# pipe_stage_reg

==> pipe_stage_reg/m3.png <==
Drawn at 3 px/micron.
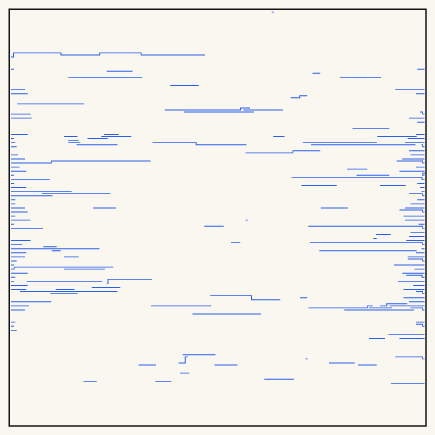

[config.mk]
export PLATFORM = sky130hd
export DESIGN_NAME = pipe_stage_reg
export DESIGN_NICKNAME = d
export VERILOG_FILES = /design/src/rtl/pipe_stage_reg.sv
export SDC_FILE = /design/constraint.sdc
export NUM_CORES = 1
export LEC_CHECK = 0
export ABC_CLOCK_PERIOD_IN_PS = 2400
export CAP_MARGIN = 5
export CORE_MARGIN = 1
export CORE_UTILIZATION = 45
export CTS_CLUSTER_DIAMETER = 100
export DETAILED_ROUTE_END_ITERATION = 8
export PLACE_DENSITY = 0.74
export SLEW_MARGIN = 10
export SYNTH_ARGS = -nofsm -noshare
export SYNTH_HDL_FRONTEND = slang
export SYNTH_SLANG_ARGS = --single-unit
[constraint.sdc]
create_clock -name clk -period 2.4 [get_ports clk]
set_input_delay 0.48 -clock clk [delete_from_list [all_inputs] [get_ports clk]]
set_output_delay 0.48 -clock clk [all_outputs]
set_load 0.02 [all_outputs]
[src/rtl/pipe_stage_reg.sv]
// Elastic pipeline-stage register with a 2-entry skid buffer, so in_ready is registered.
// Define PIPE_STAGE_PERF_EN to add saturating stall/bubble performance counters.
module pipe_stage_reg #(
    parameter int unsigned      WIDTH      = 96,
    parameter logic [WIDTH-1:0] RESET_VAL  = {WIDTH{1'b0}},
    parameter bit               CLEAR_DATA = 1'b1
`ifdef PIPE_STAGE_PERF_EN
    ,
    parameter int unsigned      CNT_W      = 16
`endif
) (
    input  logic             clk,
    input  logic             reset_n,
    input  logic             flush,
    input  logic             in_valid,
    output logic             in_ready,
    input  logic [WIDTH-1:0] in_data,
    output logic             out_valid,
    input  logic             out_ready,
    output logic [WIDTH-1:0] out_data,
    output logic [1:0]       occupancy
`ifdef PIPE_STAGE_PERF_EN
    ,
    input  logic             cnt_clr,
    output logic [CNT_W-1:0] stall_cnt,
    output logic [CNT_W-1:0] bubble_cnt
`endif
);

    typedef enum logic [1:0] {
        EMPTY = 2'd0,
        FULL  = 2'd1,
        SKID  = 2'd2
    } state_t;

    state_t           state_q, state_d;
    logic [WIDTH-1:0] main_d;
    logic [WIDTH-1:0] skid_q, skid_d;
    logic             in_ready_d, out_valid_d;
    logic [1:0]       occupancy_d;
    logic             in_fire, out_fire;

    // State and all outputs come straight from flops; out_data is the main entry.
    always_ff @(posedge clk or negedge reset_n) begin
        if (!reset_n) begin
            state_q   <= EMPTY;
            out_data  <= RESET_VAL;
            skid_q    <= RESET_VAL;
            in_ready  <= 1'b1;
            out_valid <= 1'b0;
            occupancy <= 2'd0;
        end else begin
            state_q   <= state_d;
            out_data  <= main_d;
            skid_q    <= skid_d;
            in_ready  <= in_ready_d;
            out_valid <= out_valid_d;
            occupancy <= occupancy_d;
        end
    end

    // Next-state and payload steering; flush overrides every handshake.
    always_comb begin
        state_d  = state_q;
        main_d   = out_data;
        skid_d   = skid_q;
        in_fire  = in_valid & in_ready;
        out_fire = out_valid & out_ready;

        if (flush) begin
            state_d = EMPTY;
            if (CLEAR_DATA) begin
                main_d = RESET_VAL;
                skid_d = RESET_VAL;
            end
        end else begin
            case (state_q)
                EMPTY: begin
                    if (in_fire) begin
                        main_d  = in_data;
                        state_d = FULL;
                    end
                end
                FULL: begin
                    if (in_fire && out_fire) begin
                        main_d = in_data;
                    end else if (in_fire) begin
                        skid_d  = in_data;
                        state_d = SKID;
                    end else if (out_fire) begin
                        state_d = EMPTY;
                        if (CLEAR_DATA) main_d = RESET_VAL;
                    end
                end
                SKID: begin
                    if (out_fire) begin
                        main_d  = skid_q;
                        state_d = FULL;
                        if (CLEAR_DATA) skid_d = RESET_VAL;
                    end
                end
                default: begin
                    state_d = EMPTY;
                end
            endcase
        end

        in_ready_d  = (state_d != SKID);
        out_valid_d = (state_d != EMPTY);
        case (state_d)
            FULL:    occupancy_d = 2'd1;
            SKID:    occupancy_d = 2'd2;
            default: occupancy_d = 2'd0;
        endcase
    end

`ifdef PIPE_STAGE_PERF_EN
    // Saturating counters; a clear takes precedence over an increment.
    always_ff @(posedge clk or negedge reset_n) begin
        if (!reset_n) begin
            stall_cnt  <= '0;
            bubble_cnt <= '0;
        end else if (cnt_clr) begin
            stall_cnt  <= '0;
            bubble_cnt <= '0;
        end else begin
            if (out_valid && !out_ready && (stall_cnt != {CNT_W{1'b1}}))
                stall_cnt <= stall_cnt + CNT_W'(1);
            if (!out_valid && out_ready && (bubble_cnt != {CNT_W{1'b1}}))
                bubble_cnt <= bubble_cnt + CNT_W'(1);
        end
    end
`endif

endmodule

# sram_arb128x48

### src/rtl/sram_arb_pkg.sv
// rtl/sram_arb_pkg.sv - shared parameters and FSM state type for the 128x48 SRAM arbiter
package sram_arb_pkg;

  localparam int ADDR_W    = 7;
  localparam int DATA_W    = 48;
  localparam int DEPTH     = 128;
  localparam int NUM_REQ   = 2;
  localparam int NUM_BYTES = DATA_W / 8;

  typedef enum logic {
    ST_INIT = 1'b0,
    ST_RUN  = 1'b1
  } state_e;

endpackage

### src/rtl/rr_arb2.sv
// rtl/rr_arb2.sv - two-input round-robin grant with its own pointer register
module rr_arb2
  import sram_arb_pkg::*;
(
  input  logic               clk,
  input  logic               rst_n,
  input  logic               en,
  input  logic [NUM_REQ-1:0] req,
  output logic [NUM_REQ-1:0] gnt
);

  logic ptr_q;
  logic ptr_d;

  // The pointer only matters on a collision; a lone requester wins outright.
  always_comb begin
    gnt = '0;
    if (en) begin
      unique case (req)
        2'b01:   gnt = 2'b01;
        2'b10:   gnt = 2'b10;
        2'b11:   gnt = ptr_q ? 2'b10 : 2'b01;
        default: gnt = 2'b00;
      endcase
    end
  end

  always_comb begin
    ptr_d = ptr_q;
    if (gnt[0]) begin
      ptr_d = 1'b1;
    end else if (gnt[1]) begin
      ptr_d = 1'b0;
    end
  end

  always_ff @(posedge clk or negedge rst_n) begin
    if (!rst_n) begin
      ptr_q <= 1'b0;
    end else begin
      ptr_q <= ptr_d;
    end
  end

endmodule

### src/rtl/sram_arb128x48.sv
// rtl/sram_arb128x48.sv - scrubbing two-port arbiter in front of a 128x48 synchronous SRAM
module sram_arb128x48
  import sram_arb_pkg::*;
(
  input  logic                          clk,
  input  logic                          rst_n,
  input  logic [NUM_REQ-1:0]            req_valid,
  output logic [NUM_REQ-1:0]            req_ready,
  input  logic [NUM_REQ-1:0]            req_write,
  input  logic [NUM_REQ*ADDR_W-1:0]     req_addr,
  input  logic [NUM_REQ*DATA_W-1:0]     req_wdata,
  input  logic [NUM_REQ*NUM_BYTES-1:0]  req_wmask,
  output logic [NUM_REQ-1:0]            rsp_valid,
  output logic [DATA_W-1:0]             rsp_rdata,
  output logic                          init_done,
  output logic                          sram_csb,
  output logic                          sram_web,
  output logic                          sram_oeb,
  output logic [ADDR_W-1:0]             sram_a,
  output logic [DATA_W-1:0]             sram_i,
  output logic [NUM_BYTES-1:0]          sram_wbm,
  input  logic [DATA_W-1:0]             sram_o
);

  state_e               state_q;
  state_e               state_d;
  logic [ADDR_W-1:0]    cnt_q;
  logic [ADDR_W-1:0]    cnt_d;
  logic                 init_done_q;
  logic                 init_done_d;
  logic [NUM_REQ-1:0]   rsp_valid_q;
  logic [NUM_REQ-1:0]   rsp_valid_d;
  logic [NUM_REQ-1:0]   gnt;
  logic                 gidx;
  logic                 g_write;
  logic [ADDR_W-1:0]    g_addr;
  logic [DATA_W-1:0]    g_wdata;
  logic [NUM_BYTES-1:0] g_wmask;

  rr_arb2 u_arb (
    .clk   (clk),
    .rst_n (rst_n),
    .en    (state_q == ST_RUN),
    .req   (req_valid),
    .gnt   (gnt)
  );

  assign gidx    = gnt[1];
  assign g_write = gidx ? req_write[1] : req_write[0];
  assign g_addr  = gidx ? req_addr[2*ADDR_W-1:ADDR_W] : req_addr[ADDR_W-1:0];
  assign g_wdata = gidx ? req_wdata[2*DATA_W-1:DATA_W] : req_wdata[DATA_W-1:0];
  assign g_wmask = gidx ? req_wmask[2*NUM_BYTES-1:NUM_BYTES] : req_wmask[NUM_BYTES-1:0];

  always_ff @(posedge clk or negedge rst_n) begin
    if (!rst_n) begin
      state_q     <= ST_INIT;
      cnt_q       <= '0;
      init_done_q <= 1'b0;
      rsp_valid_q <= '0;
    end else begin
      state_q     <= state_d;
      cnt_q       <= cnt_d;
      init_done_q <= init_done_d;
      rsp_valid_q <= rsp_valid_d;
    end
  end

  always_comb begin
    state_d = state_q;
    cnt_d   = cnt_q;
    unique case (state_q)
      ST_INIT: begin
        cnt_d = cnt_q + 7'd1;
        if (cnt_q == ADDR_W'(DEPTH - 1)) begin
          state_d = ST_RUN;
        end
      end
      ST_RUN:  state_d = ST_RUN;
      default: state_d = ST_INIT;
    endcase
  end

  assign init_done_d = (state_d == ST_RUN);
  // The SRAM returns read data one edge after the access, so the response
  // strobe is the grant of a read delayed by one cycle.
  assign rsp_valid_d = gnt & ~req_write;

  // Reset must park the SRAM even though the idle state is INIT, which
  // would otherwise be writing.
  always_comb begin
    sram_csb = 1'b1;
    sram_web = 1'b1;
    sram_wbm = '0;
    sram_a   = '0;
    sram_i   = '0;
    if (rst_n) begin
      unique case (state_q)
        ST_INIT: begin
          sram_csb = 1'b0;
          sram_web = 1'b0;
          sram_wbm = '1;
          sram_a   = cnt_q;
        end
        ST_RUN: begin
          if (|gnt) begin
            sram_csb = 1'b0;
            sram_web = ~g_write;
            sram_wbm = g_wmask;
            sram_a   = g_addr;
            sram_i   = g_wdata;
          end
        end
        default: ;
      endcase
    end
  end

  assign req_ready = gnt;
  assign rsp_valid = rsp_valid_q;
  assign rsp_rdata = sram_o;
  assign init_done = init_done_q;
  assign sram_oeb  = 1'b0;

endmodule

### config.mk
export PLATFORM = sky130hd
export DESIGN_NAME = sram_arb128x48
export DESIGN_NICKNAME = d
export VERILOG_FILES = /design/src/rtl/sram_arb_pkg.sv /design/src/rtl/rr_arb2.sv /design/src/rtl/sram_arb128x48.sv
export SDC_FILE = /design/constraint.sdc
export NUM_CORES = 1
export LEC_CHECK = 0
export ABC_AREA = 1
export CAP_MARGIN = 0
export CORE_AREA = 3 3 113 115
export CTS_CLUSTER_SIZE = 8
export DETAILED_ROUTE_END_ITERATION = 8
export DIE_AREA = 0 0 116 118
export GPL_ROUTABILITY_DRIVEN = 0
export PLACE_DENSITY = 0.62
export SLEW_MARGIN = 20
export SYNTH_ARGS = -nofsm -noshare
export SYNTH_HDL_FRONTEND = slang
export SYNTH_SLANG_ARGS = --single-unit
### constraint.sdc
create_clock -name clk -period 3.1 [get_ports clk]
set_input_delay 0.93 -clock clk [delete_from_list [all_inputs] [get_ports clk]]
set_output_delay 0.93 -clock clk [all_outputs]
set_load 0.005 [all_outputs]
# engine_hour_meter

File: src/rtl/maint_pkg.sv
// Shared constants and types for the engine-hour / maintenance-flag front end.
package maint_pkg;

  localparam int FAULT_W = 8;

  localparam logic [FAULT_W-1:0] CRIT_MASK = 8'hF0;
  localparam logic [FAULT_W-1:0] ADV_MASK  = 8'h0F;
  localparam logic [31:0]        HOURS_MAX = 32'hFFFF_FFFF;

  typedef enum logic {
    CLR_IDLE = 1'b0,
    CLR_ACK  = 1'b1
  } clr_state_t;

  // Saturating increment of the hour count.
  function automatic logic [31:0] hours_inc(input logic [31:0] hours);
    return (hours == HOURS_MAX) ? HOURS_MAX : hours + 32'd1;
  endfunction

endpackage

File: src/rtl/fault_debouncer.sv
// One fault channel: counts consecutive tick samples with the fault high and
// sets a sticky flag once the count reaches DEBOUNCE_LEN.
module fault_debouncer #(
  parameter int DEBOUNCE_LEN = 4
) (
  input  logic clk,
  input  logic rst,
  input  logic tick,
  input  logic fault,
  input  logic clr,
  output logic flag
);

  localparam int CW = (DEBOUNCE_LEN > 1) ? $clog2(DEBOUNCE_LEN + 1) : 1;
  localparam logic [CW-1:0] LEN_C = CW'(DEBOUNCE_LEN);

  logic [CW-1:0] cnt_q;
  logic [CW-1:0] cnt_inc;
  logic          flag_q;

  always_comb begin
    cnt_inc = cnt_q;
    if (cnt_q != LEN_C) begin
      cnt_inc = cnt_q + CW'(1);
    end
  end

  // Clear beats a same-cycle set, so the whole count has to be re-earned.
  always_ff @(posedge clk) begin
    if (rst) begin
      cnt_q  <= '0;
      flag_q <= 1'b0;
    end else if (clr) begin
      cnt_q  <= '0;
      flag_q <= 1'b0;
    end else if (tick) begin
      if (fault) begin
        cnt_q <= cnt_inc;
        if (cnt_inc == LEN_C) begin
          flag_q <= 1'b1;
        end
      end else begin
        cnt_q <= '0;
      end
    end
  end

  assign flag = flag_q;

endmodule

File: src/rtl/engine_hour_meter.sv
// Engine-hour accumulator with load, eight debounced sticky fault flags and a
// four-phase request/acknowledge flag-clear handshake.
module engine_hour_meter
  import maint_pkg::*;
#(
  parameter int TICKS_PER_UNIT = 3600,
  parameter int DEBOUNCE_LEN   = 4
) (
  input  logic               clk,
  input  logic               rst,
  input  logic               tick,
  input  logic               engine_running,
  input  logic [FAULT_W-1:0] fault_in,
  input  logic               load_valid,
  input  logic [31:0]        load_hours,
  input  logic               clr_req,
  input  logic [FAULT_W-1:0] clr_mask,
  output logic               clr_ack,
  output logic [31:0]        engine_hours,
  output logic [FAULT_W-1:0] maintenance_flags,
  output clr_state_t         clr_state
);

  localparam int PW = (TICKS_PER_UNIT > 1) ? $clog2(TICKS_PER_UNIT) : 1;
  localparam logic [PW-1:0] PRESC_LAST = PW'(TICKS_PER_UNIT - 1);

  logic [PW-1:0]      presc_q;
  logic [31:0]        hours_q;
  clr_state_t         state_q;
  clr_state_t         state_next;
  logic [FAULT_W-1:0] clr_vec;
  logic               accrue;

  assign accrue = tick && engine_running;

  // Load wins over a same-cycle rollover; the pending increment is dropped.
  always_ff @(posedge clk) begin
    if (rst) begin
      presc_q <= '0;
      hours_q <= '0;
    end else if (load_valid) begin
      presc_q <= '0;
      hours_q <= load_hours;
    end else if (accrue) begin
      if (presc_q == PRESC_LAST) begin
        presc_q <= '0;
        hours_q <= hours_inc(hours_q);
      end else begin
        presc_q <= presc_q + PW'(1);
      end
    end
  end

  // Clear handshake (four-phase): clr_req is a level held by the requester.
  // An accepted request in CLR_IDLE clears the masked flags on that edge and
  // raises clr_ack; clr_ack stays high until clr_req is seen low, and the
  // requester may not raise clr_req again until clr_ack has dropped.
  always_ff @(posedge clk) begin
    if (rst) begin
      state_q <= CLR_IDLE;
    end else begin
      state_q <= state_next;
    end
  end

  always_comb begin
    state_next = state_q;
    clr_vec    = '0;
    case (state_q)
      CLR_IDLE: begin
        if (clr_req) begin
          clr_vec    = clr_mask;
          state_next = CLR_ACK;
        end
      end
      CLR_ACK: begin
        if (!clr_req) begin
          state_next = CLR_IDLE;
        end
      end
      default: state_next = CLR_IDLE;
    endcase
  end

  for (genvar i = 0; i < FAULT_W; i++) begin : g_deb
    fault_debouncer #(
      .DEBOUNCE_LEN(DEBOUNCE_LEN)
    ) u_deb (
      .clk  (clk),
      .rst  (rst),
      .tick (tick),
      .fault(fault_in[i]),
      .clr  (clr_vec[i]),
      .flag (maintenance_flags[i])
    );
  end

  assign clr_ack      = (state_q == CLR_ACK);
  assign clr_state    = state_q;
  assign engine_hours = hours_q;

endmodule

File: config.mk
export PLATFORM = sky130hd
export DESIGN_NAME = engine_hour_meter
export DESIGN_NICKNAME = d
export VERILOG_FILES = /design/src/rtl/maint_pkg.sv /design/src/rtl/fault_debouncer.sv /design/src/rtl/engine_hour_meter.sv
export SDC_FILE = /design/constraint.sdc
export NUM_CORES = 1
export LEC_CHECK = 0
export ABC_CLOCK_PERIOD_IN_PS = 3100
export CELL_PAD_IN_SITES_DETAIL_PLACEMENT = 0
export CELL_PAD_IN_SITES_GLOBAL_PLACEMENT = 1
export CORE_UTILIZATION = 38
export DETAILED_ROUTE_END_ITERATION = 6
export PLACE_DENSITY_LB_ADDON = 0.1
export REMOVE_ABC_BUFFERS = 1
export SYNTH_ARGS = -nofsm -noshare
export SYNTH_HDL_FRONTEND = slang
export SYNTH_SLANG_ARGS = --single-unit
File: constraint.sdc
create_clock -name clk -period 3.1 [get_ports clk]
set_input_delay 0.62 -clock clk [delete_from_list [all_inputs] [get_ports clk]]
set_output_delay 0.62 -clock clk [all_outputs]
set_load 0.01 [all_outputs]
# uart_tx_arbiter

**config.mk**
```make
export PLATFORM = sky130hd
export DESIGN_NAME = uart_tx_arbiter
export DESIGN_NICKNAME = d
export VERILOG_FILES = /design/src/rtl/uart_tx_arbiter.sv
export SDC_FILE = /design/constraint.sdc
export NUM_CORES = 1
export LEC_CHECK = 0
export ABC_AREA = 1
export CAP_MARGIN = 15
export CORE_MARGIN = 4
export CORE_UTILIZATION = 42
export DETAILED_ROUTE_END_ITERATION = 16
export PLACE_DENSITY = 0.77
export SLEW_MARGIN = 20
export SYNTH_ARGS = -nofsm -noshare
export SYNTH_HDL_FRONTEND = slang
export SYNTH_SLANG_ARGS = --single-unit
```
**constraint.sdc**
```tcl
create_clock -name clk -period 1.4 [get_ports clk]
set_input_delay 0.28 -clock clk [delete_from_list [all_inputs] [get_ports clk]]
set_output_delay 0.28 -clock clk [all_outputs]
set_load 0.1 [all_outputs]
```
**src/rtl/uart_tx_arbiter.sv**
```systemverilog
// uart_tx_arbiter: shares one UART transmit channel among NUM_REQ byte-stream
// requesters. Grants are round-robin at packet granularity, so a packet is
// sent whole before another requester can reach the line. Each byte is paced
// against the transmitter: write, wait for busy to rise (or a latency bound),
// then wait for busy to fall before the next byte.
//
// Requester handshake (valid/ready): a byte moves on a rising clk edge where
// req_valid[i] and req_ready[i] are both 1. A requester holding valid=1 must
// keep req_data/req_last stable until ready=1. Dropping valid while ready=0
// is allowed. req_ready is combinational and only ever set for the current
// grantee, in SEND, while the transmitter is idle.
module uart_tx_arbiter #(
  parameter int NUM_REQ     = 4,
  parameter int ID_W        = 2,
  parameter int BUSY_LAT    = 8,
  parameter int PKT_TIMEOUT = 0
) (
  input  logic                   clk,
  input  logic                   rstb,
  input  logic [NUM_REQ-1:0]     req_valid,
  input  logic [8*NUM_REQ-1:0]   req_data,
  input  logic [NUM_REQ-1:0]     req_last,
  output logic [NUM_REQ-1:0]     req_ready,
  output logic                   wr_en,
  output logic [7:0]             wr_data,
  input  logic                   tx_busy,
  output logic                   grant_valid,
  output logic [ID_W-1:0]        grant_id,
  output logic                   timeout_pulse,
  output logic [1:0]             state_dbg
);

  typedef enum logic [1:0] {
    ST_IDLE    = 2'd0,
    ST_SEND    = 2'd1,
    ST_WAIT_HI = 2'd2,
    ST_WAIT_LO = 2'd3
  } state_t;

  state_t          state;
  logic [ID_W-1:0] rr_ptr;
  logic            last_flag;
  logic [7:0]      hi_cnt;
  logic [15:0]     idle_cnt;

  logic [7:0]      data_arr [NUM_REQ];
  logic            arb_found;
  logic [ID_W-1:0] arb_idx;
  int              cand;
  logic            g_valid;
  logic            g_last;
  logic [7:0]      g_data;
  logic            accept;
  logic            idle_expire;
  logic            hi_last;

  assign state_dbg = state;

  // Split the flat data bus into one byte per requester.
  always_comb begin
    for (int i = 0; i < NUM_REQ; i++) begin
      data_arr[i] = req_data[8*i +: 8];
    end
  end

  // Round-robin search: first valid requester after rr_ptr, wrapping.
  always_comb begin
    arb_found = 1'b0;
    arb_idx   = '0;
    cand      = 0;
    for (int k = 1; k <= NUM_REQ; k++) begin
      cand = (int'(rr_ptr) + k) % NUM_REQ;
      if (!arb_found && req_valid[ID_W'(cand)]) begin
        arb_found = 1'b1;
        arb_idx   = ID_W'(cand);
      end
    end
  end

  // Grantee view of the request bus and the per-state conditions.
  always_comb begin
    g_valid     = req_valid[grant_id];
    g_last      = req_last[grant_id];
    g_data      = data_arr[grant_id];
    accept      = (state == ST_SEND) && g_valid && !tx_busy;
    idle_expire = (PKT_TIMEOUT != 0) && (state == ST_SEND) && !g_valid &&
                  (({1'b0, idle_cnt} + 17'd1) == 17'(PKT_TIMEOUT));
    hi_last     = (hi_cnt == 8'(BUSY_LAT - 1));
  end

  // Ready goes only to the grantee, and is held low while reset is asserted.
  always_comb begin
    req_ready = '0;
    if (rstb && (state == ST_SEND)) begin
      req_ready[grant_id] = g_valid & ~tx_busy;
    end
  end

  // Main sequencer: arbitrate, accept a byte, pace it against tx_busy.
  always_ff @(posedge clk or negedge rstb) begin
    if (!rstb) begin
      state         <= ST_IDLE;
      rr_ptr        <= ID_W'(NUM_REQ - 1);
      last_flag     <= 1'b0;
      hi_cnt        <= '0;
      idle_cnt      <= '0;
      wr_en         <= 1'b0;
      wr_data       <= '0;
      grant_valid   <= 1'b0;
      grant_id      <= '0;
      timeout_pulse <= 1'b0;
    end else begin
      wr_en         <= 1'b0;
      timeout_pulse <= 1'b0;
      case (state)
        ST_IDLE: begin
          if (arb_found) begin
            grant_id    <= arb_idx;
            grant_valid <= 1'b1;
            idle_cnt    <= '0;
            state       <= ST_SEND;
          end
        end
        ST_SEND: begin
          if (accept) begin
            wr_data   <= g_data;
            wr_en     <= 1'b1;
            last_flag <= g_last;
            idle_cnt  <= '0;
            hi_cnt    <= '0;
            state     <= ST_WAIT_HI;
          end else if (idle_expire) begin
            // Grantee went quiet mid-packet for too long: free the line.
            timeout_pulse <= 1'b1;
            grant_valid   <= 1'b0;
            rr_ptr        <= grant_id;
            idle_cnt      <= '0;
            state         <= ST_IDLE;
          end else if ((PKT_TIMEOUT != 0) && !g_valid) begin
            idle_cnt <= idle_cnt + 16'd1;
          end
        end
        ST_WAIT_HI: begin
          // Leave on busy, or once BUSY_LAT cycles have passed; the count
          // stops at BUSY_LAT so it can never wrap.
          if (tx_busy) begin
            state <= ST_WAIT_LO;
          end else if (hi_last) begin
            hi_cnt <= 8'(BUSY_LAT);
            state  <= ST_WAIT_LO;
          end else begin
            hi_cnt <= hi_cnt + 8'd1;
          end
        end
        ST_WAIT_LO: begin
          if (!tx_busy) begin
            if (last_flag) begin
              rr_ptr      <= grant_id;
              grant_valid <= 1'b0;
              state       <= ST_IDLE;
            end else begin
              idle_cnt <= '0;
              state    <= ST_SEND;
            end
          end
        end
        default: state <= ST_IDLE;
      endcase
    end
  end

endmodule

```
# fsm_serial_tx

File: src/rtl/fsm_serial_pkg.sv
// Shared definitions for the serial line FSMs (transmitter and receiver).
package fsm_serial_pkg;

  // Frame phases, in the order they appear on the line.
  typedef enum logic [2:0] {
    IDLE,
    START,
    DATA,
    PARITY,
    STOP
  } tx_state_e;

  // Line levels.
  localparam logic LINE_IDLE = 1'b1;
  localparam logic START_BIT = 1'b0;
  localparam logic STOP_BIT  = 1'b1;

  // Clocks occupied by one complete frame: start + data + optional parity + stop.
  function automatic int frame_clks(input int data_bits, input int parity_en, input int baud_div);
    return (1 + data_bits + parity_en + 1) * baud_div;
  endfunction

endpackage

File: src/rtl/baud_tick.sv
// Bit-period counter: tick_o is high in the last clock of every BAUD_DIV-clock
// bit period. clear_i holds the counter at zero so a new frame starts aligned.
// last_next_o says the coming clock will be the last one of its bit period,
// which lets the owner register outputs that must line up with that clock.
module baud_tick #(
  parameter int BAUD_DIV = 1
) (
  input  logic clk,
  input  logic reset,
  input  logic clear_i,
  output logic tick_o,
  output logic last_next_o
);

  localparam int            CW   = (BAUD_DIV > 1) ? $clog2(BAUD_DIV) : 1;
  localparam logic [CW-1:0] LAST = CW'(BAUD_DIV - 1);

  logic [CW-1:0] cnt_q, cnt_d;

  // Wrap at the end of each bit period, or restart on clear.
  always_comb begin
    tick_o      = (cnt_q == LAST);
    cnt_d       = (clear_i || tick_o) ? '0 : cnt_q + 1'b1;
    last_next_o = (cnt_d == LAST);
  end

  // Counter register.
  // NOTE: clocked state always uses <= so every register samples pre-edge values.
  always_ff @(posedge clk) begin
    if (reset) cnt_q <= '0;
    else       cnt_q <= cnt_d;
  end

endmodule

File: src/rtl/fsm_serial_tx.sv
// Byte-serial transmitter: start bit, DATA_BITS data bits LSB first, optional
// odd parity, one stop bit. Words arrive on a valid/ready handshake; a word can
// be accepted in the last clock of a stop bit so frames run back to back.
module fsm_serial_tx
  import fsm_serial_pkg::*;
#(
  parameter int DATA_BITS = 8,
  parameter int PARITY_EN = 1,
  parameter int BAUD_DIV  = 1
) (
  input  logic                 clk,
  input  logic                 reset,
  input  logic [DATA_BITS-1:0] in_data,
  input  logic                 in_valid,
  output logic                 in_ready,
  output logic                 out,
  output logic                 busy,
  output logic                 done
);

  localparam int            BW       = (DATA_BITS > 1) ? $clog2(DATA_BITS) : 1;
  localparam logic [BW-1:0] BIT_LAST = BW'(DATA_BITS - 1);

  tx_state_e            state_q, state_d;
  logic [DATA_BITS-1:0] shift_q, shift_d;
  logic                 parity_q, parity_d;
  logic [BW-1:0]        bit_q, bit_d;
  logic                 out_q, out_d;
  logic                 busy_q, busy_d;
  logic                 done_q, done_d;
  logic                 tick;
  logic                 last_next;
  logic                 accept;
  logic                 baud_clear;

  // The bit timer idles at zero so the start bit gets a full period.
  assign baud_clear = (state_q == IDLE);

  baud_tick #(
    .BAUD_DIV (BAUD_DIV)
  ) u_baud_tick (
    .clk         (clk),
    .reset       (reset),
    .clear_i     (baud_clear),
    .tick_o      (tick),
    .last_next_o (last_next)
  );

  // Next-state logic; registered outputs are derived from the next state so
  // they change on the same edge as the state.
  // NOTE: every signal gets a default first so no path leaves it unassigned (no latch).
  always_comb begin
    state_d  = state_q;
    shift_d  = shift_q;
    parity_d = parity_q;
    bit_d    = bit_q;

    in_ready = !reset && ((state_q == IDLE) || ((state_q == STOP) && tick));
    accept   = in_valid && in_ready;

    if (accept) begin
      state_d  = START;
      shift_d  = in_data;
      parity_d = ~^in_data;
      bit_d    = '0;
    end else begin
      case (state_q)
        IDLE: ;
        START: begin
          if (tick) begin
            state_d = DATA;
            bit_d   = '0;
          end
        end
        DATA: begin
          if (tick) begin
            if (bit_q == BIT_LAST) begin
              state_d = (PARITY_EN != 0) ? PARITY : STOP;
            end else begin
              bit_d   = bit_q + 1'b1;
              shift_d = shift_q >> 1;
            end
          end
        end
        PARITY: begin
          if (tick) state_d = STOP;
        end
        STOP: begin
          if (tick) state_d = IDLE;
        end
        default: state_d = IDLE;
      endcase
    end

    case (state_d)
      IDLE:    out_d = LINE_IDLE;
      START:   out_d = START_BIT;
      DATA:    out_d = shift_d[0];
      PARITY:  out_d = parity_d;
      default: out_d = STOP_BIT;
    endcase

    busy_d = (state_d != IDLE);
    done_d = (state_d == STOP) && last_next;
  end

  // State and output registers; reset abandons any frame in flight.
  always_ff @(posedge clk) begin
    if (reset) begin
      state_q  <= IDLE;
      // NOTE: the data shift register is cleared too; it is small and a known value eases debug.
      shift_q  <= '0;
      parity_q <= 1'b0;
      bit_q    <= '0;
      out_q    <= LINE_IDLE;
      busy_q   <= 1'b0;
      done_q   <= 1'b0;
    end else begin
      state_q  <= state_d;
      shift_q  <= shift_d;
      parity_q <= parity_d;
      bit_q    <= bit_d;
      out_q    <= out_d;
      busy_q   <= busy_d;
      done_q   <= done_d;
    end
  end

  assign out  = out_q;
  assign busy = busy_q;
  assign done = done_q;

endmodule

File: config.mk
export PLATFORM = sky130hd
export DESIGN_NAME = fsm_serial_tx
export DESIGN_NICKNAME = d
export VERILOG_FILES = /design/src/rtl/fsm_serial_pkg.sv /design/src/rtl/baud_tick.sv /design/src/rtl/fsm_serial_tx.sv
export SDC_FILE = /design/constraint.sdc
export NUM_CORES = 1
export LEC_CHECK = 0
export ABC_AREA = 1
export CAP_MARGIN = 20
export CORE_AREA = 4 4 61 63
export DETAILED_ROUTE_END_ITERATION = 8
export DIE_AREA = 0 0 65 67
export GPL_TIMING_DRIVEN = 0
export PLACE_DENSITY = 0.62
export SLEW_MARGIN = 20
export SYNTH_ARGS = -nofsm -noshare
export SYNTH_HDL_FRONTEND = slang
export SYNTH_SLANG_ARGS = --single-unit
File: constraint.sdc
create_clock -name clk -period 1.68 [get_ports clk]
set_input_delay 0.504 -clock clk [delete_from_list [all_inputs] [get_ports clk]]
set_output_delay 0.504 -clock clk [all_outputs]
set_load 0.05 [all_outputs]
==> sram_arb128x48/class_map.png <==
Drawn at 2 px/micron.
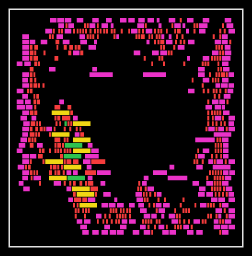
clock drivers and dummy loads: marked green, cells 4, share of their area 1.9%. remaining buffers and delay cells: marked magenta, cells 230, share of their area 54%. registers: marked yellow, cells 11, share of their area 6.6%. remaining logic cells: marked red, cells 367, share of their area 37%.
final core occ: 0.3669
Seq/total area: 0.06298

==> summary.txt, sram_arb128x48 <==
fresh numbers from the pnr run: Critical Path RT=2170 ps, core footprint=0.01191 sq mm, Buffers, non-clock=230, status=finished clean, syn_area_per_cell=5.125 sq um, Worst slew margin=0.6551, Setup TNS Final=0 ps, pre-CTS setup slack=-587.8 ps, final hold vios=0, vias in the first global route=2875, PwrDens=137.1 mW/mm^2, Via density=4.053, Worst IR Drop VDD=0.1087 mV, drc violations=0, Gate power share=0.371, GRT overflow=0, register with the most flip-flops=cnt_q, Area contributors post-synth=nand2_1, buf_4, nor2_1, dfrtp_1, inv_1, Non-clk invs=69, CP top delay family=buffers and inverters, max-slew violation count=0, multi-input combinational area share=0.2940, DR WL/cell=13.13 microns, layout cells sized above 1=0.1258, Worst Reg2Reg Path Length in Cells=7, most frequent logic cell in the layout=nand2_1, clock buffers=4, crit path max-delay cell type=dlygate4sd2_1, reg-to-reg endpoint=cnt_q[5], vertical die size=118 microns, drt pass-1 iters=4, clk latency late pin=240 ps, Area Overhead vs Synth=89.94%, post_cts resized=99, synthesized area=0.002301 sq mm, CTS root buf=clkbuf_16, Clk pwr share=0.388, Worst Setup Start Kind=primary input, diode count=0
[sram_arb128x48: synth_stat cells (all sizes together)]
master	n
nand2	144
o21bai	1
dfrtp	11
ha	1
nand4	2
nor2	102
xor2	2
xnor2	1
nand3b	4
o21ai	2
conb	1
a21oi	9
inv	69
or2	9
buf	71
nand3	20
[sram_arb128x48: tightest hold or removal path, cell delays in order, from the launching register on]
cell	delay [ps]
dfrtp_1	350
nand2_1	60
nand2_1	50
[sram_arb128x48: worst min-delay path by stage]
stage | end | start
2_1_floorplan | cnt_q[6] | cnt_q[6]
3_3_place_gp | cnt_q[6] | cnt_q[6]
3_5_place_dp | cnt_q[6] | cnt_q[6]
4_1_cts | cnt_q[6] | cnt_q[6]
5_1_grt | cnt_q[6] | cnt_q[6]
6_report | cnt_q[6] | cnt_q[6]
[sram_arb128x48: through the flow]
stage	hold WS [ps]	cell area, sq um	util	cells	power, mW
after global placement	455.1	4081	0.3426	734	0.3721
after detailed placement	471.0	4081	0.3426	734	0.3733
after global routing	515.3	4370	0.3669	759	0.6310
after floorplan	441.7	2301	-	449	0.2349
after CTS	479.7	4287	0.3599	749	0.6018
final	485.6	4370	0.3669	759	0.5993
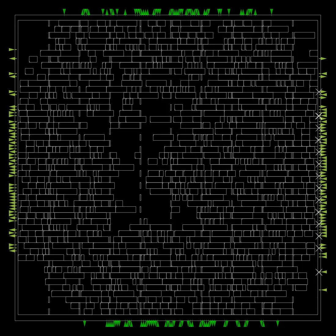
(pipe_stage_reg/placed.png)
final core occ: 0.6248
Post-Layout Cell Count: 1201

## Picture notes: pipe_stage_reg/m3.png
The layer carries 1550 microns of wire. 142 nets have wire on it. The wires run mostly horizontal.
met3 Use GR: 0.04815
Routed WL: 21.54 mm

==> summary.txt, pipe_stage_reg <==
fresh numbers from the pnr run: status=complete, but fails checks, failing checks=design-rule violations, Clock transition at path regs=70 ps, Logic family by area=AND-OR/OR-AND gates, setup bufs post-CTS=0, Die ar.=0.01915 sq mm, largest net degree at the start of global routing=97, metal2 WL=10.10 mm, clk sinks=198, clk latency late pin=430 ps, post-synth top area cell=dfrtp_1, Compound Share, Synth=0.2545, Seq group=4.07 mW, CP top delay family=buffers and inverters, crit-path most repeated cell=buf_4, register share after synthesis=0.5920, GPL Wtd Cong=0.7560, layout cells sized above 1=0.06481, Sw Pwr=2.942 mW, FP Rows=roughly 49, FFs w/ async S/R, synth=1.000, synthesized area=0.008372 sq mm, Worst slew margin=0.6709, CP Launch Point=state_q[0], Setup TNS Final=0 ps, minimum clock period=~2200 ps, pre-CTS setup slack=approximately 130 ps, fp_density=0.4629, post-DP HPWL=13.00 mm, first-pass GRT wire length=35.14 mm, drc violations=29, Worst Setup Start Kind=flip-flop, Commonest flop=dfrtp_1, Clock Skews=9.724 ps, Placed Cells=1169, WS Path Type=flip-flop to flip-flop, switching share of total power=0.3063, setup slack, reg-to-reg=190 ps, CTS tree=yes, crit path max-delay cell type=dfrtp_1, Worst EP arrival=2560 ps, Top Layer Used=met4, crit path to=skid_q[20], top power consumer group=sequential cells, post-synthesis chip area from yosys=roughly 0.0084 sq mm, Cell Type Count=32, top-count cell post-synth=dfrtp_1, DRT antenna net count=0, Area leader share=0.5889, OpenROAD warnings=29, number of synthesized flops with an enable pin=0, final worst slack=187.6 ps, initial antenna violation count=0, Gate power share=0.255, GRT overflow=0, simple share=0.09804
[pipe_stage_reg: layout make-up]
type,instances,area (sq um),share of cell area
Inverter,2,7.507,0.0006644
Tap cell,229,286.5,0.02536
Sequential cell,198,4956,0.4386
Timing Repair Buffer,224,2349,0.2078
Multi-Input combinational cell,516,3064,0.2712
Clock inverter,13,193.9,0.01716
Clock buffer,19,442.9,0.03920
[pipe_stage_reg: registers in the layout, indices dropped and copies added, names as in the netlist]
register   count
out_data      96
occupancy      2
state_q        2
out_valid      1
in_ready       1
skid_q        96
[pipe_stage_reg: cells in the final DEF, fill, tap and decap left out, types with 2 or more instances in the layout]
master,Yosys,final
buf_4,1,11
clkinv_4,0,2
inv_1,2,2
bufinv_16,0,4
clkinv_2,0,2
nor2_4,0,2
buf_12,0,13
nand2_1,194,194
ha_1,4,4
a22o_1,2,2
o21ai_1,51,51
clkdlybuf4s50_1,0,199
inv_6,0,4
clkbuf_8,0,2
o21ai_0,46,46
clkbuf_16,0,17
o2bb2ai_1,96,96
nor3_1,3,3
nand3_1,5,5
a22oi_1,97,97
dfrtp_1,197,197
==> fsm_serial_tx/ff_map.png <==
Drawn at 8 px/micron. Other sequential cells in the stronger gray, the rest of the logic in the fainter gray.
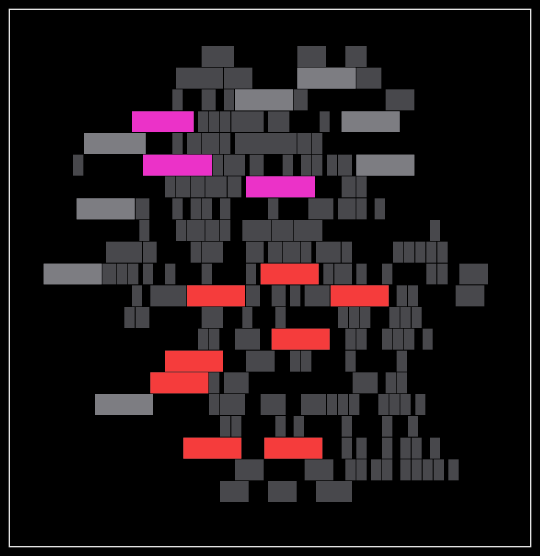
state_q: marked magenta, sequential cells 3. shift_q: marked red, sequential cells 8.
Seq/total area: 0.2941
Flop area: 390.4 sq um
final core occ: 0.4108

==> summary.txt, fsm_serial_tx <==
fresh numbers from the pnr run: status=finished clean, Hold Path Depth=1, IO buf count=13, Cell Type Count=25, min-delay src=bit_q[0], clk tree area frac=0.01979, crit path max-delay cell type=dfxtp_4, crit-path cells=nand2_2, inv_2, nor3_4, buf_6, Worst Setup Start Kind=flip-flop, register share after synthesis=0.3564, Buffers, non-clock=17, Clock Skews=5.352 ps, Top Layer Used=met4, most frequent logic cells in the routed design=nand2_1, inv_1, nor2_1, dfxtp_1, grt met2 use=0.1699, DR WL/cell=9.083 microns, WL met1=roughly 1.0 mm
[fsm_serial_tx: critical path, delay by kind of cell (launching register included)]
family | cells | cell delay [ps]
DFF | 1 | 370
and+or+nand+nor | 2 | 260
buffers and inverters | 2 | 230
[fsm_serial_tx: state kept, by name, summed over array words and instances (netlist names)]
register and flops:
out 1, bit_q 3, parity_q 1, u_baud_tick.cnt_q 1, shift_q 8, done 1
busy 1, state_q 3
[fsm_serial_tx: kinds of logic (layout without fill, tap and decap cells)]
family                   Yosys count  in the layout  synth area share
AND-OR/OR-AND                     20             20            0.1219
XOR/XNOR                           1              1          0.008208
adder cells (fa/ha/maj)            2              2           0.02344
buffers and inverters             31             50            0.1161
flip-flops                        19             19            0.3564
other                              1              1          0.003514
AND/OR/NAND/NOR                   91             91            0.3705
[fsm_serial_tx: per-stage QoR]
| step | TNS [ps] | util | cells |
|---|---|---|---|
| 3_5_place_dp | -1082 | 0.3918 | 224 |
| 2_1_floorplan | 0 | - | 165 |
| 6_report | 0 | 0.4108 | 230 |
| 3_3_place_gp | -967.3 | 0.3918 | 224 |
| 5_1_grt | -21.76 | 0.4108 | 230 |
| 4_1_cts | -64.97 | 0.4019 | 228 |
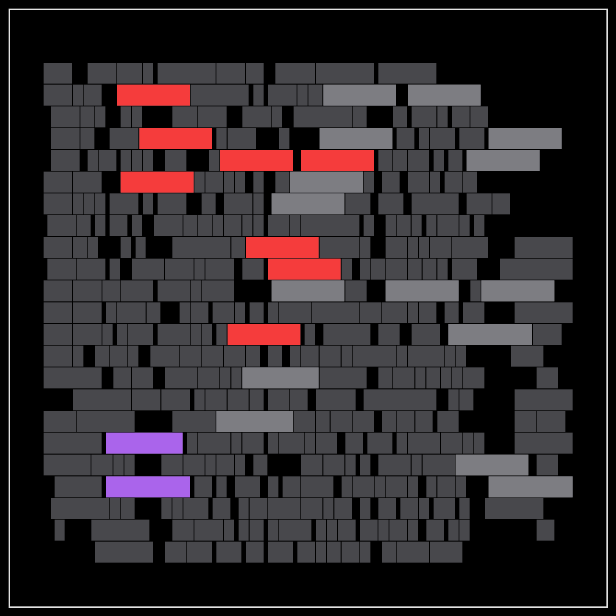
(uart_tx_arbiter/ff_map.png)
Drawn at 8 px/micron. Other sequential cells in the stronger gray, the rest of the logic in the fainter gray.
grant_id: marked purple, sequential cells 2. wr_data: marked red, sequential cells 8.
Flop area: 640.6 sq um
Seq group: 1.30 mW
final core occ: 0.7995

==> uart_tx_arbiter/class_map.png <==
Drawn at 4 px/micron.
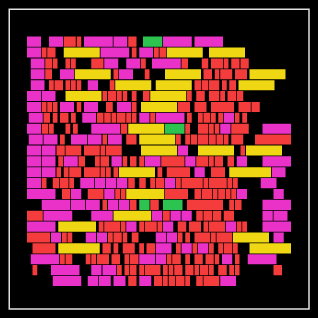
remaining logic cells: marked red, cells 242, share of their area 43%. remaining buffers and delay cells: marked magenta, cells 106, share of their area 36%. registers: marked yellow, cells 25, share of their area 20%. clock drivers and dummy loads: marked green, cells 4, share of their area 1.5%.
final instance area: 0.003313 sq mm
FP Rows: 23
Seq/total area: 0.1934

==> summary.txt, uart_tx_arbiter <==
fresh numbers from the pnr run: status=complete, but fails checks, failing checks=negative setup slack, Setup violations, final=28, Sw Pwr=approximately 4.3 mW, initial antenna violation count=0, syn_area_per_cell=6.766 sq um, Clk pwr share=0.058, Clock Skews=1.665 ps, crit path to=req_ready[0], Via density=5.262, max cap viols=0, Compound Share, Synth=0.1130, post-DP HPWL=4.317 mm, vertical die size=74.56 microns, crit-path cells=inv_4, ha_4, clkinvlp_4, nor2_4, nand2_4, nor3_4, buf_12, reg-to-reg endpoint=state_dbg[1], LEAKAGE=~1.5 nW, critical path peak fanout=4, crit path capture type=primary output, area post-placement=roughly 0.003 sq mm, Post-Layout Cell Count=427, Critical Path Max Stage Delay=500 ps, Total Power=7.894 mW, Largest regs=hi_cnt: 8 flops, wr_data: 8 flops, diode count=0, multi-input combinational area share=0.3946, clk tree area frac=0.01473, final worst slack=-623.2 ps, hold crit path type=flip-flop to flip-flop, fp_density=0.4490, clk buf depth=2, Max-area cell class=logic gates
uart_tx_arbiter: per-layer routing:
metal | wire [microns] | up-vias
met5 | 0 | -
met4 | 161 | 0
met3 | 497 | 17
met2 | 3001 | 94
met1 | 2707 | 1029
li1 | - | 1107
uart_tx_arbiter: layout by cell type, fill, tap and decap left out, types with 3 or more instances in the layout:
cell type / Yosys / final
buf_6: 3 / 6
dlygate4sd2_1: 0 / 3
nand2_1: 119 / 98
dfrtp_4: 0 / 3
nand3b_1: 3 / 3
inv_2: 2 / 4
nand4_1: 15 / 15
nand2_2: 3 / 19
nand3_1: 25 / 24
buf_4: 3 / 38
clkbuf_8: 0 / 3
clkdlybuf4s50_1: 0 / 39
o21ai_4: 2 / 3
dfrtp_1: 23 / 19
o21ai_2: 8 / 13
nand2_4: 1 / 6
buf_12: 0 / 19
nor2_1: 10 / 5
o21ai_0: 15 / 8
nor2_4: 0 / 6
inv_1: 16 / 12
uart_tx_arbiter: timing repair:
action,in CTS,in global routing
pin swaps,17,12
hold endpoints to repair,0,0
resized,33,25
buffers inserted,4,7
cloned,1,1
endpoints found under the setup margin,27,29
==> engine_hour_meter/m3.png <==
Drawn at 3 px/micron.
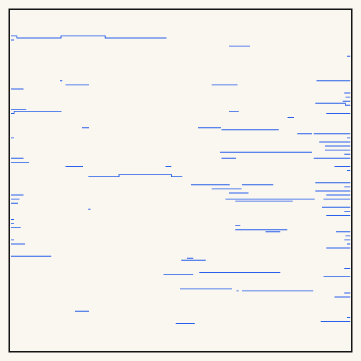
The longest straight run is 30.4 microns. The layer holds 5.0% of the routed length. The layer carries 662 microns of wire. 70 nets have wire on it. The wires run mostly horizontal.
Routed WL: 13.28 mm
met3 Use GR: 0.03454
total vias in the final route: 4791

==> summary.txt, engine_hour_meter <==
fresh numbers from the pnr run: Setup violations, final=0, WL met1=5.953 mm, setup slack, reg-to-reg=560 ps, Hold EP=g_deb[1].u_deb.flag, CTS root buf=clkbuf_16, CP top delay family=simple AND/OR/NAND/NOR gates, vias in the first global route=about 4600, LEAKAGE=2.266 nW, DRT antenna net count=0, Commonest flop=dfxtp_1, IO Count=96, YS warnings=0, synthesized area=approximately 0.0047 sq mm, met3 WL post-DR=662 microns, GR peak layer=met2, GRT overflow=0, post-DP HPWL=9.804 mm, Area Overhead vs Synth=29.11%, min-delay src=g_deb[1].u_deb.flag, cycle use final=0.8183, Layout Nets=781, metal2 WL=between 6 and 7 mm, CTS tree=yes, Placed Cells=approximately 870, clk latency late pin=350 ps, Hold Path Depth=2, FP Rows=40, synthesized instance count=621, top cells by count, synth=a21oi_1, dfxtp_1, nor2_1, H-tree depth reported by CTS=3, number of DRC markers in iteration 0=roughly 260, status=finished clean
[engine_hour_meter: report_power, final]
part | internal [mW] | switching, mW | total [mW]
combinational | 0.180 | 0.155 | 0.335
clock | 0.603 | 0.414 | 1.02
sequential | 1.02 | 0.0480 | 1.07
[engine_hour_meter: area by class of cell]
class                      count  area [sq um]
clock buffer                  14         274.0
sequential                    77          1541
timing repair buffer         111          1066
tap                          168         210.2
inverter                      32         120.1
clock inverter                 1         5.005
multi-input combinational    478          2904
fill                        1207          5941
[engine_hour_meter: how the worst max path moves through the flow]
stage | start | endpoint | slack (ps)
6_report | engine_hours[19] | engine_hours[25] | 560
5_1_grt | engine_hours[19] | engine_hours[25] | 460
4_1_cts | engine_hours[19] | engine_hours[25] | 530
3_5_place_dp | tick | engine_hours[18] | 240
3_3_place_gp | tick | engine_hours[18] | 240
2_1_floorplan | presc_q[5] | engine_hours[10] | 700
[engine_hour_meter: cell families after synthesis]
group / share of synthesized area
mux: 0.04012
compound gates: 0.2301
flops: 0.3252
fa+ha+maj: 0.04751
buf+inv: 0.06228
xor+xnor: 0.02032
simple gates: 0.2745

## Gallery

Metal layers overlaid.
Plate I
Drawn at 3 px/micron. Only two layers are drawn.
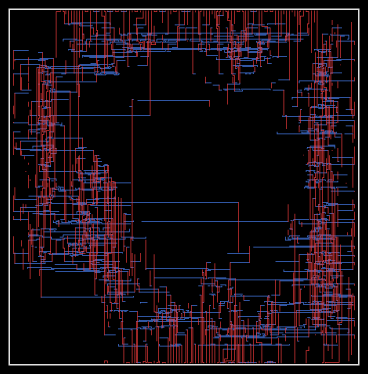
Plate II
Drawn at 4 px/micron. Only two layers are drawn.
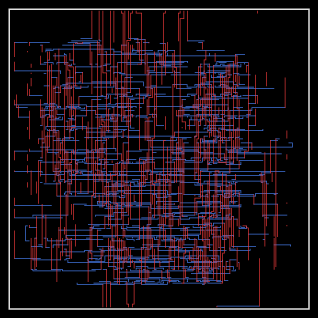
Plate III
Drawn at 3 px/micron. Only two layers are drawn.
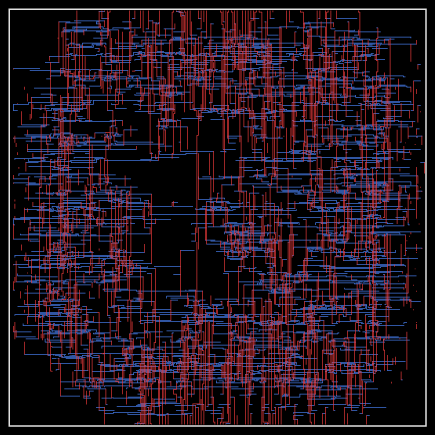
Plate IV
Drawn at 6 px/micron. Only two layers are drawn.
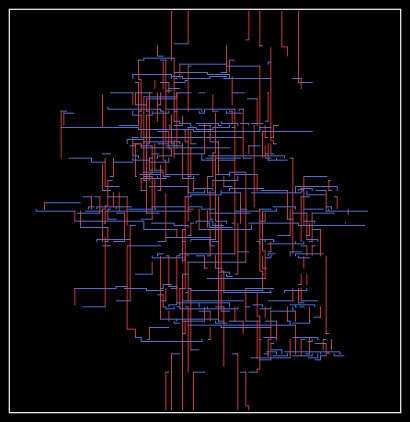
Plate V
Drawn at 3 px/micron. Only two layers are drawn.
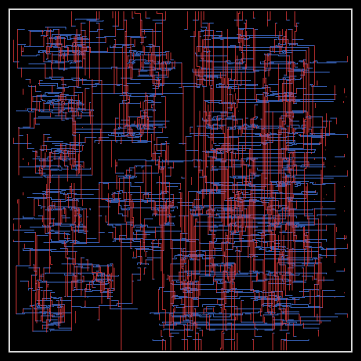
- uart_tx_arbiter = Plate II
- fsm_serial_tx = Plate IV
- pipe_stage_reg = Plate III
- engine_hour_meter = Plate V
- sram_arb128x48 = Plate I
Of these, most wire: Plate III
Of these, least wire: Plate IV


# ahb_burst_master_flat

==> ahb_burst_master_flat/layers.png <==
Drawn at 2 px/micron. Only two layers are drawn.
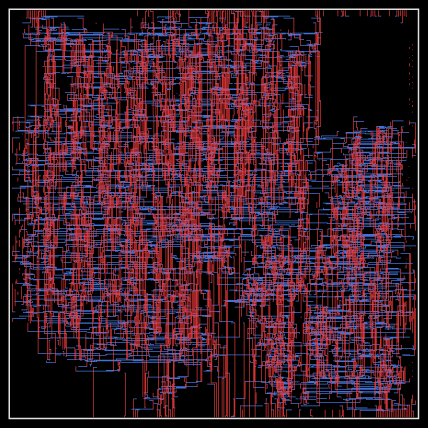

<file path="config.mk">
export PLATFORM = sky130hd
export DESIGN_NAME = ahb_burst_master_flat
export DESIGN_NICKNAME = d
export VERILOG_FILES = /design/src/rtl/ahb_pkg.sv /design/src/rtl/ahb_burst_master_if.sv /design/src/rtl/ahb_burst_regfile.sv /design/src/rtl/ahb_burst_master.sv /design/src/flat_wrapper.sv
export SDC_FILE = /design/constraint.sdc
export NUM_CORES = 1
export LEC_CHECK = 0
export CAP_MARGIN = 10
export CORE_MARGIN = 2
export CORE_UTILIZATION = 50
export CTS_BUF_LIST = sky130_fd_sc_hd__clkbuf_4 sky130_fd_sc_hd__clkbuf_8
export CTS_CLUSTER_SIZE = 28
export DETAILED_ROUTE_END_ITERATION = 16
export MAX_ROUTING_LAYER = met4
export PLACE_DENSITY = 0.75
export SYNTH_ARGS = -nofsm -noshare
export SYNTH_HDL_FRONTEND = slang
export SYNTH_SLANG_ARGS = --single-unit
</file>
<file path="constraint.sdc">
create_clock -name HCLK -period 4.6 [get_ports HCLK]
set_input_delay 0.46 -clock HCLK [delete_from_list [all_inputs] [get_ports HCLK]]
set_output_delay 0.46 -clock HCLK [all_outputs]
set_load 0.01 [all_outputs]
</file>
<file path="src/rtl/ahb_pkg.sv">
// rtl/ahb_pkg.sv - AHB-Lite encodings, FSM states and burst address helpers
package ahb_pkg;

    localparam logic [1:0] HTRANS_IDLE   = 2'b00;
    localparam logic [1:0] HTRANS_BUSY   = 2'b01;
    localparam logic [1:0] HTRANS_NONSEQ = 2'b10;
    localparam logic [1:0] HTRANS_SEQ    = 2'b11;

    localparam logic [2:0] HBURST_SINGLE = 3'd0;
    localparam logic [2:0] HBURST_INCR   = 3'd1;
    localparam logic [2:0] HBURST_WRAP4  = 3'd2;
    localparam logic [2:0] HBURST_INCR4  = 3'd3;
    localparam logic [2:0] HBURST_WRAP8  = 3'd4;
    localparam logic [2:0] HBURST_INCR8  = 3'd5;
    localparam logic [2:0] HBURST_WRAP16 = 3'd6;
    localparam logic [2:0] HBURST_INCR16 = 3'd7;

    localparam logic [2:0] HSIZE_BYTE  = 3'd0;
    localparam logic [2:0] HSIZE_HALF  = 3'd1;
    localparam logic [2:0] HSIZE_WORD  = 3'd2;
    localparam logic [2:0] HSIZE_DWORD = 3'd3;

    typedef enum logic [1:0] {
        ST_IDLE,
        ST_ADDR,
        ST_DATA_LAST,
        ST_ERR
    } state_t;

    function automatic logic [15:0] burst_beats(input logic [2:0] burst, input logic [15:0] len);
        case (burst)
            HBURST_INCR:                 burst_beats = (len == 16'd0) ? 16'd1 : len;
            HBURST_WRAP4, HBURST_INCR4:  burst_beats = 16'd4;
            HBURST_WRAP8, HBURST_INCR8:  burst_beats = 16'd8;
            HBURST_WRAP16, HBURST_INCR16: burst_beats = 16'd16;
            default:                     burst_beats = 16'd1;
        endcase
    endfunction

    // Wrapping bursts keep the upper address bits and roll the offset inside a beats*inc window.
    function automatic logic [63:0] next_addr(input logic [63:0] addr, input logic [2:0] burst,
                                              input logic [2:0] size);
        logic [63:0] inc;
        logic [63:0] span;
        logic [63:0] nxt;
        inc  = 64'd1 << size;
        nxt  = addr + inc;
        span = 64'(burst_beats(burst, 16'd1)) << size;
        if (burst != HBURST_SINGLE && !burst[0])
            next_addr = (addr & ~(span - 64'd1)) | (nxt & (span - 64'd1));
        else
            next_addr = nxt;
    endfunction

endpackage

</file>
<file path="src/rtl/ahb_burst_master_if.sv">
// rtl/ahb_burst_master_if.sv - AHB-Lite master/slave signal bundle
interface ahb_burst_master_if #(
    parameter int ADDR_W = 32,
    parameter int DATA_W = 32
);
    logic [ADDR_W-1:0] HADDR;
    logic [2:0]        HBURST;
    logic [2:0]        HSIZE;
    logic [1:0]        HTRANS;
    logic              HWRITE;
    logic [DATA_W-1:0] HWDATA;
    logic [DATA_W-1:0] HRDATA;
    logic              HREADY;
    logic              HRESP;

    modport master (
        output HADDR, HBURST, HSIZE, HTRANS, HWRITE, HWDATA,
        input  HRDATA, HREADY, HRESP
    );

    modport slave (
        input  HADDR, HBURST, HSIZE, HTRANS, HWRITE, HWDATA,
        output HRDATA, HREADY, HRESP
    );
endinterface

</file>
<file path="src/rtl/ahb_burst_regfile.sv">
// rtl/ahb_burst_regfile.sv - register file with bus/host write ports and bypassed host read
module ahb_burst_regfile #(
    parameter int DATA_W    = 32,
    parameter int REG_DEPTH = 8,
    localparam int IDX_W    = $clog2(REG_DEPTH)
) (
    input  logic              clk,
    input  logic              rst,
    input  logic              bw_en,
    input  logic [IDX_W-1:0]  bw_addr,
    input  logic [DATA_W-1:0] bw_data,
    input  logic              hw_en,
    input  logic [IDX_W-1:0]  hw_addr,
    input  logic [DATA_W-1:0] hw_data,
    input  logic [IDX_W-1:0]  br_addr,
    output logic [DATA_W-1:0] br_data,
    input  logic [IDX_W-1:0]  rd_addr,
    output logic [DATA_W-1:0] rd_data
);
    logic [DATA_W-1:0] mem [REG_DEPTH];

    // Bus write is applied last so it wins if both ports ever hit the same entry.
    always_ff @(posedge clk) begin
        if (rst) begin
            for (int i = 0; i < REG_DEPTH; i++) mem[i] <= '0;
        end else begin
            if (hw_en) mem[hw_addr] <= hw_data;
            if (bw_en) mem[bw_addr] <= bw_data;
        end
    end

    assign br_data = mem[br_addr];

    always_comb begin
        rd_data = mem[rd_addr];
        if (bw_en && bw_addr == rd_addr)
            rd_data = bw_data;
        else if (hw_en && hw_addr == rd_addr)
            rd_data = hw_data;
    end
endmodule

</file>
<file path="src/rtl/ahb_burst_master.sv">
// rtl/ahb_burst_master.sv - pipelined AHB-Lite burst master; AHB_BURST_MASTER_STATS_EN enables beat/wait counters
module ahb_burst_master
    import ahb_pkg::*;
#(
    parameter int DATA_W    = 32,
    parameter int ADDR_W    = 32,
    parameter int REG_DEPTH = 8,
    parameter int LEN_W     = 8,
    localparam int IDX_W    = $clog2(REG_DEPTH)
) (
    input  logic              HCLK,
    input  logic              HRESET,
    input  logic              cmd_valid,
    output logic              cmd_ready,
    input  logic [ADDR_W-1:0] cmd_addr,
    input  logic              cmd_write,
    input  logic [2:0]        cmd_size,
    input  logic [2:0]        cmd_burst,
    input  logic [LEN_W-1:0]  cmd_len,
    input  logic [IDX_W-1:0]  cmd_reg,
    output logic              done,
    output logic              err,
    input  logic              rf_wr_en,
    input  logic [IDX_W-1:0]  rf_wr_addr,
    input  logic [DATA_W-1:0] rf_wr_data,
    input  logic [IDX_W-1:0]  rf_rd_addr,
    output logic [DATA_W-1:0] rf_rd_data,
    ahb_burst_master_if.master ahb,
    output logic [31:0]       stat_beats,
    output logic [31:0]       stat_waits
);
    localparam logic [2:0] MAX_SIZE = 3'($clog2(DATA_W / 8));

    state_t            state_q, state_n;
    logic [ADDR_W-1:0] haddr_q, haddr_n, nxt_addr;
    logic [1:0]        htrans_q, htrans_n;
    logic [2:0]        hburst_q, hburst_n, hsize_q, hsize_n;
    logic              hwrite_q, hwrite_n;
    logic [DATA_W-1:0] hwdata_q, hwdata_n, br_data;
    logic [15:0]       remain_q, remain_n;
    logic [IDX_W-1:0]  a_idx_q, a_idx_n, dp_idx_q, dp_idx_n;
    logic              dp_q, dp_n, done_q, done_n, err_q, err_n;
    logic              bw_en, hw_en;

    assign nxt_addr  = ADDR_W'(next_addr(64'(haddr_q), hburst_q, hsize_q));
    assign cmd_ready = (state_q == ST_IDLE);
    assign hw_en     = rf_wr_en && cmd_ready && !bw_en;

    always_comb begin
        state_n  = state_q;
        haddr_n  = haddr_q;
        htrans_n = htrans_q;
        hburst_n = hburst_q;
        hsize_n  = hsize_q;
        hwrite_n = hwrite_q;
        hwdata_n = hwdata_q;
        remain_n = remain_q;
        a_idx_n  = a_idx_q;
        dp_idx_n = dp_idx_q;
        dp_n     = dp_q;
        done_n   = 1'b0;
        err_n    = 1'b0;
        bw_en    = 1'b0;
        case (state_q)
            ST_IDLE: begin
                if (cmd_valid) begin
                    if (cmd_size > MAX_SIZE) begin
                        err_n = 1'b1;
                    end else begin
                        state_n  = ST_ADDR;
                        haddr_n  = cmd_addr;
                        htrans_n = HTRANS_NONSEQ;
                        hburst_n = cmd_burst;
                        hsize_n  = cmd_size;
                        hwrite_n = cmd_write;
                        remain_n = burst_beats(cmd_burst, 16'(cmd_len)) - 16'd1;
                        a_idx_n  = cmd_reg;
                    end
                end
            end
            ST_ADDR: begin
                if (dp_q && ahb.HRESP) begin
                    // First ERROR cycle cancels the pending address phase even though HREADY is low.
                    htrans_n = HTRANS_IDLE;
                    dp_n     = 1'b0;
                    state_n  = ahb.HREADY ? ST_IDLE : ST_ERR;
                    err_n    = ahb.HREADY;
                end else if (ahb.HREADY) begin
                    bw_en    = dp_q && !hwrite_q;
                    dp_n     = 1'b1;
                    dp_idx_n = a_idx_q;
                    if (hwrite_q) hwdata_n = br_data;
                    if (remain_q == 16'd0) begin
                        htrans_n = HTRANS_IDLE;
                        state_n  = ST_DATA_LAST;
                    end else begin
                        haddr_n  = nxt_addr;
                        htrans_n = (hburst_q == HBURST_INCR && nxt_addr[9:0] == 10'd0) ?
                                   HTRANS_NONSEQ : HTRANS_SEQ;
                        remain_n = remain_q - 16'd1;
                        a_idx_n  = a_idx_q + IDX_W'(1);
                    end
                end
            end
            ST_DATA_LAST: begin
                if (ahb.HREADY) begin
                    dp_n    = 1'b0;
                    state_n = ST_IDLE;
                    if (ahb.HRESP) begin
                        err_n = 1'b1;
                    end else begin
                        done_n = 1'b1;
                        bw_en  = !hwrite_q;
                    end
                end else if (ahb.HRESP) begin
                    dp_n    = 1'b0;
                    state_n = ST_ERR;
                end
            end
            ST_ERR: begin
                if (ahb.HREADY) begin
                    err_n   = 1'b1;
                    state_n = ST_IDLE;
                end
            end
            default: state_n = ST_IDLE;
        endcase
    end

    always_ff @(posedge HCLK) begin
        if (HRESET) begin
            state_q  <= ST_IDLE;
            haddr_q  <= '0;
            htrans_q <= HTRANS_IDLE;
            hburst_q <= '0;
            hsize_q  <= '0;
            hwrite_q <= 1'b0;
            hwdata_q <= '0;
            remain_q <= '0;
            a_idx_q  <= '0;
            dp_idx_q <= '0;
            dp_q     <= 1'b0;
            done_q   <= 1'b0;
            err_q    <= 1'b0;
        end else begin
            state_q  <= state_n;
            haddr_q  <= haddr_n;
            htrans_q <= htrans_n;
            hburst_q <= hburst_n;
            hsize_q  <= hsize_n;
            hwrite_q <= hwrite_n;
            hwdata_q <= hwdata_n;
            remain_q <= remain_n;
            a_idx_q  <= a_idx_n;
            dp_idx_q <= dp_idx_n;
            dp_q     <= dp_n;
            done_q   <= done_n;
            err_q    <= err_n;
        end
    end

    ahb_burst_regfile #(.DATA_W(DATA_W), .REG_DEPTH(REG_DEPTH)) u_regfile (
        .clk     (HCLK),
        .rst     (HRESET),
        .bw_en   (bw_en),
        .bw_addr (dp_idx_q),
        .bw_data (ahb.HRDATA),
        .hw_en   (hw_en),
        .hw_addr (rf_wr_addr),
        .hw_data (rf_wr_data),
        .br_addr (a_idx_q),
        .br_data (br_data),
        .rd_addr (rf_rd_addr),
        .rd_data (rf_rd_data)
    );

    assign ahb.HADDR  = haddr_q;
    assign ahb.HTRANS = htrans_q;
    assign ahb.HBURST = hburst_q;
    assign ahb.HSIZE  = hsize_q;
    assign ahb.HWRITE = hwrite_q;
    assign ahb.HWDATA = hwdata_q;
    assign done       = done_q;
    assign err        = err_q;

`ifdef AHB_BURST_MASTER_STATS_EN
    logic [31:0] beats_q, waits_q;

    always_ff @(posedge HCLK) begin
        if (HRESET) begin
            beats_q <= '0;
            waits_q <= '0;
        end else begin
            if (dp_q && ahb.HREADY && !ahb.HRESP && beats_q != '1)
                beats_q <= beats_q + 32'd1;
            if (!ahb.HREADY && (dp_q || htrans_q != HTRANS_IDLE) && waits_q != '1)
                waits_q <= waits_q + 32'd1;
        end
    end

    assign stat_beats = beats_q;
    assign stat_waits = waits_q;
`else
    assign stat_beats = '0;
    assign stat_waits = '0;
`endif
endmodule

</file>
<file path="src/flat_wrapper.sv">
// flat-port wrapper written by rule: the top's interface ports become plain ports
module ahb_burst_master_flat import ahb_pkg::*;
#(
    parameter int DATA_W    = 32,
    parameter int ADDR_W    = 32,
    parameter int REG_DEPTH = 8,
    parameter int LEN_W     = 8,
    localparam int IDX_W    = $clog2(REG_DEPTH)
)
  (HCLK, HRESET, cmd_valid, cmd_ready, cmd_addr, cmd_write, cmd_size, cmd_burst, cmd_len, cmd_reg, done, err, rf_wr_en, rf_wr_addr, rf_wr_data, rf_rd_addr, rf_rd_data, stat_beats, stat_waits, ahb_HADDR, ahb_HBURST, ahb_HSIZE, ahb_HTRANS, ahb_HWRITE, ahb_HWDATA, ahb_HRDATA, ahb_HREADY, ahb_HRESP);
  ahb_burst_master_if #(.ADDR_W(ADDR_W), .DATA_W(DATA_W)) ahb_i ();
  input  logic HCLK;
  input  logic HRESET;
  input  logic cmd_valid;
  output logic cmd_ready;
  input  logic [ADDR_W-1:0] cmd_addr;
  input  logic cmd_write;
  input  logic [2:0] cmd_size;
  input  logic [2:0] cmd_burst;
  input  logic [LEN_W-1:0] cmd_len;
  input  logic [IDX_W-1:0] cmd_reg;
  output logic done;
  output logic err;
  input  logic rf_wr_en;
  input  logic [IDX_W-1:0] rf_wr_addr;
  input  logic [DATA_W-1:0] rf_wr_data;
  input  logic [IDX_W-1:0] rf_rd_addr;
  output logic [DATA_W-1:0] rf_rd_data;
  output logic [31:0] stat_beats;
  output logic [31:0] stat_waits;
  output wire logic [$bits(ahb_i.HADDR)-1:0] ahb_HADDR;
  output wire logic [$bits(ahb_i.HBURST)-1:0] ahb_HBURST;
  output wire logic [$bits(ahb_i.HSIZE)-1:0] ahb_HSIZE;
  output wire logic [$bits(ahb_i.HTRANS)-1:0] ahb_HTRANS;
  output wire logic [$bits(ahb_i.HWRITE)-1:0] ahb_HWRITE;
  output wire logic [$bits(ahb_i.HWDATA)-1:0] ahb_HWDATA;
  input wire logic [$bits(ahb_i.HRDATA)-1:0] ahb_HRDATA;
  input wire logic [$bits(ahb_i.HREADY)-1:0] ahb_HREADY;
  input wire logic [$bits(ahb_i.HRESP)-1:0] ahb_HRESP;
  assign ahb_HADDR = ahb_i.HADDR;
  assign ahb_HBURST = ahb_i.HBURST;
  assign ahb_HSIZE = ahb_i.HSIZE;
  assign ahb_HTRANS = ahb_i.HTRANS;
  assign ahb_HWRITE = ahb_i.HWRITE;
  assign ahb_HWDATA = ahb_i.HWDATA;
  assign ahb_i.HRDATA = ahb_HRDATA;
  assign ahb_i.HREADY = ahb_HREADY;
  assign ahb_i.HRESP = ahb_HRESP;
  ahb_burst_master #(.DATA_W(DATA_W), .ADDR_W(ADDR_W), .REG_DEPTH(REG_DEPTH), .LEN_W(LEN_W)) u_core (.HCLK(HCLK), .HRESET(HRESET), .cmd_valid(cmd_valid), .cmd_ready(cmd_ready), .cmd_addr(cmd_addr), .cmd_write(cmd_write), .cmd_size(cmd_size), .cmd_burst(cmd_burst), .cmd_len(cmd_len), .cmd_reg(cmd_reg), .done(done), .err(err), .rf_wr_en(rf_wr_en), .rf_wr_addr(rf_wr_addr), .rf_wr_data(rf_wr_data), .rf_rd_addr(rf_rd_addr), .rf_rd_data(rf_rd_data), .ahb(ahb_i), .stat_beats(stat_beats), .stat_waits(stat_waits));
endmodule
</file>
# alu_op_sequencer_flat

===== src/rtl/alu_op_sequencer_if.sv =====
// Instruction, ALU, result and debug signals between the sequencer and its
// instruction source / ALU. The sequencer takes the slave side.
interface alu_op_sequencer_if #(
    parameter int DATA_W = 4,
    parameter int AW     = 2
);
    logic [9:0]        instr;
    logic              instr_valid;
    logic              instr_ready;
    logic [DATA_W-1:0] alu_a;
    logic [DATA_W-1:0] alu_b;
    logic [2:0]        alu_ctrl;
    logic [DATA_W-1:0] alu_result;
    logic              res_valid;
    logic [DATA_W-1:0] res_data;
    logic [AW-1:0]     res_rd;
    logic              res_zero;
    logic [AW-1:0]     dbg_addr;
    logic [DATA_W-1:0] dbg_data;

    modport slave (
        input  instr, instr_valid, alu_result, dbg_addr,
        output instr_ready, alu_a, alu_b, alu_ctrl,
               res_valid, res_data, res_rd, res_zero, dbg_data
    );

    modport master (
        output instr, instr_valid, alu_result, dbg_addr,
        input  instr_ready, alu_a, alu_b, alu_ctrl,
               res_valid, res_data, res_rd, res_zero, dbg_data
    );
endinterface


===== src/rtl/alu_op_sequencer.sv =====
// Multi-cycle issue controller for the 4-bit combinational ALU: accepts
// instruction words, reads the register file, issues to the ALU, writes back.
module alu_op_sequencer #(
    parameter int DATA_W = 4,
    parameter int NREGS  = 4
) (
    input logic clk,
    input logic rst_n,
    alu_op_sequencer_if.slave bus
);
    localparam int AW = $clog2(NREGS);

    localparam logic [1:0] S_IDLE  = 2'd0;
    localparam logic [1:0] S_ISSUE = 2'd1;
    localparam logic [1:0] S_WB    = 2'd2;

    logic [1:0]        state_q, state_d;
    logic [DATA_W-1:0] rf_q [NREGS];
    logic [DATA_W-1:0] rf_d [NREGS];
    logic [DATA_W-1:0] alu_a_q, alu_a_d;
    logic [DATA_W-1:0] alu_b_q, alu_b_d;
    logic [2:0]        alu_ctrl_q, alu_ctrl_d;
    logic [AW-1:0]     rd_q, rd_d;
    logic [DATA_W-1:0] pend_q, pend_d;
    logic              res_valid_q, res_valid_d;
    logic [DATA_W-1:0] res_data_q, res_data_d;
    logic [AW-1:0]     res_rd_q, res_rd_d;
    logic              res_zero_q, res_zero_d;

    always_comb begin
        state_d     = state_q;
        rf_d        = rf_q;
        alu_a_d     = alu_a_q;
        alu_b_d     = alu_b_q;
        alu_ctrl_d  = alu_ctrl_q;
        rd_d        = rd_q;
        pend_d      = pend_q;
        res_valid_d = 1'b0;
        res_data_d  = res_data_q;
        res_rd_d    = res_rd_q;
        res_zero_d  = res_zero_q;
        case (state_q)
            S_IDLE: begin
                if (bus.instr_valid) begin
                    rd_d = bus.instr[5:4];
                    if (bus.instr[9]) begin
                        pend_d  = bus.instr[DATA_W-1:0];
                        state_d = S_WB;
                    end else begin
                        alu_a_d    = rf_q[bus.instr[3:2]];
                        alu_b_d    = rf_q[bus.instr[1:0]];
                        alu_ctrl_d = bus.instr[8:6];
                        state_d    = S_ISSUE;
                    end
                end
            end
            S_ISSUE: begin
                pend_d  = bus.alu_result;
                state_d = S_WB;
            end
            S_WB: begin
                // Write lands before the next acceptance, so dependent ops see it.
                rf_d[rd_q]  = pend_q;
                res_data_d  = pend_q;
                res_rd_d    = rd_q;
                res_zero_d  = (pend_q == '0);
                res_valid_d = 1'b1;
                state_d     = S_IDLE;
            end
            default: state_d = S_IDLE;
        endcase
    end

    always_ff @(posedge clk or negedge rst_n) begin
        if (!rst_n) begin
            state_q     <= S_IDLE;
            for (int i = 0; i < NREGS; i++) rf_q[i] <= '0;
            alu_a_q     <= '0;
            alu_b_q     <= '0;
            alu_ctrl_q  <= '0;
            rd_q        <= '0;
            pend_q      <= '0;
            res_valid_q <= 1'b0;
            res_data_q  <= '0;
            res_rd_q    <= '0;
            res_zero_q  <= 1'b0;
        end else begin
            state_q     <= state_d;
            rf_q        <= rf_d;
            alu_a_q     <= alu_a_d;
            alu_b_q     <= alu_b_d;
            alu_ctrl_q  <= alu_ctrl_d;
            rd_q        <= rd_d;
            pend_q      <= pend_d;
            res_valid_q <= res_valid_d;
            res_data_q  <= res_data_d;
            res_rd_q    <= res_rd_d;
            res_zero_q  <= res_zero_d;
        end
    end

    // Ready decodes registered state only, never instr_valid.
    assign bus.instr_ready = (state_q == S_IDLE);
    assign bus.alu_a       = alu_a_q;
    assign bus.alu_b       = alu_b_q;
    assign bus.alu_ctrl    = alu_ctrl_q;
    assign bus.res_valid   = res_valid_q;
    assign bus.res_data    = res_data_q;
    assign bus.res_rd      = res_rd_q;
    assign bus.res_zero    = res_zero_q;
    assign bus.dbg_data    = rf_q[bus.dbg_addr];
endmodule


===== src/flat_wrapper.sv =====
// flat-port wrapper written by rule: the top's interface ports become plain ports
module alu_op_sequencer_flat 
#(
    parameter int DATA_W = 4,
    parameter int NREGS  = 4
)
  (clk, rst_n, bus_instr, bus_instr_valid, bus_alu_result, bus_dbg_addr, bus_instr_ready, bus_alu_a, bus_alu_b, bus_alu_ctrl, bus_res_valid, bus_res_data, bus_res_rd, bus_res_zero, bus_dbg_data);
  alu_op_sequencer_if #(.DATA_W(DATA_W), .AW(2)) bus_i ();
  input logic clk;
  input logic rst_n;
  input wire logic [$bits(bus_i.instr)-1:0] bus_instr;
  input wire logic [$bits(bus_i.instr_valid)-1:0] bus_instr_valid;
  input wire logic [$bits(bus_i.alu_result)-1:0] bus_alu_result;
  input wire logic [$bits(bus_i.dbg_addr)-1:0] bus_dbg_addr;
  output wire logic [$bits(bus_i.instr_ready)-1:0] bus_instr_ready;
  output wire logic [$bits(bus_i.alu_a)-1:0] bus_alu_a;
  output wire logic [$bits(bus_i.alu_b)-1:0] bus_alu_b;
  output wire logic [$bits(bus_i.alu_ctrl)-1:0] bus_alu_ctrl;
  output wire logic [$bits(bus_i.res_valid)-1:0] bus_res_valid;
  output wire logic [$bits(bus_i.res_data)-1:0] bus_res_data;
  output wire logic [$bits(bus_i.res_rd)-1:0] bus_res_rd;
  output wire logic [$bits(bus_i.res_zero)-1:0] bus_res_zero;
  output wire logic [$bits(bus_i.dbg_data)-1:0] bus_dbg_data;
  assign bus_i.instr = bus_instr;
  assign bus_i.instr_valid = bus_instr_valid;
  assign bus_i.alu_result = bus_alu_result;
  assign bus_i.dbg_addr = bus_dbg_addr;
  assign bus_instr_ready = bus_i.instr_ready;
  assign bus_alu_a = bus_i.alu_a;
  assign bus_alu_b = bus_i.alu_b;
  assign bus_alu_ctrl = bus_i.alu_ctrl;
  assign bus_res_valid = bus_i.res_valid;
  assign bus_res_data = bus_i.res_data;
  assign bus_res_rd = bus_i.res_rd;
  assign bus_res_zero = bus_i.res_zero;
  assign bus_dbg_data = bus_i.dbg_data;
  alu_op_sequencer #(.DATA_W(DATA_W), .NREGS(NREGS)) u_core (.clk(clk), .rst_n(rst_n), .bus(bus_i));
endmodule

===== config.mk =====
export PLATFORM = sky130hd
export DESIGN_NAME = alu_op_sequencer_flat
export DESIGN_NICKNAME = d
export VERILOG_FILES = /design/src/rtl/alu_op_sequencer_if.sv /design/src/rtl/alu_op_sequencer.sv /design/src/flat_wrapper.sv
export SDC_FILE = /design/constraint.sdc
export NUM_CORES = 1
export LEC_CHECK = 0
export ABC_AREA = 0
export CORE_AREA = 2 2 90 92
export CTS_CLUSTER_DIAMETER = 80
export DETAILED_ROUTE_END_ITERATION = 12
export DIE_AREA = 0 0 92 94
export PLACE_DENSITY_LB_ADDON = 0.1
export SYNTH_ARGS = -nofsm -noshare
export SYNTH_HDL_FRONTEND = slang
export SYNTH_SLANG_ARGS = --single-unit

===== constraint.sdc =====
create_clock -name clk -period 2 [get_ports clk]
set_clock_uncertainty 0.05 [all_clocks]
set_input_delay 0.4 -clock clk [delete_from_list [all_inputs] [get_ports clk]]
set_output_delay 0.4 -clock clk [all_outputs]
set_load 0.005 [all_outputs]

# display_clock_reconfig

===== src/rtl/display_clock_reconfig_pkg.sv =====
`default_nettype none
// ============================================================================
// Module      : display_clock_reconfig_pkg
// Description : Shared types and constants for the MMCM display-mode switcher:
//               FSM state encoding, table-entry field slices, DRP widths.
// Revision    : 1.0 - initial release
// ============================================================================
package display_clock_reconfig_pkg;

    localparam int DRP_AW = 7;
    localparam int DRP_DW = 16;
    localparam int TBL_W  = 39;

    // Table entry layout: {drp_addr, keep_mask, set_bits}
    localparam int TBL_ADDR_MSB = 38;
    localparam int TBL_ADDR_LSB = 32;
    localparam int TBL_MASK_MSB = 31;
    localparam int TBL_MASK_LSB = 16;
    localparam int TBL_SET_MSB  = 15;
    localparam int TBL_SET_LSB  = 0;

    typedef enum logic [3:0] {
        S_BOOT_HOLD   = 4'd0,
        S_LOCK_WAIT   = 4'd1,
        S_IDLE        = 4'd2,
        S_RST_ASSERT  = 4'd3,
        S_FETCH       = 4'd4,
        S_RD_REQ      = 4'd5,
        S_RD_WAIT     = 4'd6,
        S_WR_REQ      = 4'd7,
        S_WR_WAIT     = 4'd8,
        S_RST_RELEASE = 4'd9
    } state_t;

    // Read-modify-write merge of a DRP register with a table entry
    function automatic logic [DRP_DW-1:0] drp_merge(
        input logic [DRP_DW-1:0] rd_val,
        input logic [DRP_DW-1:0] keep_mask,
        input logic [DRP_DW-1:0] set_bits
    );
        return (rd_val & keep_mask) | set_bits;
    endfunction

endpackage
`default_nettype wire


===== src/rtl/display_clock_reconfig_sync_2ff.sv =====
`default_nettype none
// ============================================================================
// Module      : display_clock_reconfig_sync_2ff
// Description : Single-bit two-flop synchroniser (used for MMCM LOCKED).
// Revision    : 1.0 - initial release
// ============================================================================
module display_clock_reconfig_sync_2ff (
    input  logic i_clk,
    input  logic i_rst,
    input  logic i_d,
    output logic o_q
);

    logic meta_q;
    logic meta_d;
    logic sync_q;
    logic sync_d;

    // Next-state of the two-stage shift chain
    always_comb begin
        meta_d = i_d;
        sync_d = meta_q;
    end

    // Synchroniser flops, cleared while in reset
    always_ff @(posedge i_clk or posedge i_rst) begin
        if (i_rst) begin
            meta_q <= 1'b0;
            sync_q <= 1'b0;
        end else begin
            meta_q <= meta_d;
            sync_q <= sync_d;
        end
    end

    assign o_q = sync_q;

endmodule
`default_nettype wire


===== src/rtl/display_clock_reconfig.sv =====
`default_nettype none
// ============================================================================
// Module      : display_clock_reconfig
// Description : Runtime display-mode switcher for a 7-series MMCM. Applies a
//               per-mode table of DRP read-modify-write updates with the MMCM
//               held in reset, then re-locks and supervises LOCKED.
// Revision    : 1.0 - initial release
// ============================================================================
module display_clock_reconfig
    import display_clock_reconfig_pkg::*;
#(
    parameter int NUM_MODES     = 4,
    parameter int REGS_PER_MODE = 8,
    parameter int INIT_MODE     = 0,
    parameter int RST_HOLD      = 16,
    parameter int LOCK_TIMEOUT  = 65536,
    parameter int DRDY_TIMEOUT  = 64,
    parameter int MAX_RETRY     = 3,
    localparam int MW = (NUM_MODES > 1) ? $clog2(NUM_MODES) : 1,
    localparam int TW = ((NUM_MODES * REGS_PER_MODE) > 1) ? $clog2(NUM_MODES * REGS_PER_MODE) : 1
) (
    input  logic              i_clk,
    input  logic              i_rst,
    input  logic              i_mode_req,
    input  logic [MW-1:0]     i_mode,
    output logic              o_ready,
    output logic              o_busy,
    output logic              o_done,
    output logic              o_err,
    output logic [MW-1:0]     o_cur_mode,
    output logic [TW-1:0]     o_tbl_addr,
    input  logic [TBL_W-1:0]  i_tbl_data,
    output logic [DRP_AW-1:0] o_daddr,
    output logic              o_den,
    output logic              o_dwe,
    output logic [DRP_DW-1:0] o_di,
    input  logic [DRP_DW-1:0] i_do,
    input  logic              i_drdy,
    input  logic              i_mmcm_locked,
    output logic              o_mmcm_rst,
    output logic [7:0]        o_lock_lost
);

    localparam int CNT_MAX = (LOCK_TIMEOUT > RST_HOLD)
                           ? ((LOCK_TIMEOUT > DRDY_TIMEOUT) ? LOCK_TIMEOUT : DRDY_TIMEOUT)
                           : ((RST_HOLD > DRDY_TIMEOUT) ? RST_HOLD : DRDY_TIMEOUT);
    localparam int CW = $clog2(CNT_MAX + 1);
    localparam int NW = (REGS_PER_MODE > 1) ? $clog2(REGS_PER_MODE) : 1;
    localparam int RW = (MAX_RETRY > 0) ? $clog2(MAX_RETRY + 1) : 1;

    state_t            state_q, state_d;
    logic [CW-1:0]     cnt_q, cnt_d;
    logic [NW-1:0]     n_q, n_d;
    logic [RW-1:0]     retry_q, retry_d;
    logic [MW-1:0]     mode_q, mode_d;
    logic              from_req_q, from_req_d;
    logic [DRP_DW-1:0] mask_q, mask_d;
    logic [DRP_DW-1:0] set_q, set_d;
    logic              lock_prev_q, lock_prev_d;
    logic              ready_q, ready_d;
    logic              done_q, done_d;
    logic              err_q, err_d;
    logic [MW-1:0]     cur_mode_q, cur_mode_d;
    logic [TW-1:0]     tbl_addr_q, tbl_addr_d;
    logic [DRP_AW-1:0] daddr_q, daddr_d;
    logic              den_q, den_d;
    logic              dwe_q, dwe_d;
    logic [DRP_DW-1:0] di_q, di_d;
    logic              mmcm_rst_q, mmcm_rst_d;
    logic [7:0]        lock_lost_q, lock_lost_d;

    logic w_locked;
    logic w_mode_ok;

    display_clock_reconfig_sync_2ff u_lock_sync (
        .i_clk (i_clk),
        .i_rst (i_rst),
        .i_d   (i_mmcm_locked),
        .o_q   (w_locked)
    );

    // Range check only exists when the mode field can encode unused values
    generate
        if ((2 ** MW) > NUM_MODES) begin : g_mode_range_chk
            assign w_mode_ok = (int'(i_mode) < NUM_MODES);
        end else begin : g_mode_always_ok
            assign w_mode_ok = 1'b1;
        end
    endgenerate

    function automatic logic [TW-1:0] entry_addr(input logic [MW-1:0] m, input logic [NW-1:0] n);
        return TW'(m) * TW'(REGS_PER_MODE) + TW'(n);
    endfunction

    // Sequencer next-state and registered-output logic
    always_comb begin
        state_d     = state_q;
        cnt_d       = cnt_q;
        n_d         = n_q;
        retry_d     = retry_q;
        mode_d      = mode_q;
        from_req_d  = from_req_q;
        mask_d      = mask_q;
        set_d       = set_q;
        lock_prev_d = w_locked;
        done_d      = 1'b0;
        err_d       = err_q;
        cur_mode_d  = cur_mode_q;
        tbl_addr_d  = tbl_addr_q;
        daddr_d     = daddr_q;
        den_d       = 1'b0;
        dwe_d       = 1'b0;
        di_d        = di_q;
        mmcm_rst_d  = mmcm_rst_q;
        lock_lost_d = lock_lost_q;

        if ((state_q == S_IDLE) && lock_prev_q && !w_locked && (lock_lost_q != 8'hFF)) begin
            lock_lost_d = lock_lost_q + 8'd1;
        end

        case (state_q)
            // Boot hold and lock-retry pulse share this state; no DRP traffic
            S_BOOT_HOLD: begin
                mmcm_rst_d = 1'b1;
                if (cnt_q == CW'(RST_HOLD - 1)) begin
                    cnt_d      = '0;
                    mmcm_rst_d = 1'b0;
                    state_d    = S_LOCK_WAIT;
                end else begin
                    cnt_d = cnt_q + CW'(1);
                end
            end
            S_LOCK_WAIT: begin
                if (w_locked) begin
                    if (from_req_q) begin
                        cur_mode_d = mode_q;
                        done_d     = 1'b1;
                    end
                    from_req_d = 1'b0;
                    state_d    = S_IDLE;
                end else if (cnt_q == CW'(LOCK_TIMEOUT - 1)) begin
                    cnt_d = '0;
                    if (retry_q < RW'(MAX_RETRY)) begin
                        retry_d    = retry_q + RW'(1);
                        mmcm_rst_d = 1'b1;
                        state_d    = S_BOOT_HOLD;
                    end else begin
                        err_d      = 1'b1;
                        from_req_d = 1'b0;
                        state_d    = S_IDLE;
                    end
                end else begin
                    cnt_d = cnt_q + CW'(1);
                end
            end
            S_IDLE: begin
                if (i_mode_req) begin
                    if (w_mode_ok) begin
                        mode_d     = i_mode;
                        n_d        = '0;
                        err_d      = 1'b0;
                        from_req_d = 1'b1;
                        retry_d    = '0;
                        cnt_d      = '0;
                        mmcm_rst_d = 1'b1;
                        state_d    = S_RST_ASSERT;
                    end else begin
                        err_d = 1'b1;
                    end
                end
            end
            S_RST_ASSERT: begin
                if (cnt_q == CW'(RST_HOLD - 1)) begin
                    cnt_d      = '0;
                    tbl_addr_d = entry_addr(mode_q, n_q);
                    state_d    = S_FETCH;
                end else begin
                    cnt_d = cnt_q + CW'(1);
                end
            end
            // Two cycles: present the address, then capture the ROM output
            S_FETCH: begin
                if (cnt_q == '0) begin
                    cnt_d = CW'(1);
                end else begin
                    cnt_d   = '0;
                    mask_d  = i_tbl_data[TBL_MASK_MSB:TBL_MASK_LSB];
                    set_d   = i_tbl_data[TBL_SET_MSB:TBL_SET_LSB];
                    daddr_d = i_tbl_data[TBL_ADDR_MSB:TBL_ADDR_LSB];
                    den_d   = 1'b1;
                    state_d = S_RD_REQ;
                end
            end
            S_RD_REQ: begin
                state_d = S_RD_WAIT;
            end
            S_RD_WAIT, S_WR_WAIT: begin
                if (i_drdy) begin
                    cnt_d = '0;
                    if (state_q == S_RD_WAIT) begin
                        di_d    = drp_merge(i_do, mask_q, set_q);
                        den_d   = 1'b1;
                        dwe_d   = 1'b1;
                        state_d = S_WR_REQ;
                    end else if (n_q == NW'(REGS_PER_MODE - 1)) begin
                        state_d = S_RST_RELEASE;
                    end else begin
                        n_d        = n_q + NW'(1);
                        tbl_addr_d = entry_addr(mode_q, n_q + NW'(1));
                        state_d    = S_FETCH;
                    end
                end else if (cnt_q == CW'(DRDY_TIMEOUT - 1)) begin
                    // DRP stalled: give up, let the old settings re-lock
                    cnt_d      = '0;
                    err_d      = 1'b1;
                    from_req_d = 1'b0;
                    mmcm_rst_d = 1'b0;
                    state_d    = S_LOCK_WAIT;
                end else begin
                    cnt_d = cnt_q + CW'(1);
                end
            end
            S_WR_REQ: begin
                state_d = S_WR_WAIT;
            end
            S_RST_RELEASE: begin
                cnt_d      = '0;
                mmcm_rst_d = 1'b0;
                state_d    = S_LOCK_WAIT;
            end
            default: begin
                state_d = S_BOOT_HOLD;
            end
        endcase

        ready_d = (state_d == S_IDLE);
    end

    // State and output registers; reset abandons any sequence in flight
    always_ff @(posedge i_clk or posedge i_rst) begin
        if (i_rst) begin
            state_q     <= S_BOOT_HOLD;
            cnt_q       <= '0;
            n_q         <= '0;
            retry_q     <= '0;
            mode_q      <= MW'(INIT_MODE);
            from_req_q  <= 1'b0;
            mask_q      <= '0;
            set_q       <= '0;
            lock_prev_q <= 1'b0;
            ready_q     <= 1'b0;
            done_q      <= 1'b0;
            err_q       <= 1'b0;
            cur_mode_q  <= MW'(INIT_MODE);
            tbl_addr_q  <= '0;
            daddr_q     <= '0;
            den_q       <= 1'b0;
            dwe_q       <= 1'b0;
            di_q        <= '0;
            mmcm_rst_q  <= 1'b1;
            lock_lost_q <= '0;
        end else begin
            state_q     <= state_d;
            cnt_q       <= cnt_d;
            n_q         <= n_d;
            retry_q     <= retry_d;
            mode_q      <= mode_d;
            from_req_q  <= from_req_d;
            mask_q      <= mask_d;
            set_q       <= set_d;
            lock_prev_q <= lock_prev_d;
            ready_q     <= ready_d;
            done_q      <= done_d;
            err_q       <= err_d;
            cur_mode_q  <= cur_mode_d;
            tbl_addr_q  <= tbl_addr_d;
            daddr_q     <= daddr_d;
            den_q       <= den_d;
            dwe_q       <= dwe_d;
            di_q        <= di_d;
            mmcm_rst_q  <= mmcm_rst_d;
            lock_lost_q <= lock_lost_d;
        end
    end

    assign o_ready     = ready_q;
    assign o_busy      = ~ready_q;
    assign o_done      = done_q;
    assign o_err       = err_q;
    assign o_cur_mode  = cur_mode_q;
    assign o_tbl_addr  = tbl_addr_q;
    assign o_daddr     = daddr_q;
    assign o_den       = den_q;
    assign o_dwe       = dwe_q;
    assign o_di        = di_q;
    assign o_mmcm_rst  = mmcm_rst_q;
    assign o_lock_lost = lock_lost_q;

endmodule
`default_nettype wire


===== config.mk =====
export PLATFORM = sky130hd
export DESIGN_NAME = display_clock_reconfig
export DESIGN_NICKNAME = d
export VERILOG_FILES = /design/src/rtl/display_clock_reconfig_pkg.sv /design/src/rtl/display_clock_reconfig_sync_2ff.sv /design/src/rtl/display_clock_reconfig.sv
export SDC_FILE = /design/constraint.sdc
export NUM_CORES = 1
export LEC_CHECK = 0
export ABC_AREA = 1
export CORE_MARGIN = 2
export CORE_UTILIZATION = 56
export CTS_CLUSTER_DIAMETER = 200
export DETAILED_ROUTE_END_ITERATION = 7
export PLACE_DENSITY = 0.86
export SLEW_MARGIN = 5
export SYNTH_ARGS = -nofsm -noshare
export SYNTH_HDL_FRONTEND = slang
export SYNTH_SLANG_ARGS = --single-unit

===== constraint.sdc =====
create_clock -name i_clk -period 10.61 [get_ports i_clk]
set_clock_uncertainty 0.15 [all_clocks]
set_input_delay 2.6525 -clock i_clk [delete_from_list [all_inputs] [get_ports i_clk]]
set_output_delay 2.6525 -clock i_clk [all_outputs]
set_load 0.02 [all_outputs]

==> ahb_burst_master_flat/class_map.png <==
Drawn at 1.5 px/micron.
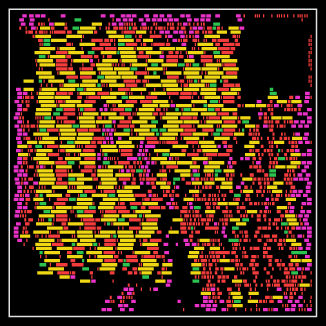
remaining logic cells: marked red, cells 1318, share of their area 41%. registers: marked yellow, cells 356, share of their area 42%. remaining buffers and delay cells: marked magenta, cells 292, share of their area 12%. clock drivers and dummy loads: marked green, cells 107, share of their area 5.5%.
Seq/total area: 0.4045
FP Rows: 73
core footprint: 0.03955 sq mm

## Picture notes: ahb_burst_master_flat/layers.png
M1: marked blue, wire length 21.7 mm. M2: marked red, wire length 29.0 mm.
DR WL/cell: 22.38 microns
total vias in the final route: 15904
GR Util All Layers: 0.2895
Routed WL: 58.16 mm

==> summary.txt, ahb_burst_master_flat <==
fresh numbers from the pnr run: worst r2r src=u_core.ahb.HSIZE[1], Setup TNS Final=0 ps, H-tree depth reported by CTS=2, Total Power=9.762 mW, hold buffer count at cts=0, LEAKAGE=8.563 nW, crit-path most repeated cell=o21ai_0, yosys cell count=between 1500 and 2000, post-synthesis chip area from yosys=0.01997 sq mm, IO buf count=233, pre-CTS setup slack=roughly 640 ps, Comb gates=roughly 1300, IO Count=298, min-delay src=HRESET, crit path capture type=primary output, most frequent logic cells in the routed design=nor2_1, edfxtp_1, clkdlybuf4s50_1, nand2_1, mux4_2, register with the most flip-flops=u_core.u_regfile.mem, CTS root buf=clkbuf_8, GRT overflow=0, final worst slack=396.9 ps, Compound Share, Synth=0.1038, cts bufs inserted=57, post_cts resized=0, Yosys reg bits=356, tap cell count=525, RSZ-0062 raised after global routing=false, Combinational Power=2.81 mW, number of DRC markers in iteration 0=1464, max-slew violation count=0, YS warnings=0, synthesized area=0.01997 sq mm, syn_area_per_cell=around 11 sq um, GPL Wtd Cong=0.9053, Max-area cell class=sequential cells, Critical Path RT=4140 ps, top cells by count, synth=nor2_1, edfxtp_1, nand2_1, FFs w/ async S/R, synth=0, setup bufs post-CTS=0, clk latency late pin=690 ps, drc violations=0, Die ar.=roughly 0.042 sq mm, post-synth top area cell=edfxtp_1, clock buffers=92, clk tree area frac=0.05304, status=finished clean, setup slack, reg-to-reg=1100 ps, minimum clock period=~4200 ps, Worst slew margin=0.3261, hold crit path type=primary input to flip-flop, Worst Path Buf+Inv=3
[ahb_burst_master_flat: layer usage]
| metal | track usage | routed length, microns | up-vias |
|---|---|---|---|
| met3 | 0.05134 | 5583 | 150 |
| met5 | - | 0 | - |
| met2 | 0.4784 | 28970 | 892 |
| li1 | - | - | 7061 |
| met4 | 0.1191 | 1882 | 0 |
| met1 | 0.3532 | 21730 | 7801 |
[ahb_burst_master_flat: worst max-delay path by stage]
| stage | startpoint | end | slack, ps | depth (start not counted) |
|---|---|---|---|---|
| finish | u_core.state_q[0] | rf_rd_data[1] | 400 | 10 |
| global route | u_core.state_q[1] | rf_rd_data[19] | 170 | 9 |
| floorplan | u_core.state_q[0] | u_core.u_regfile.mem[4][0] | 1220 | 10 |
| global placement | ahb_HREADY | rf_rd_data[1] | 690 | 9 |
| CTS | u_core.state_q[0] | rf_rd_data[1] | 400 | 10 |
| detailed placement | ahb_HREADY | rf_rd_data[1] | 640 | 9 |
[ahb_burst_master_flat: stage by stage]
step / cell area [sq um] / std cells
after floorplan: 20200 / 1867
after detailed placement: 22690 / 2491
after CTS: 23960 / 2598
final: 23970 / 2599
after global placement: 22690 / 2491
after global routing: 23970 / 2599
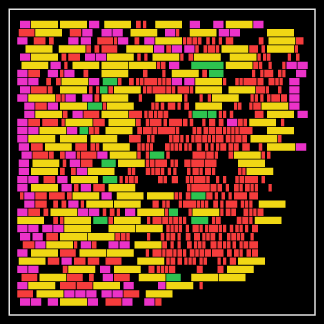
(display_clock_reconfig/class_map.png)
Drawn at 3 px/micron.
registers: marked yellow, cells 108, share of their area 42%. remaining logic cells: marked red, cells 444, share of their area 39%. clock drivers and dummy loads: marked green, cells 16, share of their area 3.4%. remaining buffers and delay cells: marked magenta, cells 107, share of their area 16%.
Seq/total area: 0.4061
final instance area: 0.006658 sq mm
core footprint: 0.009240 sq mm
final core occ: 0.7205
FP Rows: 35

==> display_clock_reconfig/placed.png <==
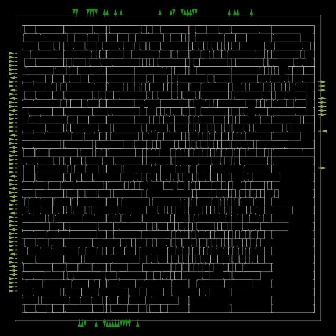
FILL cells: 671
Post-Layout Cell Count: 804
tap cell count: 129
seq_cells: 108

==> summary.txt, display_clock_reconfig <==
fresh numbers from the pnr run: setup bufs post-CTS=0, LEAKAGE=3.163 nW, register share after synthesis=0.5088, layout cells sized above 1=0.1304, Layout Nets=~740, Commonest flop=dfrtp_1, met3 Use GR=0.05866, WS Path Type=primary input to flip-flop, Buffers, non-clock=107, Area Overhead vs Synth=25.29%, Area contributors post-synth=dfrtp_1, nand2_1, mux2_4, nand3_1, o21ai_0, status=finished clean, multi-input combinational area share=0.3490, Area leader share=0.5039, fp_density=0.5751, Logic area=0.002323 sq mm, total vias in the final route=4289, GRT overflow=0, most frequent logic cell in the layout=nand2_1, YS warnings=0, metal2 WL=5.524 mm, initial antenna violation count=0, clk latency late pin=380 ps, Logic family by area=simple AND/OR/NAND/NOR gates, critical path peak fanout=35, area post-placement=0.006440 sq mm, drc violations=0, Clock transition at path regs=100 ps, Routed WL=~11 mm, Flop area=between 0.002 and 0.003 sq mm, crit path capture type=flip-flop, Die ar.=0.01028 sq mm, grt met2 use=0.3897, post_cts resized=0, Worst IR Drop VDD=~0.074 mV, RSZ-0062 raised after global routing=false, met1 Track Usage GR=0.2998, syn_area_per_cell=around 9.4 sq um, first-pass GRT wire length=roughly 19 mm, diode count=0, f_max=0.2169 GHz, DRT antenna net count=0
## display_clock_reconfig: final timing paths
check / cells after the start / to / start
setup / recovery: 7 / o_ready / i_drdy
hold / removal: 0 / u_lock_sync.o_q / u_lock_sync.meta_q
setup reg to reg: 11 / cnt_q[9] / cnt_q[1]
hold reg to reg: 0 / u_lock_sync.o_q / u_lock_sync.meta_q
max in group asynchronous: 3 / from_req_q / i_rst
min in group asynchronous: 2 / cnt_q[11] / i_rst
## display_clock_reconfig: where the power goes
part           leakage (nW)  switching (mW)  internal, mW
Combinational          1.71          0.0170        0.0305
Clock                 0.107           0.148         0.120
Sequential             1.35         0.00484         0.419
## display_clock_reconfig: worst max-delay path, cell delays in order
cell and delay (ps):
clkdlybuf4s50_1 650, nand3_1 850, nand2_1 260, nor2_1 70, nand3_1 110, nand3_1 80, nor2_1 90
## display_clock_reconfig: registers in the layout, summed over array words and instances (netlist names), 2 cells and up
register     count
retry_q          2
o_cur_mode       2
o_tbl_addr       5
cnt_q           17
o_di            16
state_q          4
o_daddr          7
set_q           16
mode_q           2
mask_q          16
n_q              3
o_lock_lost      8
==> alu_op_sequencer_flat/layers.png <==
Drawn at 4 px/micron. Only two layers are drawn.
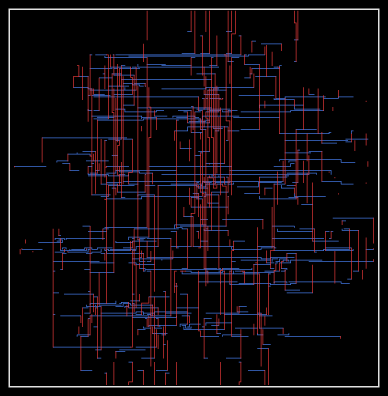
M2: marked red, wire length 2220 microns. M1: marked blue, wire length 2070 microns.
GR Util All Layers: 0.1143
total vias in the final route: 1305
DR WL/cell: 15.58 microns

==> summary.txt, alu_op_sequencer_flat <==
fresh numbers from the pnr run: core footprint=0.007607 sq mm, IO Count=43, Post-Layout Cell Count=292, vias in the first global route=approximately 1300, OpenROAD warnings=26, hold crit path type=primary input to asynchronous set/reset pin, critical path depth in cells=3, multi-input combinational area share=0.3324, Logic family by area=multiplexers, Die W=92 microns, post-synthesis adder-cell area fraction=0, GRT overflow=0, Hold Slack=between 15 and 20 ps, LEAKAGE=about 1.1 nW, worst r2r src=u_core.state_q[0], Worst EP arrival=1510 ps, YS warnings=0, Via density=4.469, crit path capture type=primary output, status=finished clean, cts bufs inserted=5, FFs w/ async S/R, synth=1.000, xor+xnor area frac=0, Die ar.=0.008648 sq mm, Yosys reg bits=between 40 and 50, H-tree depth reported by CTS=2, Worst slew margin=0.6635, FILL cells=768, post-synthesis chip area from yosys=0.001999 sq mm, NonClk Buf Share=0.1827, Flop area=about 0.0011 sq mm, Area leader share=0.5382, Logic area=roughly 900 sq um, diode count=0, CTS tree=yes, Synth Net Count=154, synthesized area=around 0.002 sq mm, Mux area share=0.3298, top-count cell post-synth=dfrtp_1, setup bufs post-CTS=0, vertical die size=about 94 microns, GPL Wtd Cong=0.6883, final hold vios=0, DRT antenna net count=0, Worst IR Drop VDD=approximately 0.33 mV, PwrDens=1172 mW/mm^2, crit-path cells=clkdlybuf4s50_1, mux4_2, buf_2
[alu_op_sequencer_flat: state kept, by name, indices dropped and copies added, names as in the netlist, 2 cells and up]
| name | flops |
|---|---|
| u_core.rd_q | 2 |
| u_core.bus.alu_ctrl | 3 |
| u_core.bus.res_data | 4 |
| u_core.pend_q | 4 |
| u_core.bus.alu_a | 4 |
| u_core.rf_q | 16 |
| u_core.bus.alu_b | 4 |
| u_core.state_q | 2 |
| u_core.bus.res_rd | 2 |
[alu_op_sequencer_flat: power breakdown]
group	total [mW]	switching (mW)	internal, mW
logic	1.09	0.323	0.767
registers	1.50	0.287	1.21
clock network	0.528	0.283	0.245
total	3.12	0.893	2.22
[alu_op_sequencer_flat: routing by layer]
metal	track usage	vias up	share of wire	wire length (microns)
met3	0.03531	4	0.048	218
met2	0.1826	31	0.49	2220
met1	0.1516	671	0.46	2074
met5	0	-	0	0
met4	0.02985	0	0.0081	37
li1	-	599	-	-
[alu_op_sequencer_flat: cells by family after synthesis]
| kind of cell | count (synthesis) |
|---|---|
| flops | 43 |
| mux | 45 |
| compound gates | 6 |
| simple gates | 35 |
| buf+inv | 6 |

# buzzer_seq

==> buzzer_seq/class_map.png <==
Drawn at 2 px/micron.
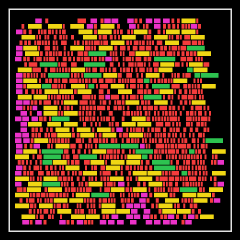

File: config.mk
export PLATFORM = sky130hd
export DESIGN_NAME = buzzer_seq
export DESIGN_NICKNAME = d
export VERILOG_FILES = /design/src/rtl/buzzer_seq_pkg.sv /design/src/rtl/buzzer_tb_cnt.sv /design/src/rtl/buzzer_seq.sv
export SDC_FILE = /design/constraint.sdc
export NUM_CORES = 1
export LEC_CHECK = 0
export ABC_AREA = 1
export CORE_MARGIN = 2
export CORE_UTILIZATION = 62
export CTS_BUF_LIST = sky130_fd_sc_hd__clkbuf_4 sky130_fd_sc_hd__clkbuf_8 sky130_fd_sc_hd__clkbuf_16
export DETAILED_ROUTE_END_ITERATION = 10
export GPL_ROUTABILITY_DRIVEN = 0
export HOLD_SLACK_MARGIN = 0.08
export PLACE_DENSITY = 0.86
export SYNTH_ARGS = -nofsm -noshare
export SYNTH_HDL_FRONTEND = slang
export SYNTH_SLANG_ARGS = --single-unit
File: constraint.sdc
create_clock -name clk_i -period 3.87 [get_ports clk_i]
set_input_delay 0.9675 -clock clk_i [delete_from_list [all_inputs] [get_ports clk_i]]
set_output_delay 0.9675 -clock clk_i [all_outputs]
set_load 0.02 [all_outputs]
File: src/rtl/buzzer_seq_pkg.sv
// Shared types for the buzzer tone/burst sequencer.
// State and mode encodings used by the top-level FSM.
package buzzer_seq_pkg;

  typedef enum logic [1:0] {IDLE, ON, OFF} state_t;
  typedef enum logic {MODE_CONT, MODE_BURST} mode_t;

  // Length fields treat 0 as 1; returns the terminal count for an == compare.
  function automatic logic [15:0] last_of16(input logic [15:0] v);
    return (v == 16'd0) ? 16'd0 : v - 16'd1;
  endfunction

endpackage

File: src/rtl/buzzer_tb_cnt.sv
// Tone timebase: counts 0..half and strobes on the wrap cycle.
// Strobe is combinational from the registered count; clear dominates run.
module buzzer_tb_cnt #(
  parameter int CNT_W = 22
) (
  input  logic             clk_i,
  input  logic             rst_n_i,
  input  logic             clear,
  input  logic             run,
  input  logic [CNT_W-1:0] half,
  output logic             strobe
);

  logic [CNT_W-1:0] cnt_q;

  assign strobe = run && (cnt_q == half);

  always_ff @(posedge clk_i) begin
    if (!rst_n_i) begin
      cnt_q <= '0;
    end else if (clear) begin
      cnt_q <= '0;
    end else if (run) begin
      cnt_q <= strobe ? '0 : cnt_q + CNT_W'(1);
    end
  end

endmodule

File: src/rtl/buzzer_seq.sv
// Tone and burst generator for a piezo buzzer with start/stop/done control.
// Outputs are registered from next-state values, so busy/buzzer rise the cycle after start.
module buzzer_seq
  import buzzer_seq_pkg::*;
#(
  parameter int CNT_W = 22,
  parameter int DUR_W = 16,
  parameter int REP_W = 8
) (
  input  logic             clk_i,
  input  logic             rst_n_i,
  input  logic             en_i,
  input  logic             start_i,
  input  logic             stop_i,
  input  logic             mode_i,
  input  logic [CNT_W-1:0] half_i,
  input  logic [DUR_W-1:0] on_i,
  input  logic [DUR_W-1:0] off_i,
  input  logic [REP_W-1:0] reps_i,
  output logic             buzzer_o,
  output logic             busy_o,
  output logic             done_o
);

  state_t           state_q, state_d;
  mode_t            mode_q;
  logic [CNT_W-1:0] half_q;
  logic [DUR_W-1:0] on_q, off_q;
  logic [REP_W-1:0] reps_q;
  logic [DUR_W-1:0] tcnt_q, tcnt_d;
  logic [REP_W-1:0] rep_q, rep_d;
  logic             tone_q, tone_d;
  logic             done_d;
  logic             latch;
  logic             abort;
  logic             strobe;
  logic             buzzer_q, busy_q, done_q;

  logic [DUR_W-1:0] on_last, off_last;
  logic [REP_W-1:0] rep_last;

  assign on_last  = (on_q == '0) ? '0 : on_q - DUR_W'(1);
  assign off_last = off_q - DUR_W'(1);
  assign rep_last = (reps_q == '0) ? '0 : reps_q - REP_W'(1);
  assign abort    = !en_i || stop_i;

  // Counter is held at zero in IDLE so every beep and gap starts on a fresh period.
  buzzer_tb_cnt #(.CNT_W(CNT_W)) u_cnt (
    .clk_i   (clk_i),
    .rst_n_i (rst_n_i),
    .clear   (state_q == IDLE),
    .run     (state_q != IDLE),
    .half    (half_q),
    .strobe  (strobe)
  );

  always_comb begin
    state_d = state_q;
    tone_d  = tone_q;
    tcnt_d  = tcnt_q;
    rep_d   = rep_q;
    done_d  = 1'b0;
    latch   = 1'b0;
    case (state_q)
      IDLE: begin
        if (start_i && en_i && !stop_i) begin
          state_d = ON;
          tone_d  = 1'b1;
          tcnt_d  = '0;
          rep_d   = '0;
          latch   = 1'b1;
        end
      end
      ON: begin
        if (abort) begin
          state_d = IDLE;
          tone_d  = 1'b0;
        end else if (strobe) begin
          if (mode_q == MODE_BURST && tcnt_q == on_last) begin
            tcnt_d = '0;
            if (rep_q == rep_last) begin
              state_d = IDLE;
              tone_d  = 1'b0;
              done_d  = 1'b1;
            end else if (off_q == '0) begin
              rep_d  = rep_q + REP_W'(1);
              tone_d = 1'b1;
            end else begin
              state_d = OFF;
              tone_d  = 1'b0;
            end
          end else begin
            tone_d = ~tone_q;
            tcnt_d = tcnt_q + DUR_W'(1);
          end
        end
      end
      OFF: begin
        if (abort) begin
          state_d = IDLE;
          tone_d  = 1'b0;
        end else if (strobe) begin
          if (tcnt_q == off_last) begin
            state_d = ON;
            tone_d  = 1'b1;
            tcnt_d  = '0;
            rep_d   = rep_q + REP_W'(1);
          end else begin
            tcnt_d = tcnt_q + DUR_W'(1);
          end
        end
      end
      default: begin
        state_d = IDLE;
        tone_d  = 1'b0;
      end
    endcase
  end

  always_ff @(posedge clk_i) begin
    if (!rst_n_i) begin
      state_q  <= IDLE;
      mode_q   <= MODE_CONT;
      half_q   <= '0;
      on_q     <= '0;
      off_q    <= '0;
      reps_q   <= '0;
      tcnt_q   <= '0;
      rep_q    <= '0;
      tone_q   <= 1'b0;
      buzzer_q <= 1'b0;
      busy_q   <= 1'b0;
      done_q   <= 1'b0;
    end else begin
      state_q  <= state_d;
      tcnt_q   <= tcnt_d;
      rep_q    <= rep_d;
      tone_q   <= tone_d;
      buzzer_q <= (state_d == ON) && tone_d;
      busy_q   <= (state_d != IDLE);
      done_q   <= done_d;
      if (latch) begin
        mode_q <= mode_t'(mode_i);
        half_q <= half_i;
        on_q   <= on_i;
        off_q  <= off_i;
        reps_q <= reps_i;
      end
    end
  end

  assign buzzer_o = buzzer_q;
  assign busy_o   = busy_q;
  assign done_o   = done_q;

endmodule

# alb

`src/rtl/alb.sv`:
```
// alb: registered 4-bit arithmetic/logic block with carry, overflow,
// negative and zero flags. All outputs update one clk edge after the
// inputs are sampled; reset clears every output register asynchronously.
// Build option: define ALB_CARRY_LOOKAHEAD_EN to use a carry-lookahead
// adder. When it is undefined, a ripple-carry chain is used. Results are
// bit-identical in both builds.
module alb (
    input  logic       clk,
    input  logic       reset,
    input  logic [3:0] R_in,
    input  logic [3:0] S_in,
    input  logic       CI,
    input  logic [1:0] I,
    output logic [3:0] F_ALB,
    output logic       CO,
    output logic       VO,
    output logic       NO,
    output logic       ZO
);

    logic [3:0] add_a;
    logic [3:0] add_b;
    logic [3:0] sum;
    logic [4:0] c;

    logic [3:0] f_d, f_q;
    logic       co_d, co_q;
    logic       vo_d, vo_q;
    logic       no_d, no_q;
    logic       zo_d, zo_q;

    // Adder operands: S + R for I=10; S + ~R (subtract with borrow) for I=00.
    always_comb begin
        add_a = S_in;
        add_b = I[1] ? R_in : ~R_in;
    end

`ifdef ALB_CARRY_LOOKAHEAD_EN
    logic [3:0] g;
    logic [3:0] p;

    // Carry-lookahead adder: every carry is a flat function of g, p and CI.
    always_comb begin
        g    = add_a & add_b;
        p    = add_a ^ add_b;
        c[0] = CI;
        c[1] = g[0] | (p[0] & CI);
        c[2] = g[1] | (p[1] & g[0]) | (p[1] & p[0] & CI);
        c[3] = g[2] | (p[2] & g[1]) | (p[2] & p[1] & g[0])
             | (p[2] & p[1] & p[0] & CI);
        c[4] = g[3] | (p[3] & g[2]) | (p[3] & p[2] & g[1])
             | (p[3] & p[2] & p[1] & g[0])
             | (p[3] & p[2] & p[1] & p[0] & CI);
        sum  = p ^ c[3:0];
    end
`else
    // Ripple-carry adder: a chain of four full adders.
    always_comb begin
        logic cy;
        cy   = CI;
        sum  = '0;
        c    = '0;
        c[0] = CI;
        for (int k = 0; k < 4; k++) begin
            sum[k] = add_a[k] ^ add_b[k] ^ cy;
            cy     = (add_a[k] & add_b[k]) | (cy & (add_a[k] ^ add_b[k]));
            c[k+1] = cy;
        end
    end
`endif

    // Operation select and flag generation. Logic ops ignore CI and clear CO/VO.
    always_comb begin
        f_d  = '0;
        co_d = 1'b0;
        vo_d = 1'b0;
        case (I)
            2'b00, 2'b10: begin
                f_d  = sum;
                co_d = c[4];
                vo_d = c[3] ^ c[4];
            end
            2'b01:   f_d = S_in ^ R_in;
            default: f_d = ~(S_in ^ R_in);
        endcase
        no_d = f_d[3];
        zo_d = (f_d == 4'h0);
    end

    // Output registers; reset clears them immediately and drops any pending result.
    always_ff @(posedge clk or posedge reset) begin
        if (reset) begin
            f_q  <= '0;
            co_q <= 1'b0;
            vo_q <= 1'b0;
            no_q <= 1'b0;
            zo_q <= 1'b0;
        end else begin
            f_q  <= f_d;
            co_q <= co_d;
            vo_q <= vo_d;
            no_q <= no_d;
            zo_q <= zo_d;
        end
    end

    assign F_ALB = f_q;
    assign CO    = co_q;
    assign VO    = vo_q;
    assign NO    = no_q;
    assign ZO    = zo_q;

endmodule

```
`config.mk`:
```
export PLATFORM = sky130hd
export DESIGN_NAME = alb
export DESIGN_NICKNAME = d
export VERILOG_FILES = /design/src/rtl/alb.sv
export SDC_FILE = /design/constraint.sdc
export NUM_CORES = 1
export LEC_CHECK = 0
export CAP_MARGIN = 20
export CORE_AREA = 2 2 39 41
export DETAILED_ROUTE_END_ITERATION = 16
export DIE_AREA = 0 0 41 43
export PLACE_DENSITY_LB_ADDON = 0.12
export SYNTH_ARGS = -nofsm -noshare
export SYNTH_HDL_FRONTEND = slang
export SYNTH_SLANG_ARGS = --single-unit
```
`constraint.sdc`:
```
create_clock -name clk -period 0.8 [get_ports clk]
set_input_delay 0.16 -clock clk [delete_from_list [all_inputs] [get_ports clk]]
set_output_delay 0.16 -clock clk [all_outputs]
set_load 0.01 [all_outputs]
```
==> alb/util_map.png <==
Drawn at 8 px/micron. The die is cut into 8 by 9 equal tiles; black is low, pale yellow is high, 0 to 100% covered.
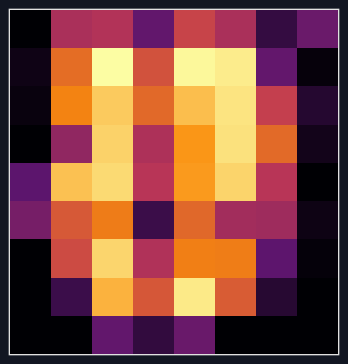
18% of the tiles are nearly empty. The fullest tile reaches 100%. The densest ninth of the die: north. The mean over all tiles is 44%. The emptiest ninth of the die: south-east.
final core occ: 0.5732
core footprint: 0.001384 sq mm
fp_density: 0.3761

==> summary.txt, alb <==
fresh numbers from the pnr run: status=complete, but fails checks, failing checks=negative setup slack, diode count=0, synthesized area=520.5 sq um, Layout Nets=83, Cell Type Count=17, GR Util All Layers=0.1269, grt met2 use=0.2250, top power consumer group=combinational cells, post-synthesis adder-cell area fraction=0.1538, cycle use final=2.553, hold buffer count at cts=0, crit-path cells=buf_8, xnor2_2, fa_2, inv_2, fa_2, inv_2, fa_2, fa_2, mux2_4, nor4_2, final worst slack=-1243 ps, Critical Path Max Stage Delay=410 ps, Flop area=175.2 sq um, yosys cell count=34, GR peak layer=met2, Worst Setup Start Kind=primary input, post-synthesis chip area from yosys=520.5 sq um, Worst slew margin=0.8409, FP Rows=14, Setup violations, final=15, seq_cells=7, Max-area cell class=logic gates, Buffers, non-clock=30, Worst Path Buf+Inv=3, crit path max-delay cell type=fa_2, largest net degree at the start of global routing=8, CP Launch Point=I[1], post-DP HPWL=782.8 microns, simple share=0.04327, clk buf depth=2, Clk pwr share=0.234, final hold vios=0, Gate power share=0.425, Seq/total area=0.2208, Via density=between 4 and 5, Logic family by area=XOR/XNOR gates, top cells by count, synth=dfrtp_1, fa_1, inv_1, xnor2_1, met3 WL post-DR=approximately 70 microns, tap cell count=16, Top Layer Used=met3, RSZ-0062 raised after global routing=true, DRT antenna net count=0, xor+xnor area frac=0.2716, FILL cells=122, IO buf count=20, CTS tree=yes, post_cts resized=56, Critical Path RT=950 ps, NonClk Buf Share=0.3028, WS Path Type=primary input to flip-flop, OpenROAD warnings=29, critical path depth in cells=10, CTS root buf=clkbuf_4, Area Overhead vs Synth=52.40%, GPL Wtd Cong=between 0.6 and 0.7, Area contributors post-synth=dfrtp_1, fa_1, xor3_1, xnor2_1, xor3_4, setup bufs post-CTS=1, Commonest flop=dfrtp_1, Compound Share, Synth=0
[alb: per-stage QoR]
step / instances / hold WS (ps) / setup slack, ps / TNS, ps / area [sq um]
6_report: 81 / 136.2 / -1243 / -6601 / 793.3
5_1_grt: 81 / 161.1 / -1297 / -7120 / 793.3
4_1_cts: 81 / 138.7 / -1241 / -6707 / 787.0
3_5_place_dp: 76 / 391.0 / -1977 / -12580 / 787.0
3_3_place_gp: 76 / 390.4 / -1937 / -12300 / 787.0
2_1_floorplan: 34 / -36.60 / -1487 / -7537 / 546.8
[alb: cells in the final DEF (no fill, tap or decap), drive strengths merged]
cell type | netlist | routed
mux2i | 1 | 1
xor2 | 1 | 1
fa | 4 | 4
clkbuf | 0 | 4
dlygate4sd2 | 0 | 2
xnor2 | 4 | 4
buf | 3 | 21
xnor3 | 1 | 1
clkdlybuf4s15 | 0 | 1
nor4 | 1 | 1
nor2 | 1 | 1
xor3 | 3 | 3
clkdlybuf4s50 | 0 | 6
dfrtp | 7 | 7
mux2 | 3 | 3
inv | 4 | 4
nor2b | 1 | 1
[alb: flip-flops by register name, indices dropped and copies added, names as in the netlist]
register and flops:
VO 1, ZO 1, F_ALB 4, CO 1
==> buzzer_seq/ff_map.png <==
Drawn at 4 px/micron. Other sequential cells in the stronger gray, the rest of the logic in the fainter gray.
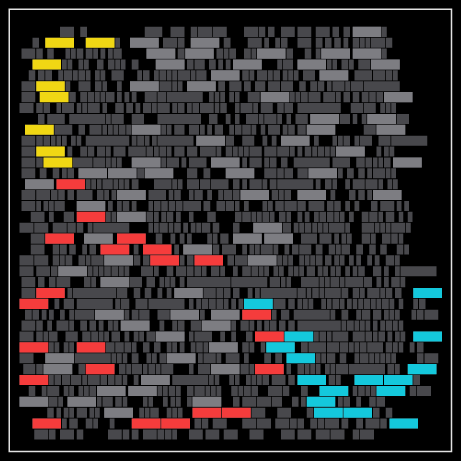
on_q: marked cyan, sequential cells 16, where south-east. half_q: marked red, sequential cells 22. reps_q: marked yellow, sequential cells 8, where north-west.
Another 69 sequential cells are not colored.
Seq/total area: 0.2730
final core occ: 0.7711

==> buzzer_seq/m3.png <==
Drawn at 3 px/micron.
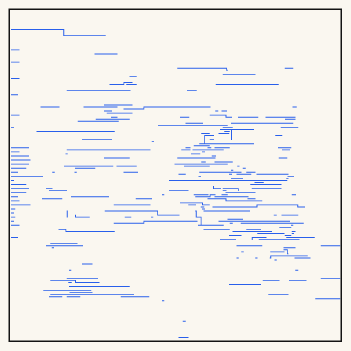
The wires run mostly horizontal. The longest straight run is 39.1 microns.
Routed WL: 19.12 mm
total vias in the final route: 7301
met3 Use GR: 0.08583

## Picture notes: buzzer_seq/class_map.png
registers: marked yellow, cells 115, share of their area 28%. clock drivers and dummy loads: marked green, cells 32, share of their area 8.4%. remaining buffers and delay cells: marked magenta, cells 75, share of their area 8.9%. remaining logic cells: marked red, cells 909, share of their area 55%.
final instance area: 0.008432 sq mm
core footprint: 0.01094 sq mm

==> summary.txt, buzzer_seq <==
fresh numbers from the pnr run: Flop area=0.002302 sq mm, metal2 WL=a little over 9 mm, top power consumer group=clock, Worst slew margin=0.3362, critical path depth in cells=14, PwrDens=447.9 mW/mm^2, clk latency late pin=430 ps, post-DP HPWL=13.14 mm, Worst Setup Start Kind=flip-flop, vias in the first global route=6847, Sequential Power Share=0.332, cycle use final=0.8223, crit path max-delay cell type=o21ai_2, vertical die size=110.2 microns, clk buf depth=2, CP top delay family=simple AND/OR/NAND/NOR gates, Area Overhead vs Synth=20.60%, syn_area_per_cell=about 6.6 sq um, first-pass GRT wire length=about 32 mm, Area contributors post-synth=dfxtp_1, nand2_1, inv_1, nor2_1, a21oi_1, Worst EP arrival=3470 ps, Worst Reg2Reg Path Length in Cells=14, FP Rows=38, switching share of total power=0.2776, Critical Path RT=about 4200 ps, Logic area=0.004011 sq mm, f_max=0.3142 GHz, synthesized instance count=about 1100, Cell Type Count=39, Clock Skews=~9.9 ps, Seq group=1.25 mW, Synth Net Count=1141, CTS tree=yes, Yosys reg bits=115, IO Count=71, GRT overflow=0, Sw Pwr=1.049 mW, max-slew violation count=0, Layout Nets=between 1000 and 1500, top-count cell post-synth=nand2_1, met1 Track Usage GR=0.3931, status=finished clean, WS Path Type=flip-flop to flip-flop, grt met2 use=0.5688, Critical Path Max Stage Delay=about 500 ps, area post-placement=~0.0077 sq mm, DRT antenna net count=0, cts bufs inserted=17, post-synthesis chip area from yosys=0.006992 sq mm, Die ar.=0.01214 sq mm, most frequent logic cell in the layout=nand2_1, pre-CTS setup slack=744.2 ps, Via density=5.744, fp_density=0.6394, DR WL/cell=about 15 microns, yosys cell count=1062, H-tree depth reported by CTS=4, FILL cells=827, number of synthesized flops with an enable pin=0, Setup violations, final=0, Setup TNS Final=0 ps
==> buzzer_seq: path summary, 6_finish.rpt <==
check                           slack [ps]    endpoint       start
worst max register to register         690   tcnt_q[6]     on_q[0]
worst max-delay path                   690   tcnt_q[6]     on_q[0]
worst min-delay path                   470  half_q[16]  half_q[16]
worst min register to register         470  half_q[16]  half_q[16]
==> buzzer_seq: layout make-up <==
type,count,area share
multi-input cells,773,0.4757
flip-flops and latches,115,0.2730
repair buffers,75,0.08755
inverters,136,0.06054
clock buffers,19,0.05372
clock inverters,13,0.02864
well taps,140,0.02077
==> buzzer_seq: flip-flops by register name, summed over array words and instances (netlist names), 2 cells and up <==
signal       cells
half_q          22
tcnt_q          16
rep_q            8
off_q           16
state_q          2
reps_q           8
u_cnt.cnt_q     22
on_q            16
==> buzzer_seq: kinds of logic after synthesis <==
| group | count (synthesis) | share of synthesized area |
|---|---|---|
| compound gates | 173 | 0.1324 |
| flops | 115 | 0.3293 |
| fa+ha+maj | 11 | 0.01968 |
| xor+xnor | 62 | 0.07767 |
| simple gates | 527 | 0.3429 |
| buf+inv | 174 | 0.09807 |

## Gallery

Metal layers overlaid.
image #1
Drawn at 3 px/micron. Only two layers are drawn.
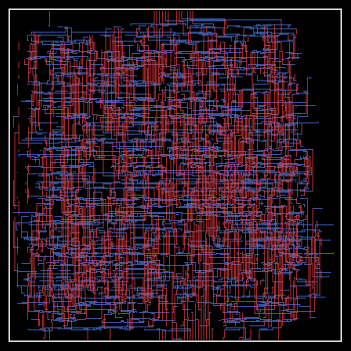
image #2
Drawn at 8 px/micron. Only two layers are drawn.
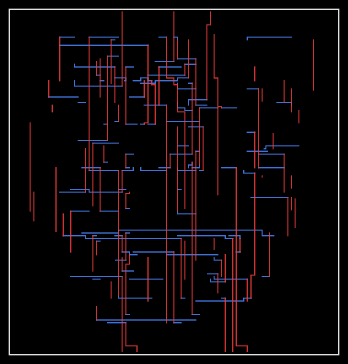
alb -> image #2
buzzer_seq -> image #1
- most wire: image #1
- largest die: image #1



==> gallery <==
Cell placement.
panel A
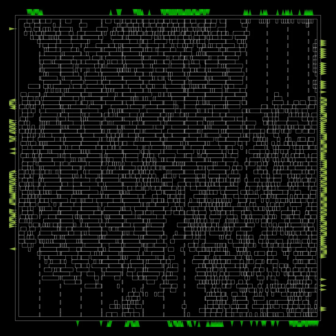
panel B
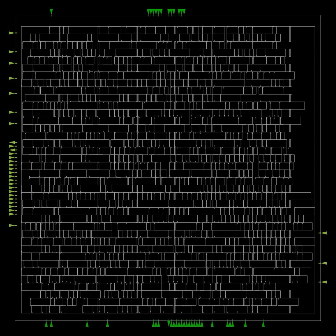
panel C
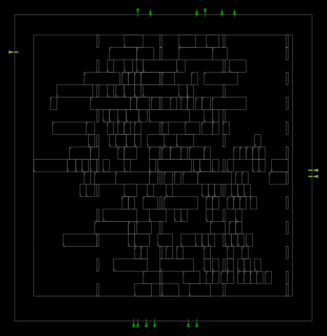
panel D
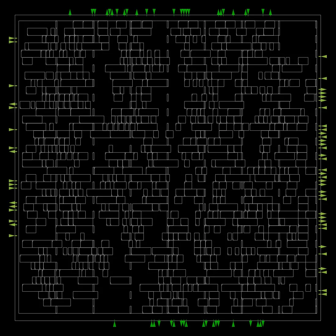
panel E
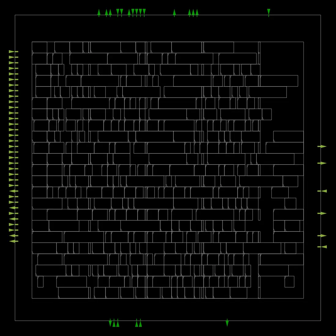
panel F
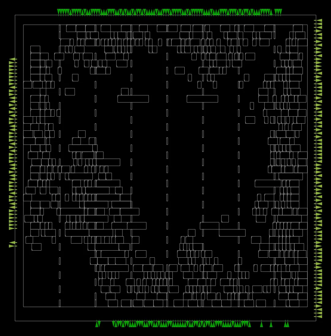
The one with the most sequential cells is panel A.
The one with the fewest cells is panel C.
For uart_tx_arbiter, see panel E.
For sram_arb128x48, see panel F.
For fsm_serial_tx, see panel C.
For buzzer_seq, see panel B.
For ahb_burst_master_flat, see panel A.
For engine_hour_meter, see panel D.


==> layout pictures side by side <==
Where the registers sit.
picture 1
Drawn at 3 px/micron. Other sequential cells in the stronger gray, the rest of the logic in the fainter gray.
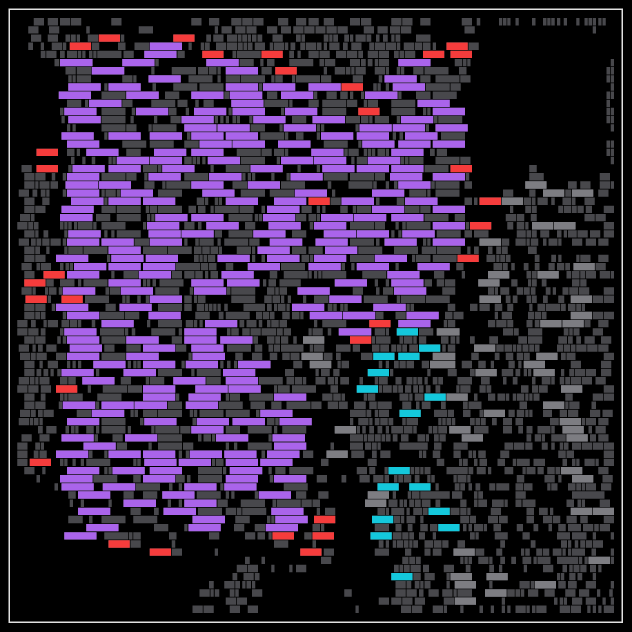
picture 2
Drawn at 4 px/micron. Other sequential cells in the stronger gray, the rest of the logic in the fainter gray.
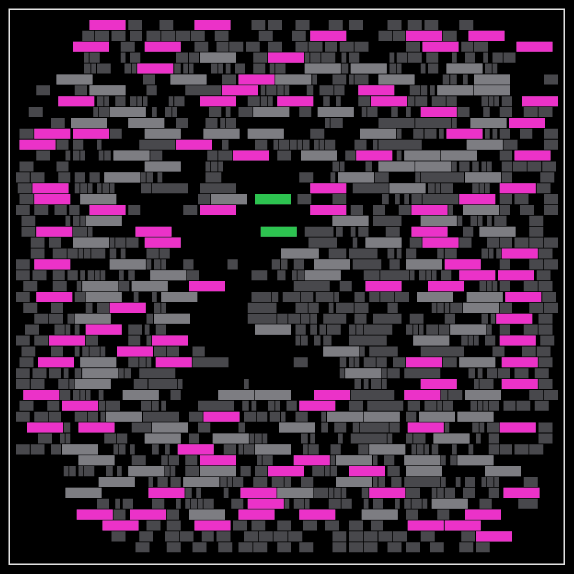
picture 3
Drawn at 4 px/micron. Other sequential cells in the stronger gray, the rest of the logic in the fainter gray.
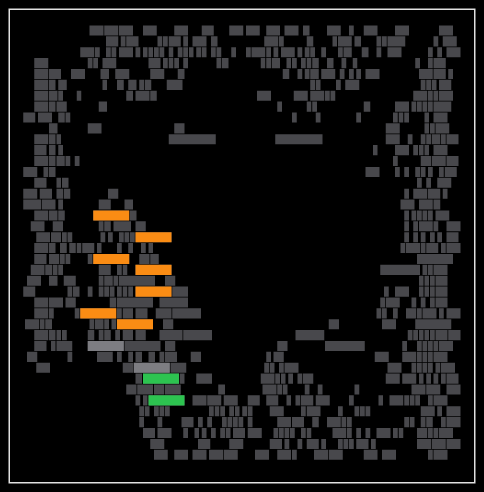
picture 4
Drawn at 6 px/micron. Other sequential cells in the stronger gray, the rest of the logic in the fainter gray.
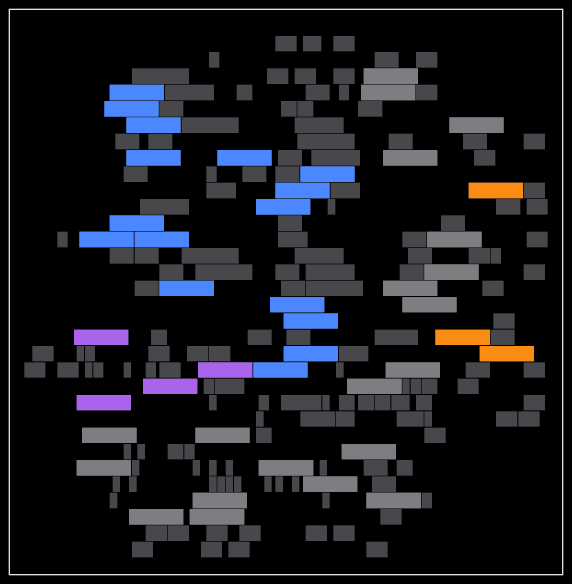
picture 5
Drawn at 6 px/micron. Other sequential cells in the stronger gray, the rest of the logic in the fainter gray.
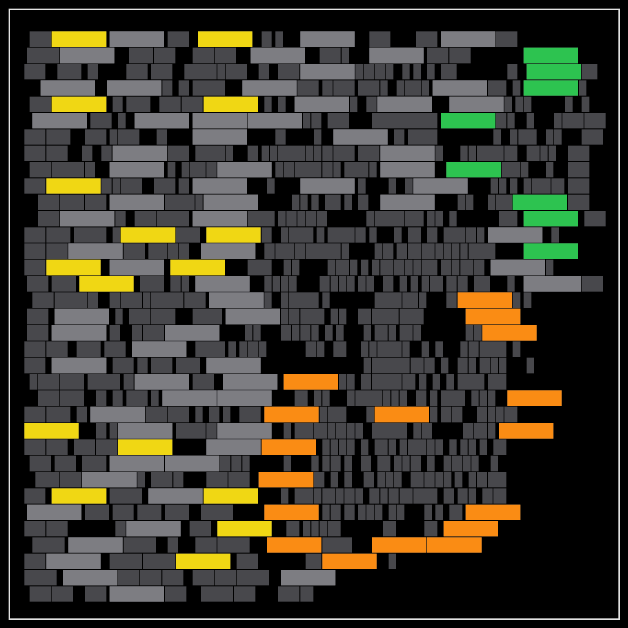
picture 6
Drawn at 4 px/micron. Other sequential cells in the stronger gray, the rest of the logic in the fainter gray.
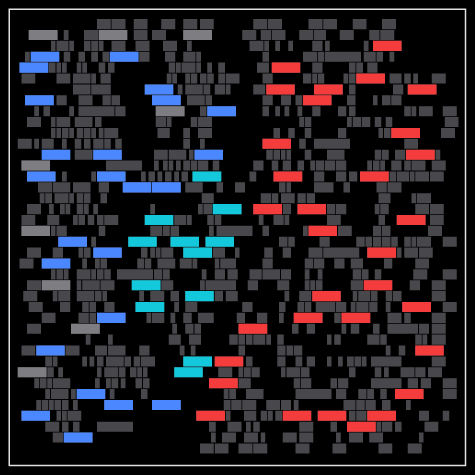
picture 5 -> display_clock_reconfig
picture 4 -> alu_op_sequencer_flat
picture 3 -> sram_arb128x48
picture 2 -> pipe_stage_reg
picture 6 -> engine_hour_meter
picture 1 -> ahb_burst_master_flat

Key to picture 4:
u_core.bus.alu_ctrl: marked orange, sequential cells 3. u_core.rf_q: marked blue, sequential cells 16. u_core.pend_q: marked purple, sequential cells 4.

No activity file was given, so power comes from the tool's default toggle rates.
